# ---- adder_result_misr ----
**adder_result_misr: signal metal coverage by tile**

Scale: 1.5 px per um. 21 x 22 tiles, from black (low) to pale yellow (high), scaled to the fullest tile. Values are wire area over tile area, all layers added.
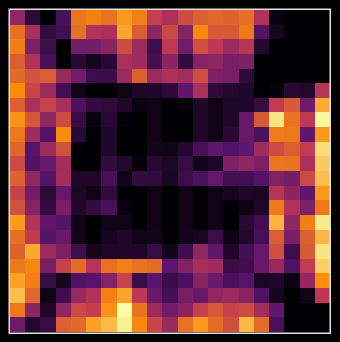
**adder_result_misr: sizing map**

Scale: 2 px per um.
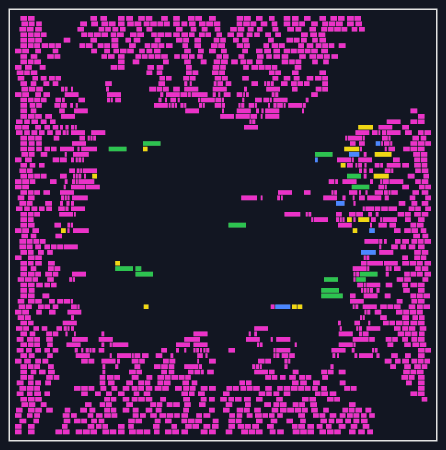
`src/rtl/adder_eval_pkg.sv`:
```
// rtl/adder_eval_pkg.sv - shared types, default MISR constants and MISR step for adder_result_misr
package adder_eval_pkg;

    typedef enum logic [1:0] {
        IDLE  = 2'd0,
        RUN   = 2'd1,
        DRAIN = 2'd2,
        DONE  = 2'd3
    } state_t;

    localparam logic [31:0] DEFAULT_POLY = 32'h04C11DB7;
    localparam logic [31:0] DEFAULT_SEED = 32'hFFFFFFFF;

    // One Galois MISR step at the default 32-bit width and polynomial.
    function automatic logic [31:0] misr_step(input logic [31:0] sig, input logic [31:0] data);
        return {sig[30:0], 1'b0} ^ (sig[31] ? DEFAULT_POLY : 32'h0) ^ data;
    endfunction

endpackage

```
`src/rtl/adder_result_misr_xor_fold.sv`:
```
// rtl/adder_result_misr_xor_fold.sv - combinational XOR fold of a wide word into OUT_W-bit chunks
module xor_fold #(
    parameter int IN_W  = 501,
    parameter int OUT_W = 32
) (
    input  logic [IN_W-1:0]  in_data,
    output logic [OUT_W-1:0] fold
);

    localparam int NCH = (IN_W + OUT_W - 1) / OUT_W;

    logic [NCH*OUT_W-1:0] padded;

    always_comb begin
        padded = '0;
        padded[IN_W-1:0] = in_data;
        fold = '0;
        for (int i = 0; i < NCH; i++) begin
            fold = fold ^ padded[i*OUT_W +: OUT_W];
        end
    end

endmodule

```
`src/rtl/adder_result_misr.sv`:
```
// rtl/adder_result_misr.sv - folds adder sum/carry results into a MISR signature over a fixed-length run
module adder_result_misr
    import adder_eval_pkg::*;
#(
    parameter int                   DATA_WIDTH  = 500,
    parameter int                   SIG_WIDTH   = 32,
    parameter logic [SIG_WIDTH-1:0] POLY        = DEFAULT_POLY,
    parameter logic [SIG_WIDTH-1:0] SEED        = DEFAULT_SEED,
    parameter int                   NUM_SAMPLES = 1024
) (
    input  logic                               clk,
    input  logic                               resetn,
    input  logic                               start,
    input  logic                               in_valid,
    input  logic [DATA_WIDTH-1:0]              S,
    input  logic                               Cout,
    output logic                               busy,
    output logic                               done,
    output logic [SIG_WIDTH-1:0]               signature,
    output logic [$clog2(NUM_SAMPLES+1)-1:0]   sample_cnt
);

    localparam int              CNT_W    = $clog2(NUM_SAMPLES + 1);
    localparam logic [CNT_W-1:0] FULL_CNT = CNT_W'(NUM_SAMPLES);
    localparam logic [CNT_W-1:0] LAST_CNT = CNT_W'(NUM_SAMPLES - 1);

    state_t               state;
    state_t               state_next;
    logic [CNT_W-1:0]     cnt;
    logic [SIG_WIDTH-1:0] sig;
    logic [SIG_WIDTH-1:0] sig_next;
    logic [SIG_WIDTH-1:0] fold;
    logic [SIG_WIDTH-1:0] fold_q;
    logic                 fold_v;
    logic                 accept;
    logic                 arm;

    xor_fold #(
        .IN_W  (DATA_WIDTH + 1),
        .OUT_W (SIG_WIDTH)
    ) u_fold (
        .in_data ({Cout, S}),
        .fold    (fold)
    );

    always_comb begin
        state_next = state;
        accept     = 1'b0;
        arm        = 1'b0;
        unique case (state)
            IDLE, DONE: begin
                if (start) begin
                    arm        = 1'b1;
                    state_next = RUN;
                end
            end
            RUN: begin
                if (in_valid && (cnt != FULL_CNT)) begin
                    accept = 1'b1;
                    if (cnt == LAST_CNT) begin
                        state_next = DRAIN;
                    end
                end
            end
            DRAIN: state_next = DONE;
            default: state_next = IDLE;
        endcase
    end

    // The fold register delays the MISR by one cycle, so DRAIN absorbs the last word.
    assign sig_next = {sig[SIG_WIDTH-2:0], 1'b0} ^ (sig[SIG_WIDTH-1] ? POLY : '0) ^ fold_q;

    always_ff @(posedge clk) begin
        if (!resetn) begin
            state  <= IDLE;
            cnt    <= '0;
            sig    <= SEED;
            fold_q <= '0;
            fold_v <= 1'b0;
        end else begin
            state  <= state_next;
            fold_v <= accept;
            if (accept) begin
                fold_q <= fold;
            end
            if (arm) begin
                sig <= SEED;
                cnt <= '0;
            end else begin
                if (fold_v) begin
                    sig <= sig_next;
                end
                if (accept) begin
                    cnt <= cnt + CNT_W'(1);
                end
            end
        end
    end

    assign busy       = (state == RUN) || (state == DRAIN);
    assign done       = (state == DONE);
    assign signature  = sig;
    assign sample_cnt = cnt;

endmodule

```
`config.mk`:
```
export PLATFORM = sky130hd
export DESIGN_NAME = adder_result_misr
export DESIGN_NICKNAME = d
export VERILOG_FILES = /design/src/rtl/adder_eval_pkg.sv /design/src/rtl/adder_result_misr_xor_fold.sv /design/src/rtl/adder_result_misr.sv
export SDC_FILE = /design/constraint.sdc
export NUM_CORES = 1
export LEC_CHECK = 0
export CORE_AREA = 2 2 211 213
export DETAILED_ROUTE_END_ITERATION = 10
export DIE_AREA = 0 0 213 215
export SLEW_MARGIN = 20
export SYNTH_ARGS = -nofsm -noshare
export SYNTH_HDL_FRONTEND = slang
export SYNTH_HIERARCHICAL = 1
export SYNTH_SLANG_ARGS = --single-unit
export TNS_END_PERCENT = 1
```
`constraint.sdc`:
```
create_clock -name clk -period 2.4 [get_ports clk]
set_input_delay 0.48 -clock clk [delete_from_list [all_inputs] [get_ports clk]]
set_output_delay 0.48 -clock clk [all_outputs]
set_load 0.01 [all_outputs]
```
==> reports/metrics.cfg <==
[status]
status = finished, final reports clean

[global_routing]
gr-total-overflow = 0
use_met1 = 0.131
first_global_vias = 7687

[final_timing]
maxSlewViolCount = 0
rsz0062_at_grt = false
hold-worst-slack_ns = 0.466

[critical_path]
cp_slowest_cell = clkdlybuf4s50_1
slowest_delay_ns = 0.55
critPathBufInv = 3

[clocking]
path_clk_slew_ns = 0.07

[yosys]
synth-async-reset-ratio = 0
area_leaders = xnor2_1, dfxtp_1, xor2_1, nand2_1, o21ai_0
fp_nets = 1374
ys_cells = 864
simple_gate_share = 0.0968

[cells_and_area]
nFillCells = 4561

[place]
gp_congestion = 0.877

[worst_hold_path]
min-delay-start = fold_q[10]

[die]
fp_util = 0.174
dieArea_um2 = 45800

[drt]
met1_length_um = 10600
wl_met2_um = 14700

[job]
tool_warnings = 29

## Picture notes: 'signal metal coverage by tile' of adder_result_misr
The mean over all tiles is 0.099. The emptiest ninth of the die: center. 27% of the tiles are over half the peak.

## Picture notes: 'sizing map' of adder_result_misr
Key: magenta = x1 and smaller [cells 1373, most used clkdlybuf4s50_1]; yellow = x3 and x4 [cells 15, most used buf_4]; blue = x2 [cells 7, most used dfxtp_2]; green = x6 and larger [cells 14, most used clkbuf_16]

==> report_power, final <==
group | leakage (nW) | internal [mW] | total, mW | switching (mW)
Sequential | 0.633 | 1.47 | 1.61 | 0.139
Clock | 0.141 | 0.831 | 1.44 | 0.606
Combinational | 3.87 | 2.14 | 3.57 | 1.43
==> cell type report <==
class / instances / area (um2) / area share
repair buffers: 558 / 5590 / 0.396
flip-flops and latches: 78 / 1560 / 0.111
inverters: 6 / 22.5 / 0.00160
clock buffers: 10 / 239 / 0.0170
well taps: 592 / 741 / 0.0526
clock inverters: 5 / 58.8 / 0.00417
multi-input cells: 752 / 5880 / 0.417
==> tightest hold or removal path, stage by stage (launching register included) <==
cell and delay, ns:
dfxtp_1 0.32, nand2_1 0.05, o21ai_0 0.06
==> through the flow <==
stage           util  total power [mW]  setup slack, ns  area (um2)
2_1_floorplan      -              3.79            0.849        7580
3_3_place_gp   0.316              5.25            0.240       13800
3_5_place_dp   0.316              5.27            0.245       13800
4_1_cts        0.323              6.78            0.120       14100
5_1_grt        0.323              7.11           0.0675       14100
6_report       0.323              6.62            0.163       14100
==> flip-flops by register name, indices dropped and copies added (netlist names) <==
register,cells
fold_q,32
signature,32
sample_cnt,11
state,2
fold_v,1

# ---- vending_change ----
**vending_change: clock routing**

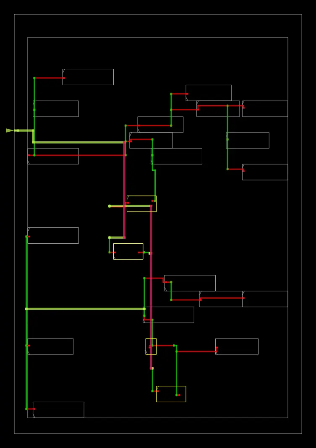
**vending_change: where the registers sit**

Scale: 4 px per um. Other sequential cells in the stronger gray, the rest of the logic in the fainter gray.
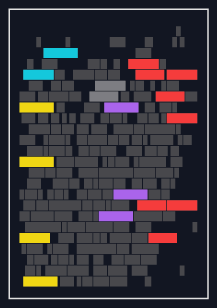
**vending_change: sizing map**

Scale: 6 px per um.
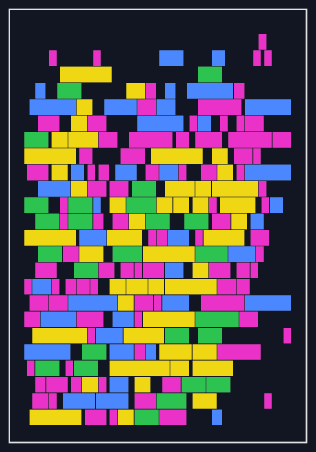
## src/rtl/vending_pkg.sv

```systemverilog
`default_nettype none
// ============================================================================
// Module   : vending_pkg
// Purpose  : Shared coin codes, coin values and FSM state encoding for the
//            vending change dispenser.
// Revision : 1.0
// ============================================================================
package vending_pkg;

    localparam logic [1:0] COIN_1    = 2'b00;
    localparam logic [1:0] COIN_2    = 2'b01;
    localparam logic [1:0] COIN_4    = 2'b10;
    localparam logic [1:0] COIN_NONE = 2'b11;

    typedef enum logic [2:0] {
        ST_IDLE   = 3'd0,
        ST_SELECT = 3'd1,
        ST_ISSUE  = 3'd2,
        ST_GAP    = 3'd3,
        ST_DONE   = 3'd4,
        ST_FAULT  = 3'd5
    } state_e;

    function automatic logic [2:0] coin_value(input logic [1:0] code);
        case (code)
            COIN_1:  coin_value = 3'd1;
            COIN_2:  coin_value = 3'd2;
            COIN_4:  coin_value = 3'd4;
            default: coin_value = 3'd0;
        endcase
    endfunction

endpackage
`default_nettype wire

```

## src/rtl/vending_timer.sv

```systemverilog
`default_nettype none
// ============================================================================
// Module   : vending_timer
// Purpose  : Clearable up-counter with terminal-count compare, shared between
//            the ack timeout and the inter-coin gap.
// Revision : 1.0
// ============================================================================
module vending_timer
    import vending_pkg::*;
#(
    parameter int W = 8
) (
    input  logic         clk,
    input  logic         rst,
    input  logic         clr,
    input  logic         en,
    input  logic [W-1:0] tc_val,
    output logic         tc
);

    logic [W-1:0] count_q;
    logic [W-1:0] count_d;

    always_comb begin
        count_d = count_q;
        if (clr) begin
            count_d = '0;
        end else if (en) begin
            count_d = count_q + W'(1);
        end
    end

    always_ff @(posedge clk) begin
        if (rst) begin
            count_q <= '0;
        end else begin
            count_q <= count_d;
        end
    end

    assign tc = (count_q == tc_val);

endmodule
`default_nettype wire

```

## src/rtl/vending_change.sv

```systemverilog
`default_nettype none
// ============================================================================
// Module   : vending_change
// Purpose  : Pays out an owed amount one coin at a time (greedy 4/2/1) over a
//            valid/ack handshake with a fixed gap and a sticky ack timeout.
//            Define VEND_CHANGE_STAT_EN to build the coins_paid counter.
// Revision : 1.0
// ============================================================================
module vending_change
    import vending_pkg::*;
#(
    parameter int AMT_W   = 4,
    parameter int TIMEOUT = 255,
    parameter int GAP     = 4
) (
    input  logic             clk,
    input  logic             rst,
    input  logic             start,
    input  logic [AMT_W-1:0] amount,
    output logic [1:0]       coin_out,
    output logic             coin_valid,
    input  logic             coin_ack,
    input  logic             err_clr,
    output logic             busy,
    output logic             done,
    output logic             err,
    output logic [AMT_W-1:0] remaining,
    output logic [7:0]       coins_paid
);

    localparam int T_MAX = (TIMEOUT > GAP) ? TIMEOUT : GAP;
    localparam int TMR_W = $clog2(T_MAX + 1);
    localparam logic [TMR_W-1:0] TO_TC  = TMR_W'(TIMEOUT - 1);
    localparam logic [TMR_W-1:0] GAP_TC = TMR_W'(GAP - 1);

    state_e           state_q, state_d;
    logic [AMT_W-1:0] remaining_q, remaining_d;
    logic [1:0]       coin_out_q, coin_out_d;
    logic             coin_valid_q, coin_valid_d;
    logic             err_q, err_d;
    logic [1:0]       greedy_code;
    logic             tmr_clr, tmr_en, tmr_tc;
    logic [TMR_W-1:0] tmr_tc_val;

    // AMT_W is assumed to be at least 3 so the value 4 is representable.
    always_comb begin
        if (remaining_q >= AMT_W'(4)) begin
            greedy_code = COIN_4;
        end else if (remaining_q >= AMT_W'(2)) begin
            greedy_code = COIN_2;
        end else begin
            greedy_code = COIN_1;
        end
    end

    always_comb begin
        state_d      = state_q;
        remaining_d  = remaining_q;
        coin_out_d   = coin_out_q;
        coin_valid_d = coin_valid_q;
        err_d        = err_q;
        tmr_clr      = 1'b1;
        tmr_en       = 1'b0;
        tmr_tc_val   = GAP_TC;
        case (state_q)
            ST_IDLE: begin
                if (start) begin
                    remaining_d = amount;
                    state_d     = ST_SELECT;
                end
            end
            ST_SELECT: begin
                if (remaining_q == '0) begin
                    state_d = ST_DONE;
                end else begin
                    coin_out_d   = greedy_code;
                    coin_valid_d = 1'b1;
                    state_d      = ST_ISSUE;
                end
            end
            ST_ISSUE: begin
                tmr_clr    = 1'b0;
                tmr_en     = 1'b1;
                tmr_tc_val = TO_TC;
                // Ack is checked first so it wins over a coincident timeout.
                if (coin_ack) begin
                    remaining_d  = remaining_q - AMT_W'(coin_value(coin_out_q));
                    coin_valid_d = 1'b0;
                    coin_out_d   = COIN_NONE;
                    tmr_clr      = 1'b1;
                    state_d      = ST_GAP;
                end else if (tmr_tc) begin
                    coin_valid_d = 1'b0;
                    coin_out_d   = COIN_NONE;
                    err_d        = 1'b1;
                    state_d      = ST_FAULT;
                end
            end
            ST_GAP: begin
                tmr_clr = 1'b0;
                tmr_en  = 1'b1;
                if (tmr_tc) begin
                    state_d = ST_SELECT;
                end
            end
            ST_DONE: begin
                state_d = ST_IDLE;
            end
            ST_FAULT: begin
                if (err_clr) begin
                    err_d       = 1'b0;
                    remaining_d = '0;
                    state_d     = ST_IDLE;
                end
            end
            default: begin
                state_d = ST_IDLE;
            end
        endcase
    end

    always_ff @(posedge clk) begin
        if (rst) begin
            state_q      <= ST_IDLE;
            remaining_q  <= '0;
            coin_out_q   <= COIN_NONE;
            coin_valid_q <= 1'b0;
            err_q        <= 1'b0;
        end else begin
            state_q      <= state_d;
            remaining_q  <= remaining_d;
            coin_out_q   <= coin_out_d;
            coin_valid_q <= coin_valid_d;
            err_q        <= err_d;
        end
    end

    vending_timer #(
        .W (TMR_W)
    ) u_timer (
        .clk    (clk),
        .rst    (rst),
        .clr    (tmr_clr),
        .en     (tmr_en),
        .tc_val (tmr_tc_val),
        .tc     (tmr_tc)
    );

`ifdef VEND_CHANGE_STAT_EN
    logic       coin_accept;
    logic [7:0] coins_paid_q, coins_paid_d;

    assign coin_accept = (state_q == ST_ISSUE) && coin_ack;

    always_comb begin
        coins_paid_d = coins_paid_q;
        if (coin_accept && (coins_paid_q != 8'hFF)) begin
            coins_paid_d = coins_paid_q + 8'd1;
        end
    end

    always_ff @(posedge clk) begin
        if (rst) begin
            coins_paid_q <= 8'd0;
        end else begin
            coins_paid_q <= coins_paid_d;
        end
    end

    assign coins_paid = coins_paid_q;
`else
    assign coins_paid = 8'd0;
`endif

    assign coin_out   = coin_out_q;
    assign coin_valid = coin_valid_q;
    assign err        = err_q;
    assign remaining  = remaining_q;
    assign busy       = (state_q != ST_IDLE) && (state_q != ST_FAULT);
    assign done       = (state_q == ST_DONE);

endmodule
`default_nettype wire
```

## config.mk

```make
export PLATFORM = sky130hd
export DESIGN_NAME = vending_change
export DESIGN_NICKNAME = d
export VERILOG_FILES = /design/src/rtl/vending_pkg.sv /design/src/rtl/vending_timer.sv /design/src/rtl/vending_change.sv
export SDC_FILE = /design/constraint.sdc
export NUM_CORES = 1
export LEC_CHECK = 0
export CAP_MARGIN = 20
export CORE_ASPECT_RATIO = 1.5
export CORE_MARGIN = 2
export CORE_UTILIZATION = 41
export CTS_CLUSTER_DIAMETER = 30
export DETAILED_ROUTE_END_ITERATION = 12
export HOLD_SLACK_MARGIN = 0.06
export PLACE_DENSITY = 0.75
export SETUP_SLACK_MARGIN = 0.5
export SLEW_MARGIN = 25
export SYNTH_ARGS = -nofsm -noshare
export SYNTH_HDL_FRONTEND = slang
export SYNTH_SLANG_ARGS = --single-unit
```

## constraint.sdc

```tcl
create_clock -name clk -period 1.75 [get_ports clk]
set_clock_uncertainty 0.05 [all_clocks]
set_input_delay 0.35 -clock clk [delete_from_list [all_inputs] [get_ports clk]]
set_output_delay 0.35 -clock clk [all_outputs]
set_load 0.01 [all_outputs]
```

==> reports/metrics.cfg <==
[yosys]
ys_cells = 147
topCombFamilyByArea = simple AND/OR/NAND/NOR gates
top_cells_by_count = dfxtp_1, nor2_1, nand2_1, buf_4, a21oi_1
ys.flops = 19

[status]
status = finished, violations left
violations = negative setup slack

[critical_path]
cp_slowest_cell = fa_2
arrival_ns = 1.94
worst-path-max-fanout = 2
startpoint = remaining[0]
slowest_delay_ns = 0.53

[global_routing]
grt.busiest_layer = met2
antenna_found_initial = 0
grt_pass1_wl_um = 6220

[cells_and_area]
postLayoutCellArea_um2 = 2050
flop_area_um2 = 415

[final_timing]
setup_viol = 1
layout_setup_ws_ns = -0.0474

[drt]
dr.pass1.iters = 4
met1_length_um = 1400
drt-initial-drc-count = 55

[place]
port_buffers = 18

[die]
io_pins = 27
dieArea_um2 = 3550

[clocking]
htree_levels = 1

[power]
p_clk_frac = 0.197
p_int_mw = 1.05

## Picture notes: 'clock routing' of vending_change
number of buffers created by CTS: 3
P_clk: 0.321 mW
layout clock buffer count: 3
sequential cell count: 19

## Picture notes: 'where the registers sit' of vending_change
Key: yellow = remaining [placed flops 4]; red = u_timer.count_q [placed flops 8]; purple = state_q [placed flops 3]; cyan = coin_out [placed flops 2]
Another 2 sequential cells are not colored.

## Picture notes: 'sizing map' of vending_change
Key: blue = x2 [cells 37, most used dfxtp_2]; magenta = x1 and smaller [cells 90, most used nor2_1]; yellow = x3 and x4 [cells 46, most used buf_4]; green = x6 and larger [cells 25, most used buf_6]

registers in the layout, indices dropped and copies added, names as in the netlist:
name and cells:
err 1, state_q 3, coin_out 2, u_timer.count_q 8
coin_valid 1, remaining 4
cell type report:
class / instances / share of cell area
Timing Repair Buffer: 55 / 0.257
Multi-Input combinational cell: 114 / 0.483
Clock inverter: 1 / 0.00244
Clock buffer: 3 / 0.0202
Inverter: 6 / 0.0110
Tap cell: 39 / 0.0238
Sequential cell: 19 / 0.203
layout by cell type (no fill, tap or decap), types with 2 or more instances in the layout:
master / count
inv_1: 5
nand2_1: 10
conb_1: 8
and2_4: 2
o21ai_2: 2
nand3b_1: 3
nor2_1: 12
a21oi_1: 5
clkbuf_8: 3
a211o_1: 2
ha_1: 2
nand4_1: 2
a21oi_2: 2
nor2_2: 4
dfxtp_4: 7
dfxtp_1: 5
xor2_1: 3
dfxtp_2: 7
buf_4: 21
clkdlybuf4s50_1: 6
nor3_2: 2
buf_6: 20
nor3b_4: 2
nand2b_1: 4
clkbuf_2: 2
nand2b_4: 2
xnor2_1: 4

# ---- vga_timing_gen ----
**vga_timing_gen: metal 3**

Scale: 8 px per um.
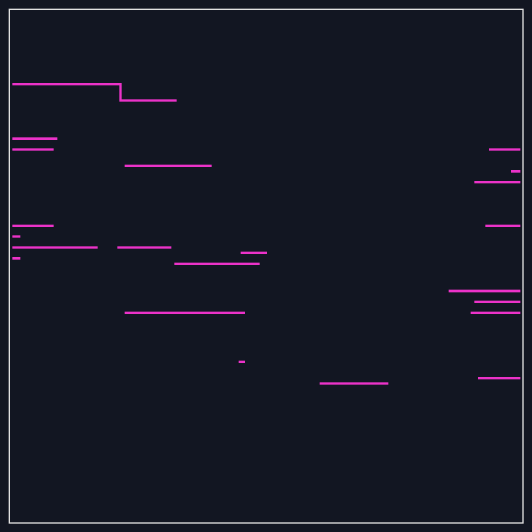
`src/rtl/vga_timing_pkg.sv`:
```
// Shared raster timing defaults and coordinate type for the VGA timing generator.
package vga_timing_pkg;

   localparam int H_VISIBLE_DFLT = 640;
   localparam int H_FP_DFLT      = 16;
   localparam int H_SYNC_DFLT    = 96;
   localparam int H_BP_DFLT      = 48;
   localparam int H_TOTAL_DFLT   = H_VISIBLE_DFLT + H_FP_DFLT + H_SYNC_DFLT + H_BP_DFLT;

   localparam int V_VISIBLE_DFLT = 480;
   localparam int V_FP_DFLT      = 10;
   localparam int V_SYNC_DFLT    = 2;
   localparam int V_BP_DFLT      = 33;
   localparam int V_TOTAL_DFLT   = V_VISIBLE_DFLT + V_FP_DFLT + V_SYNC_DFLT + V_BP_DFLT;

   localparam int COORD_W = 10;
   typedef logic [COORD_W-1:0] coord_t;

endpackage

```
`src/rtl/vga_axis_counter.sv`:
```
// One raster axis: wrapping position counter with registered sync and active flags
// derived from the next count, so they line up with the count they describe.
module vga_axis_counter
   import vga_timing_pkg::*;
#(
   parameter int VISIBLE = H_VISIBLE_DFLT,
   parameter int FP      = H_FP_DFLT,
   parameter int SYNC    = H_SYNC_DFLT,
   parameter int BP      = H_BP_DFLT
) (
   input  logic   vga_clk,
   input  logic   reset,
   input  logic   advance,
   output coord_t count,
   output logic   wrap,
   output logic   sync_n,
   output logic   active
);

   localparam int TOTAL = VISIBLE + FP + SYNC + BP;

   if (TOTAL > (1 << COORD_W)) begin : g_total_chk
      $error("vga_axis_counter: TOTAL %0d does not fit the coordinate width", TOTAL);
   end

   localparam coord_t LAST    = coord_t'(TOTAL - 1);
   localparam coord_t VIS_END = coord_t'(VISIBLE);
   localparam coord_t SYNC_LO = coord_t'(VISIBLE + FP);
   localparam coord_t SYNC_HI = coord_t'(VISIBLE + FP + SYNC);

   coord_t count_nxt;

   always_comb begin
      wrap      = advance && (count == LAST);
      count_nxt = count;
      if (wrap)         count_nxt = '0;
      else if (advance) count_nxt = count + coord_t'(1);
   end

   always_ff @(posedge vga_clk) begin
      if (reset) begin
         count  <= '0;
         sync_n <= 1'b1;
         active <= 1'b1;
      end else begin
         count  <= count_nxt;
         sync_n <= !((count_nxt >= SYNC_LO) && (count_nxt < SYNC_HI));
         active <= (count_nxt < VIS_END);
      end
   end

endmodule

```
`src/rtl/vga_timing_gen.sv`:
```
// VGA raster timing: DrawX/DrawY, blank, hs/vs and frame markers on vga_clk.
// Define VGA_TIMING_FRAME_COUNT_EN to add the 16-bit frame_count output.
module vga_timing_gen
   import vga_timing_pkg::*;
#(
   parameter int H_VISIBLE = H_VISIBLE_DFLT,
   parameter int H_FP      = H_FP_DFLT,
   parameter int H_SYNC    = H_SYNC_DFLT,
   parameter int H_BP      = H_BP_DFLT,
   parameter int V_VISIBLE = V_VISIBLE_DFLT,
   parameter int V_FP      = V_FP_DFLT,
   parameter int V_SYNC    = V_SYNC_DFLT,
   parameter int V_BP      = V_BP_DFLT
) (
   input  logic   vga_clk,
   input  logic   reset,
   output coord_t DrawX,
   output coord_t DrawY,
   output logic   hs,
   output logic   vs,
   output logic   blank,
   output logic   sync,
   output logic   frame_start,
   output logic   line_end
`ifdef VGA_TIMING_FRAME_COUNT_EN
  ,output logic [15:0] frame_count
`endif
);

   localparam int H_TOTAL = H_VISIBLE + H_FP + H_SYNC + H_BP;

   logic h_wrap, v_wrap, h_active, v_active;

   vga_axis_counter #(
      .VISIBLE(H_VISIBLE), .FP(H_FP), .SYNC(H_SYNC), .BP(H_BP)
   ) u_h (
      .vga_clk(vga_clk), .reset(reset), .advance(1'b1),
      .count(DrawX), .wrap(h_wrap), .sync_n(hs), .active(h_active)
   );

   vga_axis_counter #(
      .VISIBLE(V_VISIBLE), .FP(V_FP), .SYNC(V_SYNC), .BP(V_BP)
   ) u_v (
      .vga_clk(vga_clk), .reset(reset), .advance(h_wrap),
      .count(DrawY), .wrap(v_wrap), .sync_n(vs), .active(v_active)
   );

   assign blank    = h_active & v_active;
   assign sync     = 1'b0;
   assign line_end = (DrawX == coord_t'(H_TOTAL - 1));

   // Vertical wrap only fires on a horizontal wrap, so it alone marks the frame rollover.
   logic frame_wrap;
   assign frame_wrap = h_wrap & v_wrap;

   always_ff @(posedge vga_clk) begin
      if (reset) frame_start <= 1'b0;
      else       frame_start <= frame_wrap;
   end

`ifdef VGA_TIMING_FRAME_COUNT_EN
   always_ff @(posedge vga_clk) begin
      if (reset)           frame_count <= '0;
      else if (frame_wrap) frame_count <= frame_count + 16'd1;
   end
`endif

endmodule

```
`config.mk`:
```
export PLATFORM = sky130hd
export DESIGN_NAME = vga_timing_gen
export DESIGN_NICKNAME = d
export VERILOG_FILES = /design/src/rtl/vga_timing_pkg.sv /design/src/rtl/vga_axis_counter.sv /design/src/rtl/vga_timing_gen.sv
export SDC_FILE = /design/constraint.sdc
export NUM_CORES = 1
export LEC_CHECK = 0
export ABC_AREA = 0
export CORE_MARGIN = 4
export CORE_UTILIZATION = 45
export CTS_BUF_LIST = sky130_fd_sc_hd__clkbuf_8
export CTS_CLUSTER_SIZE = 12
export DETAILED_ROUTE_END_ITERATION = 10
export PLACE_DENSITY = 0.69
export SLEW_MARGIN = 20
export SYNTH_ARGS = -nofsm -noshare
export SYNTH_HDL_FRONTEND = slang
export SYNTH_SLANG_ARGS = --single-unit
export TNS_END_PERCENT = 30
```
`constraint.sdc`:
```
create_clock -name vga_clk -period 2.1 [get_ports vga_clk]
set_input_delay 0.42 -clock vga_clk [delete_from_list [all_inputs] [get_ports vga_clk]]
set_output_delay 0.42 -clock vga_clk [all_outputs]
set_load 0.1 [all_outputs]
```
==> reports/metrics.cfg <==
[power]
netSwitchingFraction = 0.273
powerComb_mw = 0.0970
powerClk_mw = 0.287
powerDensity_nw_per_um2 = 504

[worst_hold_path]
worstHoldEndpoint = u_h.count[0]

[critical_path]
crit_family = simple AND/OR/NAND/NOR gates
cp_slowest_cell = dfxtp_4

[drt]
dr.pass1.iters = 4
dr_wl_met3_um = 141
drt-initial-drc-count = 52
remaining_drc_errors = 0

[global_routing]
gr-total-overflow = 0
first_global_vias = 1111
use_met1 = 0.228
grtUsageMet3 = 0.0246

[die]
dieArea_um2 = 4100

[final_timing]
layout_setup_ws_ns = 0.0628
setup_viol = 0

[yosys]
top_area_frac = 0.354
yosys.area_share.aoi = 0.139
syn_avg_cell_area_um2 = 8.77
synthCells = 161
synth.largest_area_cell = dfxtp_1
yosys.stat.chipArea_um2 = 1410
fp_nets = 166

[place]
gp_congestion = 0.799
dp.final_hpwl_um = 2300

[status]
status = finished, final reports clean

## Picture notes: 'metal 3' of vga_timing_gen
The wires run mostly horizontal. The layer holds 4.6% of the routed length. 20 nets have wire on it. The longest straight run is 14.7 um. The layer carries 141 um of wire.

==> what timing repair did <==
action	4_1_cts	5_1_grt
gates resized	0	1
endpoints found under the setup margin	0	1
endpoints found under the hold margin	0	0
==> synthesized netlist by cell type, drive strengths merged <==
| cell type | number |
|---|---|
| dfxtp | 25 |
| nor2 | 13 |
| nand2 | 11 |
| nor3 | 10 |
| nand3 | 9 |
| buf | 8 |
| xnor2 | 8 |
| a21oi | 7 |
| inv | 6 |
| o21ai | 6 |
| nor2b | 5 |
| nand4 | 4 |
| or3 | 4 |
| xor2 | 4 |
| a31oi | 3 |
| and2 | 3 |
| ha | 3 |
| nand4b | 3 |
| and3 | 2 |
| and4 | 2 |
| and4b | 2 |
| nor4b | 2 |
| a211o | 1 |
| a211oi | 1 |
| a21bo | 1 |
| a21o | 1 |
| a31o | 1 |
| clkbuf | 1 |
| conb | 1 |
| mux2 | 1 |
| mux2i | 1 |
| nand2b | 1 |
| nand3b | 1 |
| nor4 | 1 |
| nor4bb | 1 |
| o2111ai | 1 |
| o21ba | 1 |
| o22a | 1 |
| o22ai | 1 |
| o311a | 1 |
| o311ai | 1 |
| o31ai | 1 |
| or3b | 1 |

# ---- result_bram_scheduler ----
`src/rtl/result_bram_scheduler.sv`:
```
// Result BRAM scheduler: sequences the shared result BRAMs between the CA compute
// stream (write pass) and the UART dump (read pass, 8-byte framed record per address).
module result_bram_scheduler #(
   parameter int         ADDR_W  = 8,
   parameter int         RUN_LEN = 256,
   parameter logic [7:0] HDR0    = 8'h55,
   parameter logic [7:0] HDR1    = 8'h5A,
   parameter logic [7:0] HDR2    = 8'h5F,
   parameter logic [7:0] HDR3    = 8'h6F
) (
   input  logic              CLK,
   input  logic              CPU_RESETN,
   input  logic              run_req,
   input  logic              tx_busy,
   input  logic [7:0]        rd_b1,
   input  logic [7:0]        rd_b2,
   input  logic [7:0]        rd_w,
   output logic              comp_en,
   output logic [ADDR_W-1:0] bram_addr,
   output logic              bram_en,
   output logic              bram_we,
   output logic              uart_start,
   output logic [7:0]        uart_data,
   output logic              busy,
   output logic              done
);

   localparam logic [ADDR_W-1:0] LAST = ADDR_W'(RUN_LEN - 1);

   typedef enum logic [2:0] {
      IDLE, COMPUTE, DRAIN, RD_ADDR, RD_WAIT, SEND, ACK, GAP
   } state_t;

   state_t            state, state_nx;
   logic [ADDR_W-1:0] addr, addr_nx;
   logic [2:0]        byte_idx, byte_idx_nx;
   logic [7:0]        data_q, data_nx;
   logic [7:0]        h_b1, h_b2, h_w;
   logic              hold_ld;
   logic [1:0]        rst_sync;
   logic              rst_n;
   logic [1:0]        busy_sync;
   logic              busy_s;

   // Assert immediately, release only on a clock edge.
   always_ff @(posedge CLK or negedge CPU_RESETN) begin
      if (!CPU_RESETN) rst_sync <= 2'b00;
      else             rst_sync <= {rst_sync[0], 1'b1};
   end
   assign rst_n = rst_sync[1];

   // tx_busy comes from the baud domain.
   always_ff @(posedge CLK or negedge rst_n) begin
      if (!rst_n) busy_sync <= 2'b00;
      else        busy_sync <= {busy_sync[0], tx_busy};
   end
   assign busy_s = busy_sync[1];

   function automatic logic [7:0] frame_byte(input logic [2:0] idx, input logic [7:0] b1,
                                             input logic [7:0] b2, input logic [7:0] w);
      case (idx)
         3'd0:    return HDR0;
         3'd1:    return b1;
         3'd2:    return HDR1;
         3'd3:    return b2;
         3'd4:    return HDR2;
         3'd6:    return HDR3;
         default: return w;
      endcase
   endfunction

   always_ff @(posedge CLK or negedge rst_n) begin
      if (!rst_n) begin
         state    <= IDLE;
         addr     <= '0;
         byte_idx <= '0;
         data_q   <= '0;
         h_b1     <= '0;
         h_b2     <= '0;
         h_w      <= '0;
      end else begin
         state    <= state_nx;
         addr     <= addr_nx;
         byte_idx <= byte_idx_nx;
         data_q   <= data_nx;
         if (hold_ld) begin
            h_b1 <= rd_b1;
            h_b2 <= rd_b2;
            h_w  <= rd_w;
         end
      end
   end

   // Strobes decode straight from state so a reset drops them without waiting for a clock.
   always_comb begin
      state_nx    = state;
      addr_nx     = addr;
      byte_idx_nx = byte_idx;
      data_nx     = data_q;
      hold_ld     = 1'b0;
      comp_en     = 1'b0;
      bram_en     = 1'b0;
      bram_we     = 1'b0;
      uart_start  = 1'b0;
      done        = 1'b0;
      case (state)
         IDLE: begin
            if (run_req) begin
               state_nx = COMPUTE;
               addr_nx  = '0;
            end
         end
         COMPUTE: begin
            comp_en = 1'b1;
            bram_en = 1'b1;
            bram_we = 1'b1;
            // Stop on compare so a full 2**ADDR_W run never writes the wrapped address.
            if (addr == LAST) state_nx = DRAIN;
            else              addr_nx  = addr + 1'b1;
         end
         DRAIN: begin
            addr_nx     = '0;
            byte_idx_nx = '0;
            state_nx    = RD_ADDR;
         end
         RD_ADDR: begin
            bram_en  = 1'b1;
            state_nx = RD_WAIT;
         end
         RD_WAIT: begin
            hold_ld  = 1'b1;
            data_nx  = HDR0;
            state_nx = SEND;
         end
         SEND: begin
            uart_start = 1'b1;
            if (busy_s) state_nx = ACK;
         end
         ACK: begin
            if (!busy_s) state_nx = GAP;
         end
         GAP: begin
            if (byte_idx != 3'd7) begin
               byte_idx_nx = byte_idx + 3'd1;
               data_nx     = frame_byte(byte_idx + 3'd1, h_b1, h_b2, h_w);
               state_nx    = SEND;
            end else if (addr != LAST) begin
               addr_nx     = addr + 1'b1;
               byte_idx_nx = '0;
               state_nx    = RD_ADDR;
            end else begin
               done     = 1'b1;
               state_nx = IDLE;
            end
         end
         default: state_nx = IDLE;
      endcase
   end

   assign bram_addr = addr;
   assign uart_data = data_q;
   assign busy      = (state != IDLE);

endmodule

```
`config.mk`:
```
export PLATFORM = sky130hd
export DESIGN_NAME = result_bram_scheduler
export DESIGN_NICKNAME = d
export VERILOG_FILES = /design/src/rtl/result_bram_scheduler.sv
export SDC_FILE = /design/constraint.sdc
export NUM_CORES = 1
export LEC_CHECK = 0
export CORE_MARGIN = 2
export CORE_UTILIZATION = 43
export CTS_CLUSTER_DIAMETER = 150
export DETAILED_ROUTE_END_ITERATION = 7
export PLACE_DENSITY = 0.68
export SLEW_MARGIN = 20
export SYNTH_ARGS = -nofsm -noshare
export SYNTH_HDL_FRONTEND = slang
export SYNTH_SLANG_ARGS = --single-unit
```
`constraint.sdc`:
```
create_clock -name CLK -period 3.55 [get_ports CLK]
set_clock_uncertainty 0.2 [all_clocks]
set_input_delay 0.355 -clock CLK [delete_from_list [all_inputs] [get_ports CLK]]
set_output_delay 0.355 -clock CLK [all_outputs]
set_load 0.005 [all_outputs]
```
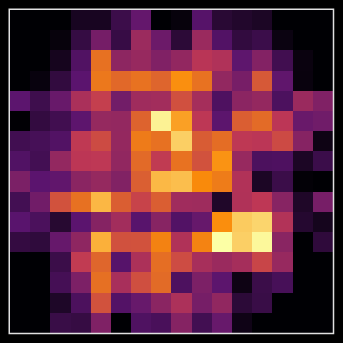
**Above:** result_bram_scheduler (signal metal coverage by tile).
Scale: 4 px per um. 16 x 16 tiles, from black (low) to pale yellow (high), scaled to the fullest tile. Values are wire area over tile area, all layers added.
16% of the tiles are nearly empty. The mean over all tiles is 0.13. 24% of the tiles are over half the peak. The fullest tile reaches 0.40. The densest ninth of the die: center.

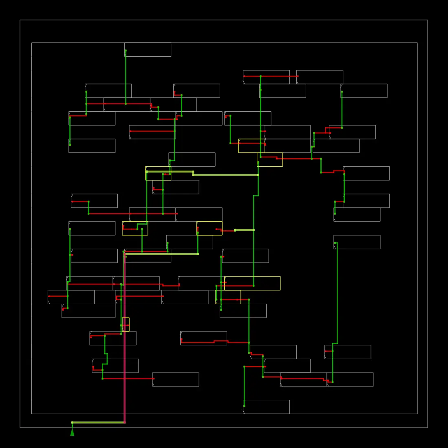
**Above:** result_bram_scheduler (clock routing).
sequential cell count: 50
clk latency of the worst-skew pair: 0.30 ns
number of buffers created by CTS: 5

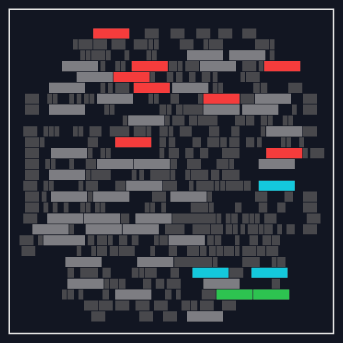
**Above:** result_bram_scheduler (where the registers sit).
Scale: 4 px per um. Other sequential cells in the stronger gray, the rest of the logic in the fainter gray.
Key: cyan = state [placed flops 3]; red = h_w [placed flops 8]; green = busy_sync [placed flops 2]
Another 37 sequential cells are not colored.

==> reports/metrics.cfg <==
[status]
status = finished, final reports clean

[cells_and_area]
nets = 361

[global_routing]
gr-total-overflow = 0
use_met1 = 0.270

[critical_path]
crit_top_cell = ha_1
crit_chain = ha_1, ha_1, nand3_1, nor2_1, clkdlybuf4s50_1

[power]
p_comb_frac = 0.485
seqPwrFrac = 0.374

[yosys]
synth_cell_types = 44
synthCells = 284
yosys.stat.chipArea_um2 = 2530
ys_seq_share = 0.495
synth.largest_area_cell = dfrtp_1
yosysWarnings = 0

[final_timing]
rsz0062_at_grt = false
hold-worst-slack_ns = 0.150

[place]
dp.final_hpwl_um = 3870

[worst_hold_path]
hold_path.class = register to asynchronous set/reset pin

[die]
die_h_um = 80.7

[logic make-up after synthesis]
family          share of synthesized area
mux                                0.0198
fa+ha+maj                          0.0347
other cells                       0.00148
buf+inv                            0.0441
simple gates                        0.240
compound gates                      0.165
flops                               0.495
[worst min path at each step]
stage | from | to | slack (ns) | depth (start not counted)
after floorplan | CPU_RESETN | rst_sync[0] | -0.14 | 0
after global placement | busy_sync[0] | busy_sync[1] | 0.14 | 0
after detailed placement | busy_sync[0] | busy_sync[1] | 0.13 | 0
after CTS | CPU_RESETN | rst_sync[0] | 0.0006 | 1
after global routing | rst_sync[0] | rst_sync[1] | 0.18 | 0
final | rst_sync[1] | bram_addr[0] | 0.15 | 0
[flip-flops by register name (all words and copies together), names as in the netlist]
name       count
bram_addr      8
busy_sync      2
state          3
h_b1           8
rst_sync       2
h_w            8
uart_data      8
h_b2           8
byte_idx       3
[area by class of cell]
type                    count  area, um2  area share
well taps                  72       90.1      0.0284
clock inverters             1       30.0     0.00948
repair buffers             51        508       0.160
flip-flops and latches     50       1250       0.396
inverters                   8       30.0     0.00948
multi-input cells         210       1170       0.369
clock buffers               7       86.3      0.0273

# ---- vga_sync_decoder ----
**vga_sync_decoder: clock network drawn from the DEF**

Scale: 2 px per um.
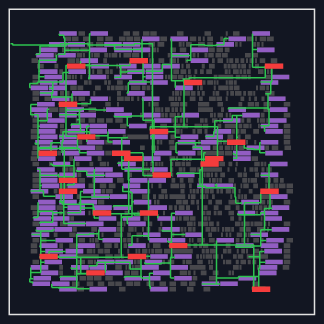
### src/rtl/vga_sync_decoder.sv
// VGA receive-side timing recovery: measures HS/VS timing, locks to a stable mode and
// emits pixel coordinates aligned with the sampled colour, 3 clocks after the pins.
module vga_sync_decoder #(
  parameter int CNT_W    = 12,
  parameter bit SYNC_POL = 1'b0,
  parameter int H_BACK   = 144,
  parameter int H_ACTIVE = 640,
  parameter int V_BACK   = 35,
  parameter int V_ACTIVE = 480
) (
  input  logic             clk,
  input  logic             rst_n,
  input  logic             vga_hs,
  input  logic             vga_vs,
  input  logic [7:0]       vga_r,
  input  logic [7:0]       vga_g,
  input  logic [7:0]       vga_b,
  output logic [CNT_W-1:0] h_total,
  output logic [CNT_W-1:0] h_sync_w,
  output logic [CNT_W-1:0] v_total,
  output logic [CNT_W-1:0] v_sync_w,
  output logic             locked,
  output logic             frame_start,
  output logic             pixel_valid,
  output logic [CNT_W-1:0] pixel_x,
  output logic [CNT_W-1:0] pixel_y,
  output logic [7:0]       pix_r,
  output logic [7:0]       pix_g,
  output logic [7:0]       pix_b
);

  localparam logic [CNT_W-1:0] CNT_MAX = '1;
  localparam logic [CNT_W-1:0] ONE     = CNT_W'(1);
  localparam logic [CNT_W-1:0] H_LO    = CNT_W'(H_BACK);
  localparam logic [CNT_W-1:0] H_HI    = CNT_W'(H_BACK + H_ACTIVE);
  localparam logic [CNT_W-1:0] V_LO    = CNT_W'(V_BACK);
  localparam logic [CNT_W-1:0] V_HI    = CNT_W'(V_BACK + V_ACTIVE);

  typedef enum logic [1:0] {SEARCH = 2'd0, CHECK = 2'd1, LOCKED = 2'd2} state_t;

  state_t           state_reg, state_next;
  logic [1:0]       rst_sync;
  logic             rst_i_n;
  logic [25:0]      pipe1, pipe2;
  logic             hs_prev, vs_prev;
  logic             hs_act, vs_act, hs_edge, vs_edge, hs_release, vs_release;
  logic [CNT_W-1:0] h_cnt_reg, h_cnt, line_cnt_reg, line_cnt;
  logic [CNT_W-1:0] last_period, period, new_h, new_v;
  logic [CNT_W-1:0] hs_w, vs_lines;
  logic             h_sat, h_err, h_bad, h_err_now, act;

  // Reset takes effect immediately but is released two clocks later, in step with clk.
  always_ff @(posedge clk or negedge rst_n)
    if (!rst_n) rst_sync <= '0;
    else        rst_sync <= {rst_sync[0], 1'b1};
  assign rst_i_n = rst_sync[1];

  always_ff @(posedge clk or negedge rst_i_n)
    if (!rst_i_n) begin
      pipe1   <= '0;
      pipe2   <= '0;
      hs_prev <= 1'b0;
      vs_prev <= 1'b0;
    end else begin
      pipe1   <= {vga_hs, vga_vs, vga_r, vga_g, vga_b};
      pipe2   <= pipe1;
      hs_prev <= pipe2[25];
      vs_prev <= pipe2[24];
    end

  assign hs_act     = (pipe2[25] == SYNC_POL);
  assign vs_act     = (pipe2[24] == SYNC_POL);
  assign hs_edge    = hs_act && (hs_prev != SYNC_POL);
  assign vs_edge    = vs_act && (vs_prev != SYNC_POL);
  assign hs_release = !hs_act && (hs_prev == SYNC_POL);
  assign vs_release = !vs_act && (vs_prev == SYNC_POL);

  assign h_sat     = (h_cnt_reg == CNT_MAX);
  assign period    = h_cnt_reg + ONE;
  assign new_h     = hs_edge ? period : last_period;
  assign new_v     = line_cnt_reg + ONE;
  assign h_bad     = hs_edge && (state_reg != SEARCH) && (period != h_total);
  assign h_err_now = h_err || h_bad;

  // h_cnt/line_cnt are the positions of the sample currently in stage 2.
  always_comb begin
    h_cnt    = h_cnt_reg;
    line_cnt = line_cnt_reg;
    if (hs_edge)     h_cnt = '0;
    else if (!h_sat) h_cnt = h_cnt_reg + ONE;
    if (vs_edge)                                 line_cnt = '0;
    else if (hs_edge && line_cnt_reg != CNT_MAX) line_cnt = line_cnt_reg + ONE;
  end

  always_ff @(posedge clk or negedge rst_i_n)
    if (!rst_i_n) begin
      h_cnt_reg    <= '0;
      line_cnt_reg <= '0;
      last_period  <= '0;
      hs_w         <= '0;
      vs_lines     <= '0;
      h_sync_w     <= '0;
      v_sync_w     <= '0;
      h_total      <= '0;
      v_total      <= '0;
      h_err        <= 1'b0;
    end else begin
      h_cnt_reg    <= h_cnt;
      line_cnt_reg <= line_cnt;
      if (hs_edge) last_period <= period;
      if (hs_edge)                          hs_w <= ONE;
      else if (hs_act && hs_w != CNT_MAX)   hs_w <= hs_w + ONE;
      if (hs_release) h_sync_w <= hs_w;
      if (vs_edge)                                      vs_lines <= hs_edge ? ONE : '0;
      else if (vs_act && hs_edge && vs_lines != CNT_MAX) vs_lines <= vs_lines + ONE;
      if (vs_release) v_sync_w <= vs_lines;
      if (vs_edge) begin
        h_total <= new_h;
        v_total <= new_v;
        h_err   <= 1'b0;
      end else if (h_bad) begin
        h_err <= 1'b1;
      end
    end

  always_ff @(posedge clk or negedge rst_i_n)
    if (!rst_i_n) state_reg <= SEARCH;
    else          state_reg <= state_next;

  always_comb begin
    state_next = state_reg;
    case (state_reg)
      SEARCH: if (vs_edge) state_next = CHECK;
      CHECK:  if (vs_edge && new_v == v_total && new_h == h_total &&
                  new_v != '0 && new_h != '0 && !h_err_now)
                state_next = LOCKED;
      LOCKED: if (h_err_now || (vs_edge && new_v != v_total) || h_sat)
                state_next = SEARCH;
      default: state_next = SEARCH;
    endcase
  end

  always_comb begin
    locked = (state_reg == LOCKED);
  end

  assign act = locked && (h_cnt >= H_LO) && (h_cnt < H_HI) &&
               (line_cnt >= V_LO) && (line_cnt < V_HI);

  always_ff @(posedge clk or negedge rst_i_n)
    if (!rst_i_n) begin
      pixel_valid <= 1'b0;
      frame_start <= 1'b0;
      pixel_x     <= '0;
      pixel_y     <= '0;
      pix_r       <= '0;
      pix_g       <= '0;
      pix_b       <= '0;
    end else begin
      pixel_valid <= act;
      frame_start <= vs_edge && locked;
      pixel_x     <= act ? (h_cnt - H_LO) : '0;
      pixel_y     <= act ? (line_cnt - V_LO) : '0;
      pix_r       <= act ? pipe2[23:16] : '0;
      pix_g       <= act ? pipe2[15:8] : '0;
      pix_b       <= act ? pipe2[7:0] : '0;
    end

endmodule

### config.mk
export PLATFORM = sky130hd
export DESIGN_NAME = vga_sync_decoder
export DESIGN_NICKNAME = d
export VERILOG_FILES = /design/src/rtl/vga_sync_decoder.sv
export SDC_FILE = /design/constraint.sdc
export NUM_CORES = 1
export LEC_CHECK = 0
export ABC_AREA = 0
export ABC_CLOCK_PERIOD_IN_PS = 19400
export CORE_MARGIN = 10
export CORE_UTILIZATION = 55
export CTS_CLUSTER_SIZE = 30
export DETAILED_ROUTE_END_ITERATION = 16
export PLACE_DENSITY_LB_ADDON = 0.1
export RECOVER_POWER = 25
export SYNTH_ARGS = -nofsm -noshare
export SYNTH_HDL_FRONTEND = slang
export SYNTH_SLANG_ARGS = --single-unit
### constraint.sdc
create_clock -name clk -period 19.4 [get_ports clk]
set_input_delay 3.88 -clock clk [delete_from_list [all_inputs] [get_ports clk]]
set_output_delay 3.88 -clock clk [all_outputs]
set_load 0.005 [all_outputs]
==> reports/metrics.cfg <==
[die]
placementRows = 48
taps = 225

[final_timing]
maxSlewViolCount = 202

[global_routing]
grt_use_met2 = 0.288
grtUsageMet3 = 0.0768

[status]
violations = max-capacitance violations, max-slew violations
status = finished, violations left

[yosys]
mux_area_frac = 0.0389
synth-main-ff-cell = dfrtp_1
syn_avg_cell_area_um2 = 10.9
ys_cells = 878
ys_sh_adder = 0.00916

[critical_path]
crit_required_ns = 15.52
cp_slowest_cell = clkdlybuf4s50_1

[cells_and_area]
area_dominant_class = sequential cells
area_delta_synth_final_pct = 23.1
nClkBuffers = 31

[power]
ir_drop_mv = 0.0885
netSwitchingFraction = 0.251
p_sw_mw = 0.288

[worst_hold_path]
holdPathStages = 0

[drt]
ant_nets = 0
wire_per_inst_um = 17.9

[job]
max-cap-violations = 5

[clocking]
htree_levels = 1

## Picture notes: 'clock network drawn from the DEF' of vga_sync_decoder
Key: green = clock wires [length 2560 um]; purple = flip-flops [count 217]; red = clock-net drivers [count 24]
Position of the flops: widely spread.

-- synth_stat cells (3+ instances only) --
library cell / count / area (um2)
a31oi_1: 15 / 93.8
a22oi_1: 3 / 22.5
inv_1: 24 / 90.1
and4_1: 4 / 35.0
a21oi_1: 28 / 140
o211ai_1: 4 / 30.0
nand2_1: 70 / 263
o2111ai_1: 3 / 26.3
a311oi_1: 4 / 35.0
a2111oi_0: 4 / 35.0
nor3_1: 13 / 65.1
nand2b_1: 12 / 75.1
a211oi_1: 5 / 37.5
dfrtp_1: 217 / 5430
nor2_1: 84 / 315
or4_1: 6 / 45.0
or3_1: 7 / 43.8
ha_1: 7 / 87.6
buf_2: 11 / 55.1
nor2b_1: 7 / 43.8
nor4_1: 10 / 62.6
o31ai_1: 3 / 22.5
xnor3_1: 3 / 67.6
nand3_1: 23 / 115
xor2_1: 33 / 289
mux2_2: 25 / 282
xnor2_1: 49 / 429
clkbuf_1: 24 / 90.1
o21ai_0: 45 / 225
mux2i_1: 9 / 90.1
nand4_1: 19 / 119
and3_1: 10 / 62.6
o22ai_1: 5 / 31.3
and2_1: 32 / 200
buf_1: 7 / 26.3
buf_4: 6 / 45.0

# ---- fifo_ctrl_16x8 ----
**fifo_ctrl_16x8: signal metal coverage by tile**

Scale: 8 px per um. 10 x 10 tiles, from black (low) to pale yellow (high), scaled to the fullest tile. Values are wire area over tile area, all layers added.
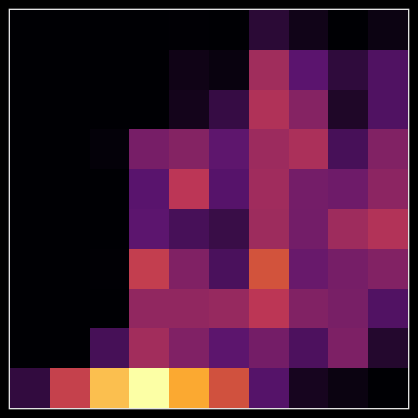
**fifo_ctrl_16x8: metal 3**

Scale: 10 px per um.
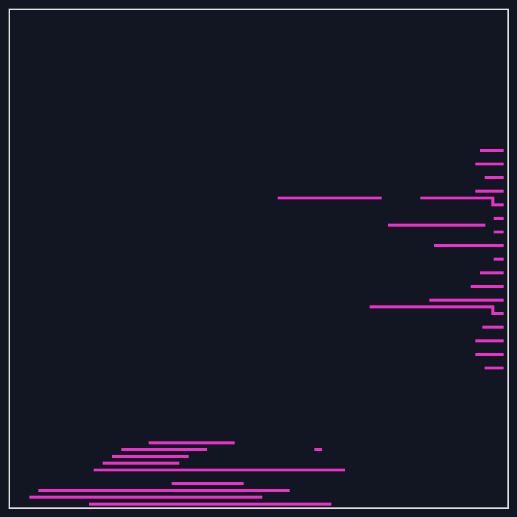
$ cat src/rtl/fifo_ctrl_16x8.sv
// FIFO controller that drives both ports of ram_dual_16x8 and turns push/pop valid/ready
// streams into RAM writes and prefetched reads, hiding the RAM's 1-cycle read latency.
module fifo_ctrl_16x8 #(
    parameter int D_WIDTH = 8,
    parameter int A_WIDTH = 4
) (
    input  logic               clk,
    input  logic               rst,
    input  logic               in_valid,
    output logic               in_ready,
    input  logic [D_WIDTH-1:0] in_data,
    output logic               out_valid,
    input  logic               out_ready,
    output logic [D_WIDTH-1:0] out_data,
    output logic [A_WIDTH:0]   count,
    output logic               full,
    output logic               empty,
    output logic               ram_wen,
    output logic [A_WIDTH-1:0] ram_waddr,
    output logic [D_WIDTH-1:0] ram_wdata,
    output logic [A_WIDTH-1:0] ram_raddr,
    input  logic [D_WIDTH-1:0] ram_rdata
);

    // Handshake: a transfer happens on a rising edge where valid and ready are both 1.
    // in_ready depends only on the count register; out_valid is a register.
    localparam logic [A_WIDTH:0]   DEPTH   = {1'b1, {A_WIDTH{1'b0}}};
    localparam logic [A_WIDTH-1:0] PTR_ONE = 1;

    logic [A_WIDTH-1:0] wptr;
    logic [A_WIDTH-1:0] rptr;
    logic               push;
    logic               pop;
    logic [A_WIDTH:0]   count_after_pop;

    assign full     = (count == DEPTH);
    assign empty    = (count == '0);
    assign in_ready = ~full;
    assign push     = in_valid & in_ready;
    assign pop      = out_valid & out_ready;

    assign ram_wen   = push;
    assign ram_waddr = wptr;
    assign ram_wdata = in_data;
    // Prefetch the next head on a pop so back-to-back pops sustain one entry per clock.
    assign ram_raddr = pop ? (rptr + PTR_ONE) : rptr;
    assign out_data  = ram_rdata;

    assign count_after_pop = count - {{A_WIDTH{1'b0}}, pop};

    always_ff @(posedge clk or posedge rst) begin
        if (rst) begin
            wptr      <= '0;
            rptr      <= '0;
            count     <= '0;
            out_valid <= 1'b0;
        end else begin
            if (push) wptr <= wptr + PTR_ONE;
            if (pop)  rptr <= rptr + PTR_ONE;
            case ({push, pop})
                2'b10:   count <= count + 1'b1;
                2'b01:   count <= count - 1'b1;
                default: count <= count;
            endcase
            // An entry written this edge is not readable until the next one, so the
            // pre-edge count is used; this gives the 2-clock push-to-valid latency.
            out_valid <= (count_after_pop != '0);
        end
    end

endmodule

$ cat config.mk
export PLATFORM = sky130hd
export DESIGN_NAME = fifo_ctrl_16x8
export DESIGN_NICKNAME = d
export VERILOG_FILES = /design/src/rtl/fifo_ctrl_16x8.sv
export SDC_FILE = /design/constraint.sdc
export NUM_CORES = 1
export LEC_CHECK = 0
export CORE_MARGIN = 1
export CORE_UTILIZATION = 42
export CTS_BUF_LIST = sky130_fd_sc_hd__clkbuf_4 sky130_fd_sc_hd__clkbuf_8
export CTS_CLUSTER_SIZE = 40
export DETAILED_ROUTE_END_ITERATION = 10
export HOLD_SLACK_MARGIN = 0.05
export PLACE_DENSITY = 0.87
export REMOVE_ABC_BUFFERS = 1
export SETUP_SLACK_MARGIN = 0.1
export SYNTH_ARGS = -nofsm -noshare
export SYNTH_HDL_FRONTEND = slang
export SYNTH_SLANG_ARGS = --single-unit
export TNS_END_PERCENT = 10
$ cat constraint.sdc
create_clock -name clk -period 6.1 [get_ports clk]
set_input_delay 1.22 -clock clk [delete_from_list [all_inputs] [get_ports clk]]
set_output_delay 1.22 -clock clk [all_outputs]
set_load 0.05 [all_outputs]
==> reports/metrics.cfg <==
[critical_path]
slowest_delay_ns = 0.83
worst_setup_path_end_kind = output port
r2r-start = count[2]
rrSetupSlack_ns = 3.35
worst-path-max-fanout = 6

[power]
powerComb_mw = 0.531
maxPowerGroup = combinational cells
p_int_mw = 0.378
powerDensity_nw_per_um2 = 729
ir_drop_mv = 0.395

[global_routing]
grt_max_degree = 15
first_global_vias = 688
grt.busiest_layer = met2
grtUsageTotal = 0.180

[yosys]
syn_avg_cell_area_um2 = 10.4
ys_seq_share = 0.366
ys_cells = 92
synth_cell_types = 31

[drt]
highest_layer = met4
wl_met2_um = 952

[place]
gp_congestion = 0.699
port_buffers = 21

[clocking]
htree_levels = 1

[final_timing]
fin_crit_ns = 4.33
hold-worst-slack_ns = 0.479
maxSlewViolCount = 0

[die]
fp_util = 0.469
placementRows = 16

[status]
status = finished, final reports clean

## Picture notes: 'signal metal coverage by tile' of fifo_ctrl_16x8
The densest ninth of the die: bottom center. The emptiest ninth of the die: upper left. The fullest tile reaches 0.65. The mean over all tiles is 0.14.

## Picture notes: 'metal 3' of fifo_ctrl_16x8
The layer carries 215 um of wire. The layer holds 11% of the routed length. 27 nets have wire on it. The longest straight run is 24.8 um.

synthesized netlist by cell type (all sizes together) (3+ instances only):
| library cell | n | area share |
|---|---|---|
| xnor2 | 5 | 0.046 |
| nand2 | 5 | 0.020 |
| a21oi | 4 | 0.021 |
| dfrtp | 14 | 0.37 |
| ha | 7 | 0.091 |
| buf | 17 | 0.13 |
| xor2 | 4 | 0.037 |
| nand4 | 3 | 0.020 |
| inv | 6 | 0.024 |
| mux2 | 4 | 0.051 |
cell type report:
cell class | instances | area (um2) | area share
multi-input combinational | 53 | 453 | 0.410
sequential | 14 | 350 | 0.317
tap | 27 | 33.8 | 0.0305
inverter | 6 | 22.5 | 0.0204
timing repair buffer | 21 | 210 | 0.190
clock buffer | 4 | 36.3 | 0.0328
cells by family (layout without fill, tap and decap cells):
family,Yosys count,after routing,share of synthesized area
buffers and inverters,25,31,0.161
and+or+nand+nor,20,20,0.136
DFF,14,14,0.366
AOI/OAI and AO/OA,12,12,0.0915
xor gates and xnor gates,9,9,0.0823
adders and majority gates,8,8,0.112
muxes,4,4,0.0510
registers in the layout (all words and copies together) (netlist names):
| signal | count |
|---|---|
| count | 5 |
| out_valid | 1 |
| ram_waddr | 4 |
| rptr | 4 |

# ---- traffic_ctrl_param_flat ----
<file path="src/rtl/traffic_ctrl_param_if.sv">
// Signal bundle for the parametrised intersection controller:
// mode/request inputs in, head codes and debug phase out.
interface traffic_ctrl_param_if;
  logic       night;
  logic       ped_req_h;
  logic       ped_req_v;
  logic [2:0] h_car_traffic;
  logic [2:0] v_car_traffic;
  logic [2:0] h_walker_traffic;
  logic [2:0] v_walker_traffic;
  logic [3:0] phase;

  modport master (
    output night, ped_req_h, ped_req_v,
    input  h_car_traffic, v_car_traffic,
    input  h_walker_traffic, v_walker_traffic,
    input  phase
  );

  modport slave (
    input  night, ped_req_h, ped_req_v,
    output h_car_traffic, v_car_traffic,
    output h_walker_traffic, v_walker_traffic,
    output phase
  );
endinterface

</file>
<file path="src/rtl/traffic_ctrl_param.sv">
// Actuated 8-phase intersection controller with latched walker
// requests, night flashing and an all-red recovery phase.
module traffic_ctrl_param #(
  parameter int unsigned T_GREEN      = 20,
  parameter int unsigned T_YELLOW     = 2,
  parameter int unsigned T_LEFT       = 10,
  parameter int unsigned T_TWINKLE    = 6,
  parameter int unsigned T_BLINK      = 1,
  parameter bit          PED_ACTUATED = 1'b0,
  parameter int unsigned CNT_W        = 8
) (
  input logic clk,
  input logic rst,
  traffic_ctrl_param_if.slave bus
);

  typedef enum logic [3:0] {
    H_GREEN = 4'd0,
    H_YEL1  = 4'd1,
    H_LEFT  = 4'd2,
    H_YEL2  = 4'd3,
    V_GREEN = 4'd4,
    V_YEL1  = 4'd5,
    V_LEFT  = 4'd6,
    V_YEL2  = 4'd7,
    NIGHT   = 4'd8,
    ALL_RED = 4'd9
  } phase_t;

  typedef enum logic [2:0] {
    RED     = 3'b000,
    GREEN   = 3'b001,
    YELLOW  = 3'b010,
    LEFT    = 3'b011,
    TWINKLE = 3'b100,
    OFF     = 3'b101
  } light_t;

  localparam logic [CNT_W-1:0] G_LAST = CNT_W'(T_GREEN - 1);
  localparam logic [CNT_W-1:0] Y_LAST = CNT_W'(T_YELLOW - 1);
  localparam logic [CNT_W-1:0] L_LAST = CNT_W'(T_LEFT - 1);
  localparam logic [CNT_W-1:0] B_LAST = CNT_W'(T_BLINK - 1);
  localparam logic [CNT_W:0]   WALK_N =
    (CNT_W+1)'(T_GREEN - T_TWINKLE);
  localparam light_t V_WALK_RST =
    PED_ACTUATED ? RED :
    (T_GREEN > T_TWINKLE) ? GREEN : TWINKLE;

  phase_t           ph_q, ph_d;
  logic [CNT_W-1:0] cnt_q, cnt_d;
  logic             pend_h_q, pend_h_d;
  logic             pend_v_q, pend_v_d;
  logic             serve_h_q, serve_h_d;
  logic             serve_v_q, serve_v_d;
  logic             blink_q, blink_d;
  logic             hold_q;
  logic             last;
  logic             walk;
  light_t           h_car_q, h_car_d;
  light_t           v_car_q, v_car_d;
  light_t           h_walk_q, h_walk_d;
  light_t           v_walk_q, v_walk_d;

  // Reset asserts asynchronously but its release is retimed to clk
  always_ff @(posedge clk or posedge rst) begin
    if (rst) hold_q <= 1'b1;
    else     hold_q <= 1'b0;
  end

  always_ff @(posedge clk or posedge rst) begin
    if (rst) begin
      ph_q      <= H_GREEN;
      cnt_q     <= '0;
      pend_h_q  <= 1'b0;
      pend_v_q  <= 1'b0;
      serve_h_q <= ~PED_ACTUATED;
      serve_v_q <= ~PED_ACTUATED;
      blink_q   <= 1'b0;
      h_car_q   <= GREEN;
      v_car_q   <= RED;
      h_walk_q  <= RED;
      v_walk_q  <= V_WALK_RST;
    end else begin
      ph_q      <= ph_d;
      cnt_q     <= cnt_d;
      pend_h_q  <= pend_h_d;
      pend_v_q  <= pend_v_d;
      serve_h_q <= serve_h_d;
      serve_v_q <= serve_v_d;
      blink_q   <= blink_d;
      h_car_q   <= h_car_d;
      v_car_q   <= v_car_d;
      h_walk_q  <= h_walk_d;
      v_walk_q  <= v_walk_d;
    end
  end

  always_comb begin
    ph_d      = ph_q;
    cnt_d     = cnt_q + CNT_W'(1);
    pend_h_d  = pend_h_q | bus.ped_req_h;
    pend_v_d  = pend_v_q | bus.ped_req_v;
    serve_h_d = serve_h_q;
    serve_v_d = serve_v_q;
    blink_d   = blink_q;
    last      = 1'b0;
    h_car_d   = RED;
    v_car_d   = RED;
    h_walk_d  = RED;
    v_walk_d  = RED;

    unique case (ph_q)
      H_GREEN, V_GREEN: last = (cnt_q == G_LAST);
      H_LEFT, V_LEFT:   last = (cnt_q == L_LAST);
      NIGHT:            last = (cnt_q == B_LAST);
      default:          last = (cnt_q == Y_LAST);
    endcase

    if (last) begin
      cnt_d = '0;
      unique case (ph_q)
        H_YEL2: begin
          ph_d    = bus.night ? NIGHT : V_GREEN;
          blink_d = 1'b0;
        end
        V_YEL2: begin
          ph_d    = bus.night ? NIGHT : H_GREEN;
          blink_d = 1'b0;
        end
        NIGHT: begin
          blink_d = ~blink_q;
          if (!bus.night) ph_d = ALL_RED;
        end
        ALL_RED: ph_d = H_GREEN;
        H_GREEN, H_YEL1, H_LEFT,
        V_GREEN, V_YEL1, V_LEFT:
          ph_d = phase_t'(ph_q + 4'd1);
        default: ph_d = ALL_RED;
      endcase
      // Serving decision is taken from requests latched before entry
      if (ph_d == H_GREEN) begin
        serve_v_d = pend_v_q | ~PED_ACTUATED;
        pend_v_d  = bus.ped_req_v;
      end
      if (ph_d == V_GREEN) begin
        serve_h_d = pend_h_q | ~PED_ACTUATED;
        pend_h_d  = bus.ped_req_h;
      end
    end

    if (hold_q) begin
      ph_d      = H_GREEN;
      cnt_d     = '0;
      pend_h_d  = 1'b0;
      pend_v_d  = 1'b0;
      serve_h_d = ~PED_ACTUATED;
      serve_v_d = ~PED_ACTUATED;
      blink_d   = 1'b0;
    end

    walk = ({1'b0, cnt_d} < WALK_N);

    unique case (ph_d)
      H_GREEN: begin
        h_car_d = GREEN;
        if (serve_v_d) v_walk_d = walk ? GREEN : TWINKLE;
      end
      H_YEL1, H_YEL2: h_car_d = YELLOW;
      H_LEFT:         h_car_d = LEFT;
      V_GREEN: begin
        v_car_d = GREEN;
        if (serve_h_d) h_walk_d = walk ? GREEN : TWINKLE;
      end
      V_YEL1, V_YEL2: v_car_d = YELLOW;
      V_LEFT:         v_car_d = LEFT;
      NIGHT: begin
        h_car_d  = blink_d ? OFF : YELLOW;
        v_car_d  = blink_d ? OFF : YELLOW;
        h_walk_d = OFF;
        v_walk_d = OFF;
      end
      default: ;
    endcase
  end

  assign bus.h_car_traffic    = h_car_q;
  assign bus.v_car_traffic    = v_car_q;
  assign bus.h_walker_traffic = h_walk_q;
  assign bus.v_walker_traffic = v_walk_q;
  assign bus.phase            = ph_q;

endmodule

</file>
<file path="src/flat_wrapper.sv">
// flat-port wrapper written by rule: the top's interface ports become plain ports
module traffic_ctrl_param_flat 
#(
  parameter int unsigned T_GREEN      = 20,
  parameter int unsigned T_YELLOW     = 2,
  parameter int unsigned T_LEFT       = 10,
  parameter int unsigned T_TWINKLE    = 6,
  parameter int unsigned T_BLINK      = 1,
  parameter bit          PED_ACTUATED = 1'b0,
  parameter int unsigned CNT_W        = 8
)
  (clk, rst, bus_night, bus_ped_req_h, bus_ped_req_v, bus_h_car_traffic, bus_v_car_traffic, bus_h_walker_traffic, bus_v_walker_traffic, bus_phase);
  traffic_ctrl_param_if bus_i ();
  input logic clk;
  input logic rst;
  input wire logic [$bits(bus_i.night)-1:0] bus_night;
  input wire logic [$bits(bus_i.ped_req_h)-1:0] bus_ped_req_h;
  input wire logic [$bits(bus_i.ped_req_v)-1:0] bus_ped_req_v;
  output wire logic [$bits(bus_i.h_car_traffic)-1:0] bus_h_car_traffic;
  output wire logic [$bits(bus_i.v_car_traffic)-1:0] bus_v_car_traffic;
  output wire logic [$bits(bus_i.h_walker_traffic)-1:0] bus_h_walker_traffic;
  output wire logic [$bits(bus_i.v_walker_traffic)-1:0] bus_v_walker_traffic;
  output wire logic [$bits(bus_i.phase)-1:0] bus_phase;
  assign bus_i.night = bus_night;
  assign bus_i.ped_req_h = bus_ped_req_h;
  assign bus_i.ped_req_v = bus_ped_req_v;
  assign bus_h_car_traffic = bus_i.h_car_traffic;
  assign bus_v_car_traffic = bus_i.v_car_traffic;
  assign bus_h_walker_traffic = bus_i.h_walker_traffic;
  assign bus_v_walker_traffic = bus_i.v_walker_traffic;
  assign bus_phase = bus_i.phase;
  traffic_ctrl_param #(.T_GREEN(T_GREEN), .T_YELLOW(T_YELLOW), .T_LEFT(T_LEFT), .T_TWINKLE(T_TWINKLE), .T_BLINK(T_BLINK), .PED_ACTUATED(PED_ACTUATED), .CNT_W(CNT_W)) u_core (.clk(clk), .rst(rst), .bus(bus_i));
endmodule
</file>
<file path="config.mk">
export PLATFORM = sky130hd
export DESIGN_NAME = traffic_ctrl_param_flat
export DESIGN_NICKNAME = d
export VERILOG_FILES = /design/src/rtl/traffic_ctrl_param_if.sv /design/src/rtl/traffic_ctrl_param.sv /design/src/flat_wrapper.sv
export SDC_FILE = /design/constraint.sdc
export NUM_CORES = 1
export LEC_CHECK = 0
export ABC_CLOCK_PERIOD_IN_PS = 6800
export CELL_PAD_IN_SITES_DETAIL_PLACEMENT = 0
export CELL_PAD_IN_SITES_GLOBAL_PLACEMENT = 1
export CORE_MARGIN = 4
export CORE_UTILIZATION = 45
export DETAILED_ROUTE_END_ITERATION = 10
export GPL_TIMING_DRIVEN = 0
export PLACE_DENSITY_LB_ADDON = 0.25
export SETUP_SLACK_MARGIN = 0.3
export SKIP_CTS_REPAIR_TIMING = 1
export SYNTH_ARGS = -nofsm -noshare
export SYNTH_HDL_FRONTEND = slang
export SYNTH_SLANG_ARGS = --single-unit
</file>
<file path="constraint.sdc">
create_clock -name clk -period 6.8 [get_ports clk]
set_input_delay 1.02 -clock clk [delete_from_list [all_inputs] [get_ports clk]]
set_output_delay 1.02 -clock clk [all_outputs]
set_load 0.02 [all_outputs]
</file>
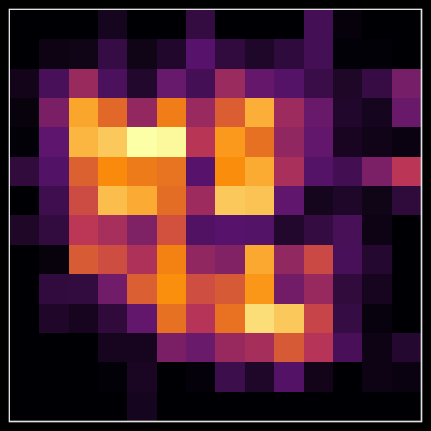
**Above:** traffic_ctrl_param_flat (signal metal coverage by tile).
Scale: 6 px per um. 14 x 14 tiles, from black (low) to pale yellow (high), scaled to the fullest tile. Values are wire area over tile area, all layers added.
20% of the tiles are over half the peak. The fullest tile reaches 0.44. The emptiest ninth of the die: lower left. The densest ninth of the die: center. The mean over all tiles is 0.12. 25% of the tiles are nearly empty.

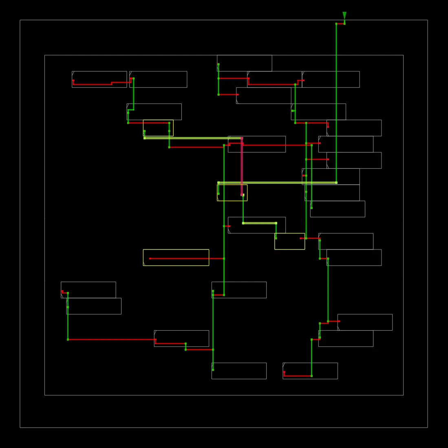
**Above:** traffic_ctrl_param_flat (clock routing).
P_clk: 0.130 mW
sequential cell count: 26

==> reports/metrics.cfg <==
[power]
p_comb_frac = 0.080
p_sw_mw = 0.0691
ir_drop_mv = 0.102

[critical_path]
startpoint = u_core.bus.phase[0]
slowest_delay_ns = 0.53
cp_slowest_cell = nor3_1
worst-path-max-fanout = 9

[final_timing]
rsz0062_at_grt = false
period_used_share = 0.411
max_freq_ghz = 0.358
setup_viol = 0

[drt]
highest_layer = met4
met1_length_um = 1710

[global_routing]
gr-total-overflow = 0
antenna_found_initial = 0
grt_max_degree = 27
grtUsageMet3 = 0.0296

[die]
die_w_um = 68.5

[status]
status = finished, final reports clean

[yosys]
syn_area_um2 = 1650

[cells_and_area]
nClkBuffers = 3
sh_comb_area = 0.472

[place]
gp_congestion = 0.860

[job]
max-cap-violations = 0

[clocking]
cts_root_buf = clkbuf_8

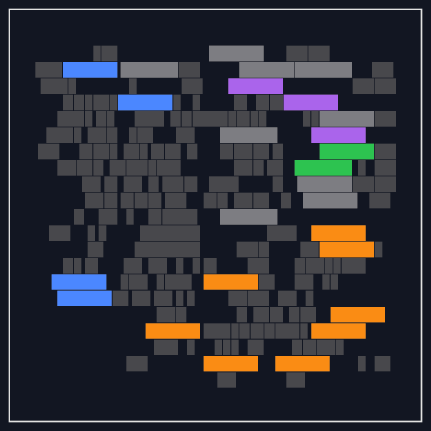
**Above:** traffic_ctrl_param_flat (where the registers sit).
Scale: 6 px per um. Other sequential cells in the stronger gray, the rest of the logic in the fainter gray.
Key: blue = u_core.bus.phase [placed flops 4]; green = u_core.bus.v_walker_traffic [placed flops 2]; orange = u_core.cnt_q [placed flops 8]; purple = u_core.bus.v_car_traffic [placed flops 3]

registers in the layout (all words and copies together), names as in the netlist:
name and flops:
u_core.bus.v_walker_traffic 2, u_core.bus.h_car_traffic 3, u_core.hold_q 1, u_core.serve_v_q 1, u_core.cnt_q 8, u_core.bus.phase 4
u_core.bus.h_walker_traffic 2, u_core.blink_q 1, u_core.serve_h_q 1, u_core.bus.v_car_traffic 3
metrics by stage:
stage,worst slack [ns],cells,util,hold slack [ns],total power [mW]
2_1_floorplan,4.21,175,-,0.491,0.181
3_3_place_gp,3.78,237,0.543,0.536,0.187
3_5_place_dp,3.80,237,0.543,0.544,0.188
4_1_cts,4.02,241,0.564,0.559,0.319
5_1_grt,3.72,241,0.564,0.594,0.327
6_report,4.01,241,0.564,0.562,0.315
logic make-up (layout without fill, tap and decap cells):
group                      count (synthesis)  count (layout)  synth area share
AOI/OAI and AO/OA                         42              42             0.204
xor gates and xnor gates                   7               7            0.0373
adders and majority gates                  7               7            0.0517
buffers and inverters                     17              37            0.0479
DFF                                       26              26             0.399
muxes                                      2               2            0.0129
other                                      1               3           0.00228
and+or+nand+nor                           71              71             0.245

# ---- aes_req_scheduler ----
**aes_req_scheduler: metal 3**

Scale: 1 px per um.
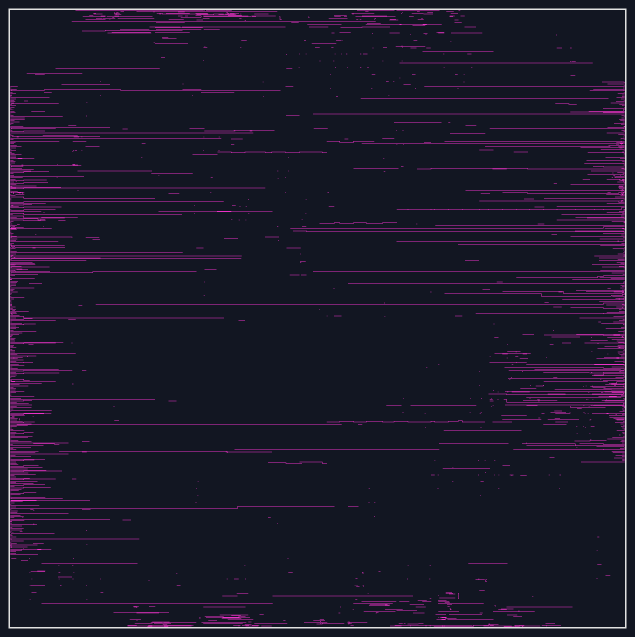
**aes_req_scheduler: signal metal coverage by tile**

Scale: 0.5 px per um. 31 x 31 tiles, from black (low) to pale yellow (high), scaled to the fullest tile. Values are wire area over tile area, all layers added.
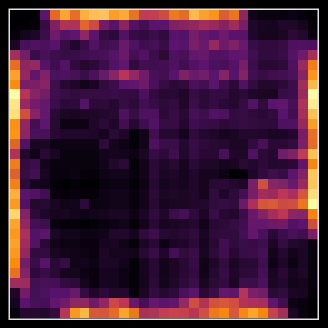
==> config.mk <==
export PLATFORM = sky130hd
export DESIGN_NAME = aes_req_scheduler
export DESIGN_NICKNAME = d
export VERILOG_FILES = /design/src/rtl/aes_req_scheduler.sv
export SDC_FILE = /design/constraint.sdc
export NUM_CORES = 1
export LEC_CHECK = 0
export CAP_MARGIN = 25
export CORE_AREA = 2 2 613 615
export CTS_CLUSTER_DIAMETER = 100
export DETAILED_ROUTE_END_ITERATION = 10
export DIE_AREA = 0 0 615 617
export DONT_BUFFER_PORTS = 1
export REMOVE_ABC_BUFFERS = 1
export SLEW_MARGIN = 25
export SYNTH_ARGS = -nofsm -noshare
export SYNTH_HDL_FRONTEND = slang
export SYNTH_SLANG_ARGS = --single-unit
==> constraint.sdc <==
create_clock -name clk -period 10 [get_ports clk]
set_clock_uncertainty 0.1 [all_clocks]
set_input_delay 2 -clock clk [delete_from_list [all_inputs] [get_ports clk]]
set_output_delay 2 -clock clk [all_outputs]
set_load 0.01 [all_outputs]
==> src/rtl/aes_req_scheduler.sv <==
// Round-robin front end that shares one AES-128 pipeline among NUM_REQ requesters.
// A tag FIFO records the owner of every accepted block so ciphertexts are routed back in order.
module aes_req_scheduler #(
   parameter int NUM_REQ      = 4,
   parameter int DATA_LEN     = 128,
   parameter int KEY_LEN      = 128,
   parameter int MAX_INFLIGHT = 32,
   parameter int ID_W         = 2
) (
   input  logic                             clk,
   input  logic                             reset,
   input  logic                             enable,
   input  logic [NUM_REQ-1:0]               req_valid,
   output logic [NUM_REQ-1:0]               req_ready,
   input  logic [NUM_REQ*DATA_LEN-1:0]      req_data,
   input  logic [NUM_REQ*KEY_LEN-1:0]       req_key,
   output logic                             core_data_valid_in,
   output logic                             core_key_valid_in,
   output logic [DATA_LEN-1:0]              core_plain_text,
   output logic [KEY_LEN-1:0]               core_cipher_key,
   input  logic                             core_data_valid_out,
   input  logic [DATA_LEN-1:0]              core_cipher_text,
   output logic                             rsp_valid,
   output logic [ID_W-1:0]                  rsp_id,
   output logic [DATA_LEN-1:0]              rsp_data,
   output logic [$clog2(MAX_INFLIGHT):0]    inflight,
   output logic                             err_underflow
);

   localparam int PTR_W = $clog2(MAX_INFLIGHT);
   localparam int CNT_W = PTR_W + 1;

   // Handshake: a requester's block is taken on a rising edge where req_valid[i] & req_ready[i];
   // req_ready is a one-hot grant that may depend on req_valid, and the requester must keep
   // valid/data/key stable until it is taken. The response side has no backpressure.

   logic [ID_W-1:0]  rr_ptr;
   logic [ID_W-1:0]  grant_id;
   logic             grant_found;
   logic             can_issue;
   logic [ID_W:0]    idx_wide;
   logic [ID_W-1:0]  idx;
   logic [PTR_W-1:0] wr_ptr;
   logic [PTR_W-1:0] rd_ptr;
   logic [ID_W-1:0]  tag_mem [MAX_INFLIGHT];
   logic             pop_ok;
   logic             underflow;

   // Occupancy of the tag FIFO equals inflight, so the counter doubles as the FIFO fill level.
   assign can_issue = enable & reset & (inflight < CNT_W'(MAX_INFLIGHT));
   assign pop_ok    = core_data_valid_out & (inflight != '0);
   assign underflow = core_data_valid_out & (inflight == '0);

   always_comb begin
      req_ready   = '0;
      grant_id    = '0;
      grant_found = 1'b0;
      idx_wide    = '0;
      idx         = '0;
      for (int i = 0; i < NUM_REQ; i++) begin
         idx_wide = (ID_W+1)'(rr_ptr) + (ID_W+1)'(i);
         if (idx_wide >= (ID_W+1)'(NUM_REQ))
            idx_wide = idx_wide - (ID_W+1)'(NUM_REQ);
         idx = idx_wide[ID_W-1:0];
         if (!grant_found && can_issue && req_valid[idx]) begin
            grant_found    = 1'b1;
            grant_id       = idx;
            req_ready[idx] = 1'b1;
         end
      end
   end

   always_ff @(posedge clk) begin
      if (grant_found)
         tag_mem[wr_ptr] <= grant_id;
   end

   always_ff @(posedge clk or negedge reset) begin
      if (!reset) begin
         rr_ptr             <= '0;
         wr_ptr             <= '0;
         rd_ptr             <= '0;
         inflight           <= '0;
         core_data_valid_in <= 1'b0;
         core_key_valid_in  <= 1'b0;
         core_plain_text    <= '0;
         core_cipher_key    <= '0;
         rsp_valid          <= 1'b0;
         rsp_id             <= '0;
         rsp_data           <= '0;
         err_underflow      <= 1'b0;
      end else begin
         core_data_valid_in <= grant_found;
         core_key_valid_in  <= grant_found;
         if (grant_found) begin
            rr_ptr          <= (grant_id == ID_W'(NUM_REQ-1)) ? '0 : grant_id + 1'b1;
            wr_ptr          <= wr_ptr + 1'b1;
            core_plain_text <= req_data[grant_id*DATA_LEN +: DATA_LEN];
            core_cipher_key <= req_key[grant_id*KEY_LEN +: KEY_LEN];
         end else begin
            core_plain_text <= '0;
            core_cipher_key <= '0;
         end

         rsp_valid <= pop_ok;
         if (pop_ok) begin
            rd_ptr   <= rd_ptr + 1'b1;
            rsp_id   <= tag_mem[rd_ptr];
            rsp_data <= core_cipher_text;
         end

         if (underflow)
            err_underflow <= 1'b1;

         case ({grant_found, pop_ok})
            2'b10:   inflight <= inflight + 1'b1;
            2'b01:   inflight <= inflight - 1'b1;
            default: inflight <= inflight;
         endcase
      end
   end

endmodule

==> reports/metrics.cfg <==
[status]
status = finished, final reports clean

[critical_path]
crit_family = AND-OR/OR-AND gates
critPathBufInv = 0
reg2regPathDepth = 9

[worst_hold_path]
holdPathStages = 2
worstHoldEndpoint = rsp_data[99]

[final_timing]
slew_headroom = 0.271
layout_setup_ws_ns = 4.16

[cells_and_area]
lay_top_count = nand2_1
reg_top3 = core_cipher_key: 128 flops, core_plain_text: 128 flops, rsp_data: 128 flops

[yosys]
ys_seq_share = 0.427
yosysWarnings = 0
synth-main-ff-cell = dfrtp_1

[drt]
wirelength_um = 263000
highest_layer = met5

[die]
core_area_um2 = 374000

[power]
power_mw = 10.4

[clocking]
clock_sinks = 471

About 'metal 3' of aes_req_scheduler:
The layer carries 27.7 mm of wire. The wires run mostly horizontal. The longest straight run is 507 um. The layer holds 11% of the routed length. 961 nets have wire on it.

About 'signal metal coverage by tile' of aes_req_scheduler:
4.1% of the tiles are nearly empty. The mean over all tiles is 0.12. 9.5% of the tiles are over half the peak. The emptiest ninth of the die: center. The fullest tile reaches 0.58.

## worst min-delay path, delay by kind of cell (launching register included)
| kind | cells | cell delay [ns] |
|---|---|---|
| flops | 1 | 0.39 |
| simple gates | 2 | 0.13 |
## power breakdown
group	internal [mW]	switching (mW)	leakage [nW]	total [mW]
clock	1.87	1.19	1.35	3.06
sequential	2.35	1.02	5.92	3.37
combinational	1.67	2.34	6.97	4.01
total	5.89	4.55	14.2	10.4
## cell families (layout without fill, tap and decap cells)
logic type	after synthesis	after routing	share of synthesized area
adder cells (fa/ha/maj)	12	12	0.00529
XOR/XNOR	17	17	0.00525
flip-flops	471	471	0.427
AND/OR/NAND/NOR	1499	1499	0.202
AND-OR/OR-AND	35	35	0.00869
multiplexers	799	799	0.304
other	0	65	0
buffers and inverters	248	196	0.0485
## layout make-up
cell class | count | area, um2
clock buffer | 104 | 2220
antenna | 65 | 163
timing repair buffer | 49 | 503
tap | 4994 | 6250
fill | 43321 | 337000
clock inverter | 34 | 531
inverter | 9 | 43.8
multi-input combinational | 2362 | 15000
sequential | 471 | 12100

# ---- pipe_field ----
**pipe_field: sizing map**

Scale: 3 px per um.
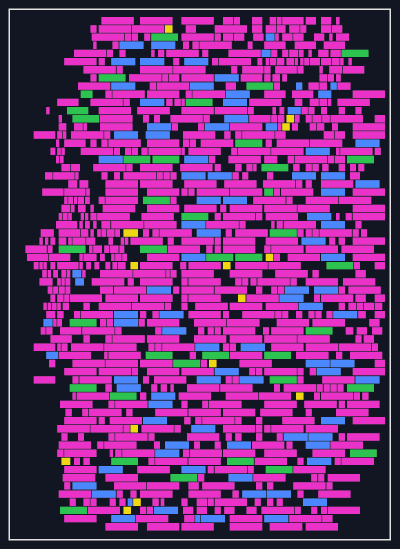
<file path="src/rtl/pipe_field.sv">
// rtl/pipe_field.sv - scrolling pipe field with LFSR gaps, bird collision and pass score
module pipe_field #(
  parameter int         BIRD_COL     = 2,
  parameter int         GAP_H        = 4,
  parameter int         PIPE_SPACING = 5,
  parameter logic [7:0] LFSR_SEED    = 8'hA5
) (
  input  logic        clk,
  input  logic        reset,
  input  logic        clkG,
  input  logic        key,
  input  logic [15:0] lights,
  input  logic [3:0]  col_sel,
  output logic [15:0] col_data,
  output logic        gameover,
  output logic [7:0]  score
);

  typedef enum logic [1:0] {IDLE, RUN, OVER} state_t;

  localparam int          MAXR     = 16 - GAP_H;
  localparam logic [15:0] GAP_MASK = 16'((32'd1 << GAP_H) - 32'd1);

  state_t      state, state_nxt;
  logic [15:0] col [16];
  logic [7:0]  lfsr;
  logic [7:0]  spcnt;
  logic        clkg_q;
  logic        tick;
  logic        collide;
  logic        advance;
  logic [3:0]  r;
  logic [3:0]  row;
  logic [15:0] pipe;

  assign tick    = clkG & ~clkg_q;
  assign collide = (state == RUN) && ((lights & col[BIRD_COL]) != 16'h0000);
  // Collision outranks a coincident tick: the field freezes as it was when hit.
  assign advance = (state == RUN) && tick && !collide;

  assign r    = lfsr[3:0];
  assign row  = (r > 4'(MAXR)) ? r - 4'(MAXR + 1) : r;
  assign pipe = ~(GAP_MASK << row);

  assign col_data = col[col_sel];

  always_ff @(posedge clk) begin
    if (reset) state <= IDLE;
    else       state <= state_nxt;
  end

  always_comb begin
    state_nxt = state;
    case (state)
      IDLE:    if (key) state_nxt = RUN;
      RUN:     if (collide) state_nxt = OVER;
      OVER:    state_nxt = OVER;
      default: state_nxt = IDLE;
    endcase
  end

  always_comb begin
    gameover = (state == OVER);
  end

  // clkG_q resets high so a strobe already high at reset release is not a tick.
  always_ff @(posedge clk) begin
    if (reset) clkg_q <= 1'b1;
    else       clkg_q <= clkG;
  end

  always_ff @(posedge clk) begin
    if (reset) begin
      for (int i = 0; i < 16; i++) col[i] <= 16'h0000;
      lfsr  <= LFSR_SEED;
      spcnt <= 8'd0;
    end else if (advance) begin
      for (int i = 0; i < 15; i++) col[i] <= col[i+1];
      col[15] <= (spcnt == 8'd0) ? pipe : 16'h0000;
      spcnt   <= (spcnt == 8'(PIPE_SPACING - 1)) ? 8'd0 : spcnt + 8'd1;
      lfsr    <= {lfsr[6:0], lfsr[7] ^ lfsr[5] ^ lfsr[4] ^ lfsr[3]};
    end
  end

  always_ff @(posedge clk) begin
    if (reset)
      score <= 8'd0;
    else if (advance && (col[BIRD_COL] != 16'h0000) && (score != 8'hFF))
      score <= score + 8'd1;
  end

endmodule

</file>
<file path="config.mk">
export PLATFORM = sky130hd
export DESIGN_NAME = pipe_field
export DESIGN_NICKNAME = d
export VERILOG_FILES = /design/src/rtl/pipe_field.sv
export SDC_FILE = /design/constraint.sdc
export NUM_CORES = 1
export LEC_CHECK = 0
export ABC_CLOCK_PERIOD_IN_PS = 10700
export CORE_ASPECT_RATIO = 1.4
export CORE_UTILIZATION = 60
export CTS_CLUSTER_SIZE = 10
export DETAILED_ROUTE_END_ITERATION = 6
export PLACE_DENSITY = 0.79
export SLEW_MARGIN = 15
export SYNTH_ARGS = -nofsm -noshare
export SYNTH_HDL_FRONTEND = slang
export SYNTH_SLANG_ARGS = --single-unit
</file>
<file path="constraint.sdc">
create_clock -name clk -period 10.7 [get_ports clk]
set_input_delay 1.605 -clock clk [delete_from_list [all_inputs] [get_ports clk]]
set_output_delay 1.605 -clock clk [all_outputs]
set_load 0.01 [all_outputs]
</file>
==> reports/metrics.cfg <==
[yosys]
simple_gate_share = 0.155
ys_sh_adder = 0.00865
yosysWarnings = 0
yosys.area_share.aoi = 0.0315
topCombFamilyByArea = simple AND/OR/NAND/NOR gates

[cells_and_area]
nets = 922
final_core_util = 0.687
clkCellAreaFrac = 0.0657
drive_gt1_frac = 0.160
nClkBuffers = 52
stdcell_count = 1167

[worst_hold_path]
worstHoldEndpoint = lfsr[6]
hold_path.class = register to register

[power]
p_leak_nw = 5.11

[die]
io_pins = 49

[status]
status = finished, final reports clean

[drt]
vias = 7233
ant_nets = 0
viasPerCell = 6.20

[critical_path]
r2r-start = col[2][2]
startpoint_type = input port

[job]
tool_warnings = 32

[final_timing]
fin_crit_ns = 5.99
setup_tns_ns = 0

[clocking]
max-clock-path-buffers = 3

## Picture notes: 'sizing map' of pipe_field
Key: magenta = x1 and smaller [cells 762, most used edfxtp_1]; green = x6 and larger [cells 38, most used clkbuf_16]; blue = x2 [cells 93, most used mux4_2]; yellow = x3 and x4 [cells 14, most used buf_4]

-- cell usage after synthesis (all sizes together) --
library cell,count,area share
a311oi,1,0.00067
edfxtp,256,0.59
nor2,15,0.0056
a211oi,5,0.0029
mux2,2,0.0017
o31ai,1,0.00058
nand3,5,0.0019
nor3,7,0.0027
clkbuf,33,0.0095
nand2b,5,0.0024
inv,16,0.0046
a222oi,1,0.00077
nor3b,1,0.00058
a211o,3,0.0020
a22oi,8,0.0046
and4,2,0.0013
a31o,5,0.0034
and3b,1,0.00067
ha,9,0.0086
a21boi,1,0.00058
and2,164,0.079
nand4b,1,0.00067
o21ai,5,0.0019
nand2,24,0.0069
nor4b,1,0.00067
nand4,7,0.0038
or3,2,0.00096
a21oi,25,0.0096
nand3b,3,0.0017
o22ai,1,0.00048
or2,2,0.00096
o21a,2,0.0012
mux2i,2,0.0015
a221oi,1,0.00067
and3,4,0.0019
xnor2,5,0.0034
dfxtp,27,0.042
nor4,8,0.0043
a31oi,3,0.0014
a41o,1,0.00077
buf,21,0.014
nor2b,82,0.039
mux4,80,0.14
-- worst max-delay path, cell delays in order --
cell             delay (ns)
buf_4                  0.28
buf_4                  0.79
mux4_2                 0.61
mux4_2                 0.53
clkdlybuf4s50_1        0.51

# ---- serial_sub4 ----
$ cat src/rtl/serial_sub4_pkg.sv
// ---------------------------------------------------------------------------
// serial_sub4_pkg
// Shared constants and types for the bit-serial 4-bit subtractor.
//   DATA_W   : operand / result width (4)
//   IDX_W    : width of the bit index counter (2)
//   IDX_LAST : index of the final (MSB) bit processed in RUN
//   state_t  : FSM state encoding (IDLE, RUN, DONE)
// ---------------------------------------------------------------------------
package serial_sub4_pkg;

    localparam int DATA_W = 4;
    localparam int IDX_W  = 2;

    localparam logic [IDX_W-1:0] IDX_LAST = IDX_W'(DATA_W - 1);

    typedef enum logic [1:0] {
        IDLE = 2'd0,
        RUN  = 2'd1,
        DONE = 2'd2
    } state_t;

endpackage

$ cat src/rtl/serial_sub4_fs1.sv
// ---------------------------------------------------------------------------
// fs1
// Combinational 1-bit full subtractor: computes x - y - bin.
// Ports:
//   x    : minuend bit
//   y    : subtrahend bit
//   bin  : borrow in
//   d    : difference bit
//   bout : borrow out
// ---------------------------------------------------------------------------
module fs1 (
    input  logic x,
    input  logic y,
    input  logic bin,
    output logic d,
    output logic bout
);

    assign d    = x ^ y ^ bin;
    // Borrow when x=0,y=1, or when x==y and a borrow is already pending.
    assign bout = (~x & y) | (~(x ^ y) & bin);

endmodule

$ cat src/rtl/serial_sub4.sv
// ---------------------------------------------------------------------------
// serial_sub4
// Bit-serial 4-bit subtractor. On start (in IDLE) the operands are latched,
// then one bit per cycle is run LSB-first through a single fs1 instance.
// The full result is published only when the last bit completes, so the
// outputs never show a partially computed value.
//
// Optional feature: define SERIAL_SUB4_OVF_EN to add the signed overflow
// output ovf and its register.
//
// Ports:
//   clk   : rising-edge clock
//   rst_n : synchronous active-low reset
//   start : request pulse, sampled only in IDLE
//   a     : minuend (4 bits)
//   b     : subtrahend (4 bits)
//   bin   : borrow in
//   busy  : high in RUN and DONE
//   done  : one-cycle completion pulse (the DONE state)
//   diff  : a - b - bin modulo 16
//   bout  : borrow out (a < b + bin, unsigned)
//   ovf   : signed overflow (only with SERIAL_SUB4_OVF_EN)
// Timing: start sampled at edge k -> done high after edge k+4 -> IDLE after
// edge k+5. With start held high a new operation begins every 6 cycles.
// ---------------------------------------------------------------------------
module serial_sub4
    import serial_sub4_pkg::*;
(
    input  logic              clk,
    input  logic              rst_n,
    input  logic              start,
    input  logic [DATA_W-1:0] a,
    input  logic [DATA_W-1:0] b,
    input  logic              bin,
    output logic              busy,
    output logic              done,
    output logic [DATA_W-1:0] diff,
    output logic              bout
`ifdef SERIAL_SUB4_OVF_EN
    ,
    output logic              ovf
`endif
);

    state_t state_reg;
    state_t state_next;

    logic [DATA_W-1:0] a_reg;
    logic [DATA_W-1:0] b_reg;
    logic              br_reg;
    logic [IDX_W-1:0]  idx_reg;
    // Difference bits produced so far; the newest bit enters at the top so
    // that after the last bit {d_bit, acc_reg} is the complete result.
    logic [DATA_W-2:0] acc_reg;

    logic [DATA_W-1:0] diff_reg;
    logic              bout_reg;
`ifdef SERIAL_SUB4_OVF_EN
    logic              ovf_reg;
`endif

    logic d_bit;
    logic br_bit;
    logic last_bit;

    // Single subtractor cell, reused for every bit position.
    fs1 u_fs1 (
        .x    (a_reg[idx_reg]),
        .y    (b_reg[idx_reg]),
        .bin  (br_reg),
        .d    (d_bit),
        .bout (br_bit)
    );

    assign last_bit = (state_reg == RUN) && (idx_reg == IDX_LAST);

    // Next-state and status outputs.
    always_comb begin
        state_next = state_reg;
        busy       = 1'b0;
        done       = 1'b0;
        case (state_reg)
            IDLE: begin
                if (start) begin
                    state_next = RUN;
                end
            end
            RUN: begin
                busy = 1'b1;
                if (idx_reg == IDX_LAST) begin
                    state_next = DONE;
                end
            end
            DONE: begin
                busy       = 1'b1;
                done       = 1'b1;
                state_next = IDLE;
            end
            default: begin
                state_next = IDLE;
            end
        endcase
    end

    always_ff @(posedge clk) begin
        if (!rst_n) begin
            state_reg <= IDLE;
        end else begin
            state_reg <= state_next;
        end
    end

    // Operand capture and serial datapath.
    always_ff @(posedge clk) begin
        if (!rst_n) begin
            a_reg   <= '0;
            b_reg   <= '0;
            br_reg  <= 1'b0;
            idx_reg <= '0;
            acc_reg <= '0;
        end else if (state_reg == IDLE) begin
            if (start) begin
                a_reg   <= a;
                b_reg   <= b;
                br_reg  <= bin;
                idx_reg <= '0;
                acc_reg <= '0;
            end
        end else if (state_reg == RUN) begin
            acc_reg <= {d_bit, acc_reg[DATA_W-2:1]};
            br_reg  <= br_bit;
            idx_reg <= idx_reg + IDX_W'(1);
        end
    end

    // Result registers: updated only on the RUN->DONE edge and held
    // until the next completion.
    always_ff @(posedge clk) begin
        if (!rst_n) begin
            diff_reg <= '0;
            bout_reg <= 1'b0;
        end else if (last_bit) begin
            diff_reg <= {d_bit, acc_reg};
            bout_reg <= br_bit;
        end
    end

`ifdef SERIAL_SUB4_OVF_EN
    // Overflow when operand signs differ and the result sign differs from a.
    always_ff @(posedge clk) begin
        if (!rst_n) begin
            ovf_reg <= 1'b0;
        end else if (last_bit) begin
            ovf_reg <= (a_reg[DATA_W-1] ^ b_reg[DATA_W-1]) & (a_reg[DATA_W-1] ^ d_bit);
        end
    end

    assign ovf = ovf_reg;
`endif

    assign diff = diff_reg;
    assign bout = bout_reg;

endmodule

$ cat config.mk
export PLATFORM = sky130hd
export DESIGN_NAME = serial_sub4
export DESIGN_NICKNAME = d
export VERILOG_FILES = /design/src/rtl/serial_sub4_pkg.sv /design/src/rtl/serial_sub4_fs1.sv /design/src/rtl/serial_sub4.sv
export SDC_FILE = /design/constraint.sdc
export NUM_CORES = 1
export LEC_CHECK = 0
export ABC_AREA = 1
export CORE_ASPECT_RATIO = 1.4
export CORE_UTILIZATION = 36
export DETAILED_ROUTE_END_ITERATION = 12
export GPL_ROUTABILITY_DRIVEN = 0
export PLACE_DENSITY = 0.65
export SLEW_MARGIN = 20
export SYNTH_ARGS = -nofsm -noshare
export SYNTH_HDL_FRONTEND = slang
export SYNTH_SLANG_ARGS = --single-unit
export TNS_END_PERCENT = 20
$ cat constraint.sdc
create_clock -name clk -period 1.55 [get_ports clk]
set_input_delay 0.3875 -clock clk [delete_from_list [all_inputs] [get_ports clk]]
set_output_delay 0.3875 -clock clk [all_outputs]
set_load 0.02 [all_outputs]
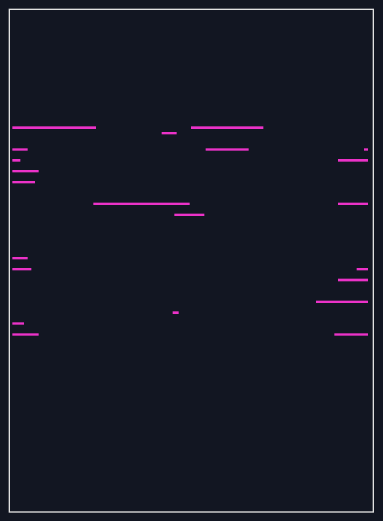
**Above:** serial_sub4 (metal 3).
Scale: 8 px per um.
19 nets have wire on it. The layer holds 4.1% of the routed length. The longest straight run is 11.7 um. The wires run mostly horizontal.

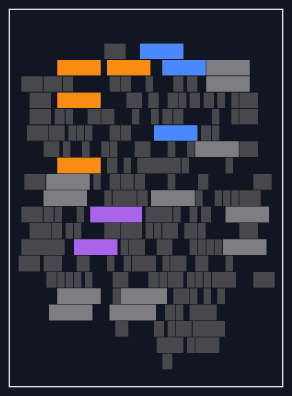
**Above:** serial_sub4 (where the registers sit).
Scale: 6 px per um. Other sequential cells in the stronger gray, the rest of the logic in the fainter gray.
Key: purple = idx_reg [placed flops 2]; blue = acc_reg [placed flops 3]; orange = b_reg [placed flops 4, where upper left]
Another 12 sequential cells are not colored.

==> logic make-up (layout without fill, tap and decap cells) <==
family	Yosys count	after routing	synth area share
buf+inv	15	47	0.0714
flops	21	21	0.444
fa+ha+maj	5	5	0.0741
compound gates	24	24	0.135
simple gates	63	63	0.275
==> through the flow <==
| step | hold slack, ns | setup WS (ns) | area [um2] | power, mW | util |
|---|---|---|---|---|---|
| 2_1_floorplan | 0.429 | 0.0505 | 947 | 0.704 | - |
| 3_3_place_gp | 0.452 | -0.0421 | 1250 | 0.780 | 0.511 |
| 3_5_place_dp | 0.453 | -0.0598 | 1250 | 0.786 | 0.511 |
| 4_1_cts | 0.469 | 0.0135 | 1260 | 1.04 | 0.516 |
| 5_1_grt | 0.490 | -0.0568 | 1300 | 1.10 | 0.533 |
| 6_report | 0.468 | 0.0279 | 1300 | 1.04 | 0.533 |
==> final timing paths <==
| path | start | to | slack (ns) | cells after the start |
|---|---|---|---|---|
| worst max-delay path | idx_reg[0] | diff[3] | 0.03 | 9 |
| worst min register to register | b_reg[2] | b_reg[2] | 0.47 | 2 |
| worst max register to register | idx_reg[0] | diff[3] | 0.03 | 9 |
| worst min-delay path | b_reg[2] | b_reg[2] | 0.47 | 2 |
==> reports/metrics.cfg <==
[power]
p_sw_mw = 0.276
maxPowerGroup = sequential cells

[cells_and_area]
flop-count = 21

[drt]
remaining_drc_errors = 0
ant_nets = 0
wire_per_inst_um = 9.92
dr.pass1.iters = 4

[yosys]
syn_area_um2 = 946
yosysWarnings = 0
synth-main-ff-cell = dfxtp_1
synth_dominant_cell_count = nor2_1

[final_timing]
rsz0062_at_grt = true
fin_crit_ns = 1.52

[clocking]
path_clk_slew_ns = 0.11
cts_resized = 15

[critical_path]
crit_type = register to register

[global_routing]
grt.busiest_layer = met2

[die]
core_area_um2 = 2440

[status]
status = finished, final reports clean



==> layout pictures side by side <==
Clock routing.
panel A
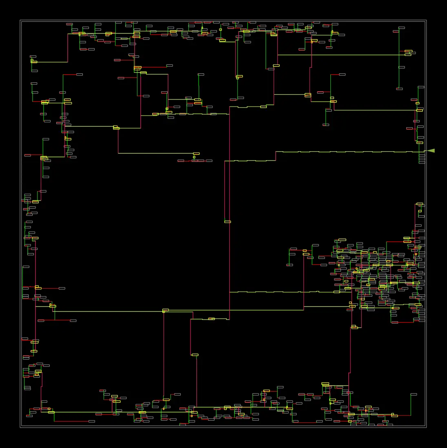
panel B
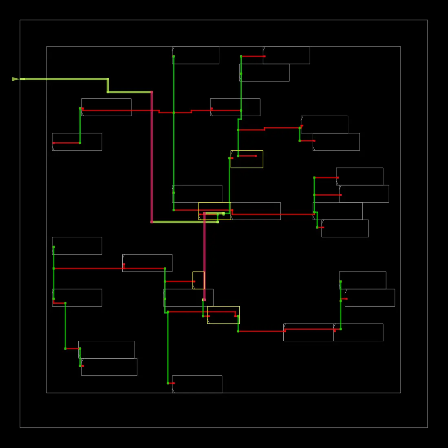
panel C
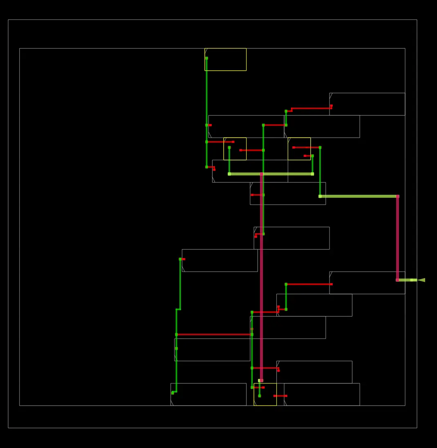
panel D
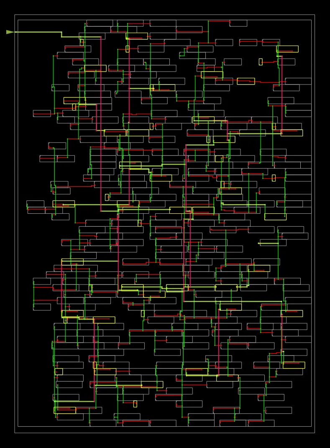
panel E
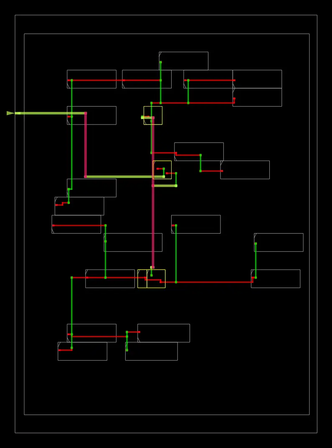
panel F
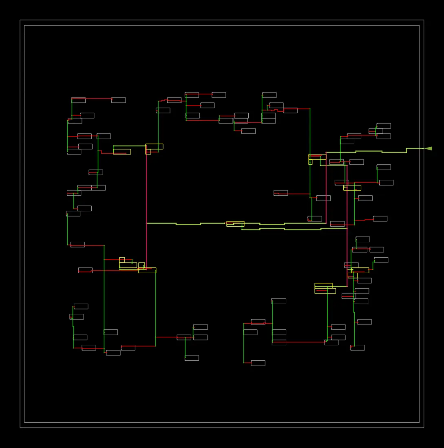
Panel B comes from vga_timing_gen.
Panel F comes from adder_result_misr.
Panel C comes from fifo_ctrl_16x8.
Panel D comes from pipe_field.
Panel A comes from aes_req_scheduler.
Panel E comes from serial_sub4.


## Gallery

Metal 3.
(a)
Scale: 6 px per um.
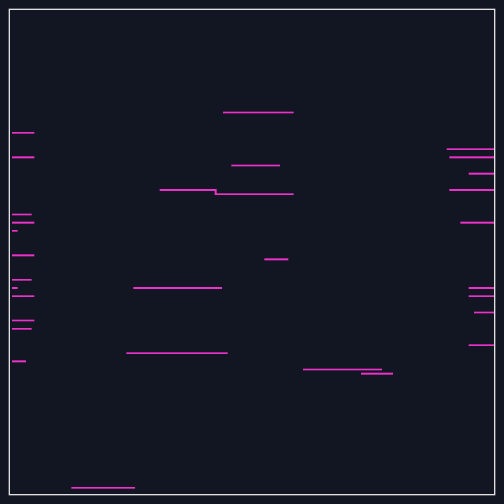
(b)
Scale: 2 px per um.
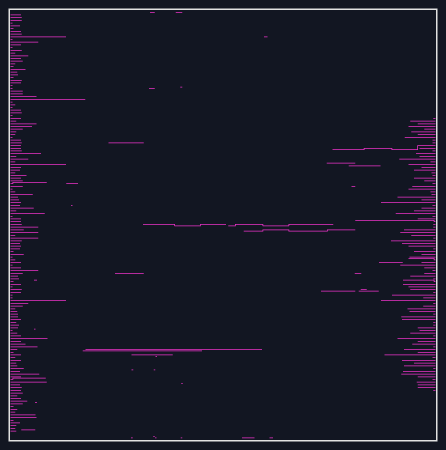
(c)
Scale: 3 px per um.
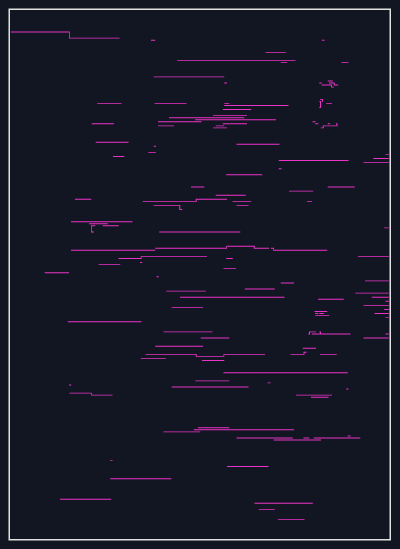
(d)
Scale: 6 px per um.
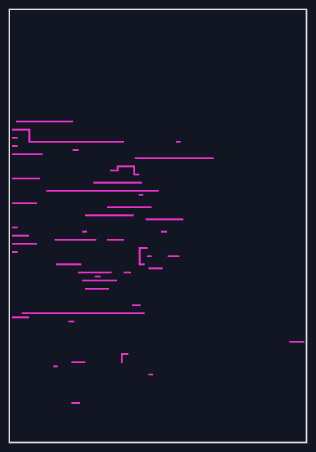
(e)
Scale: 6 px per um.
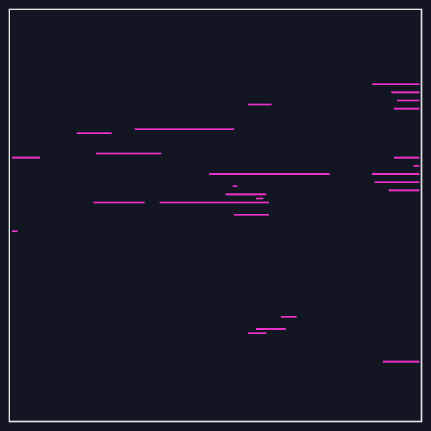
(f)
Scale: 3 px per um.
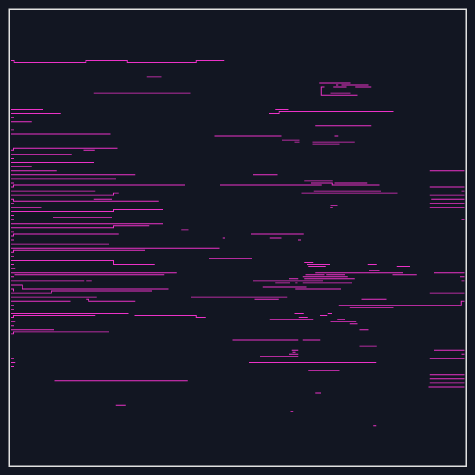
| picture | from |
|---|---|
| (b) | adder_result_misr |
| (d) | vending_change |
| (a) | result_bram_scheduler |
| (f) | vga_sync_decoder |
| (c) | pipe_field |
| (e) | traffic_ctrl_param_flat |

Key to (f):
The longest straight run is 69.2 um. 131 nets have wire on it. The layer holds 11% of the routed length. The wires run mostly horizontal.

Power is estimated from default activity; no workload was simulated.
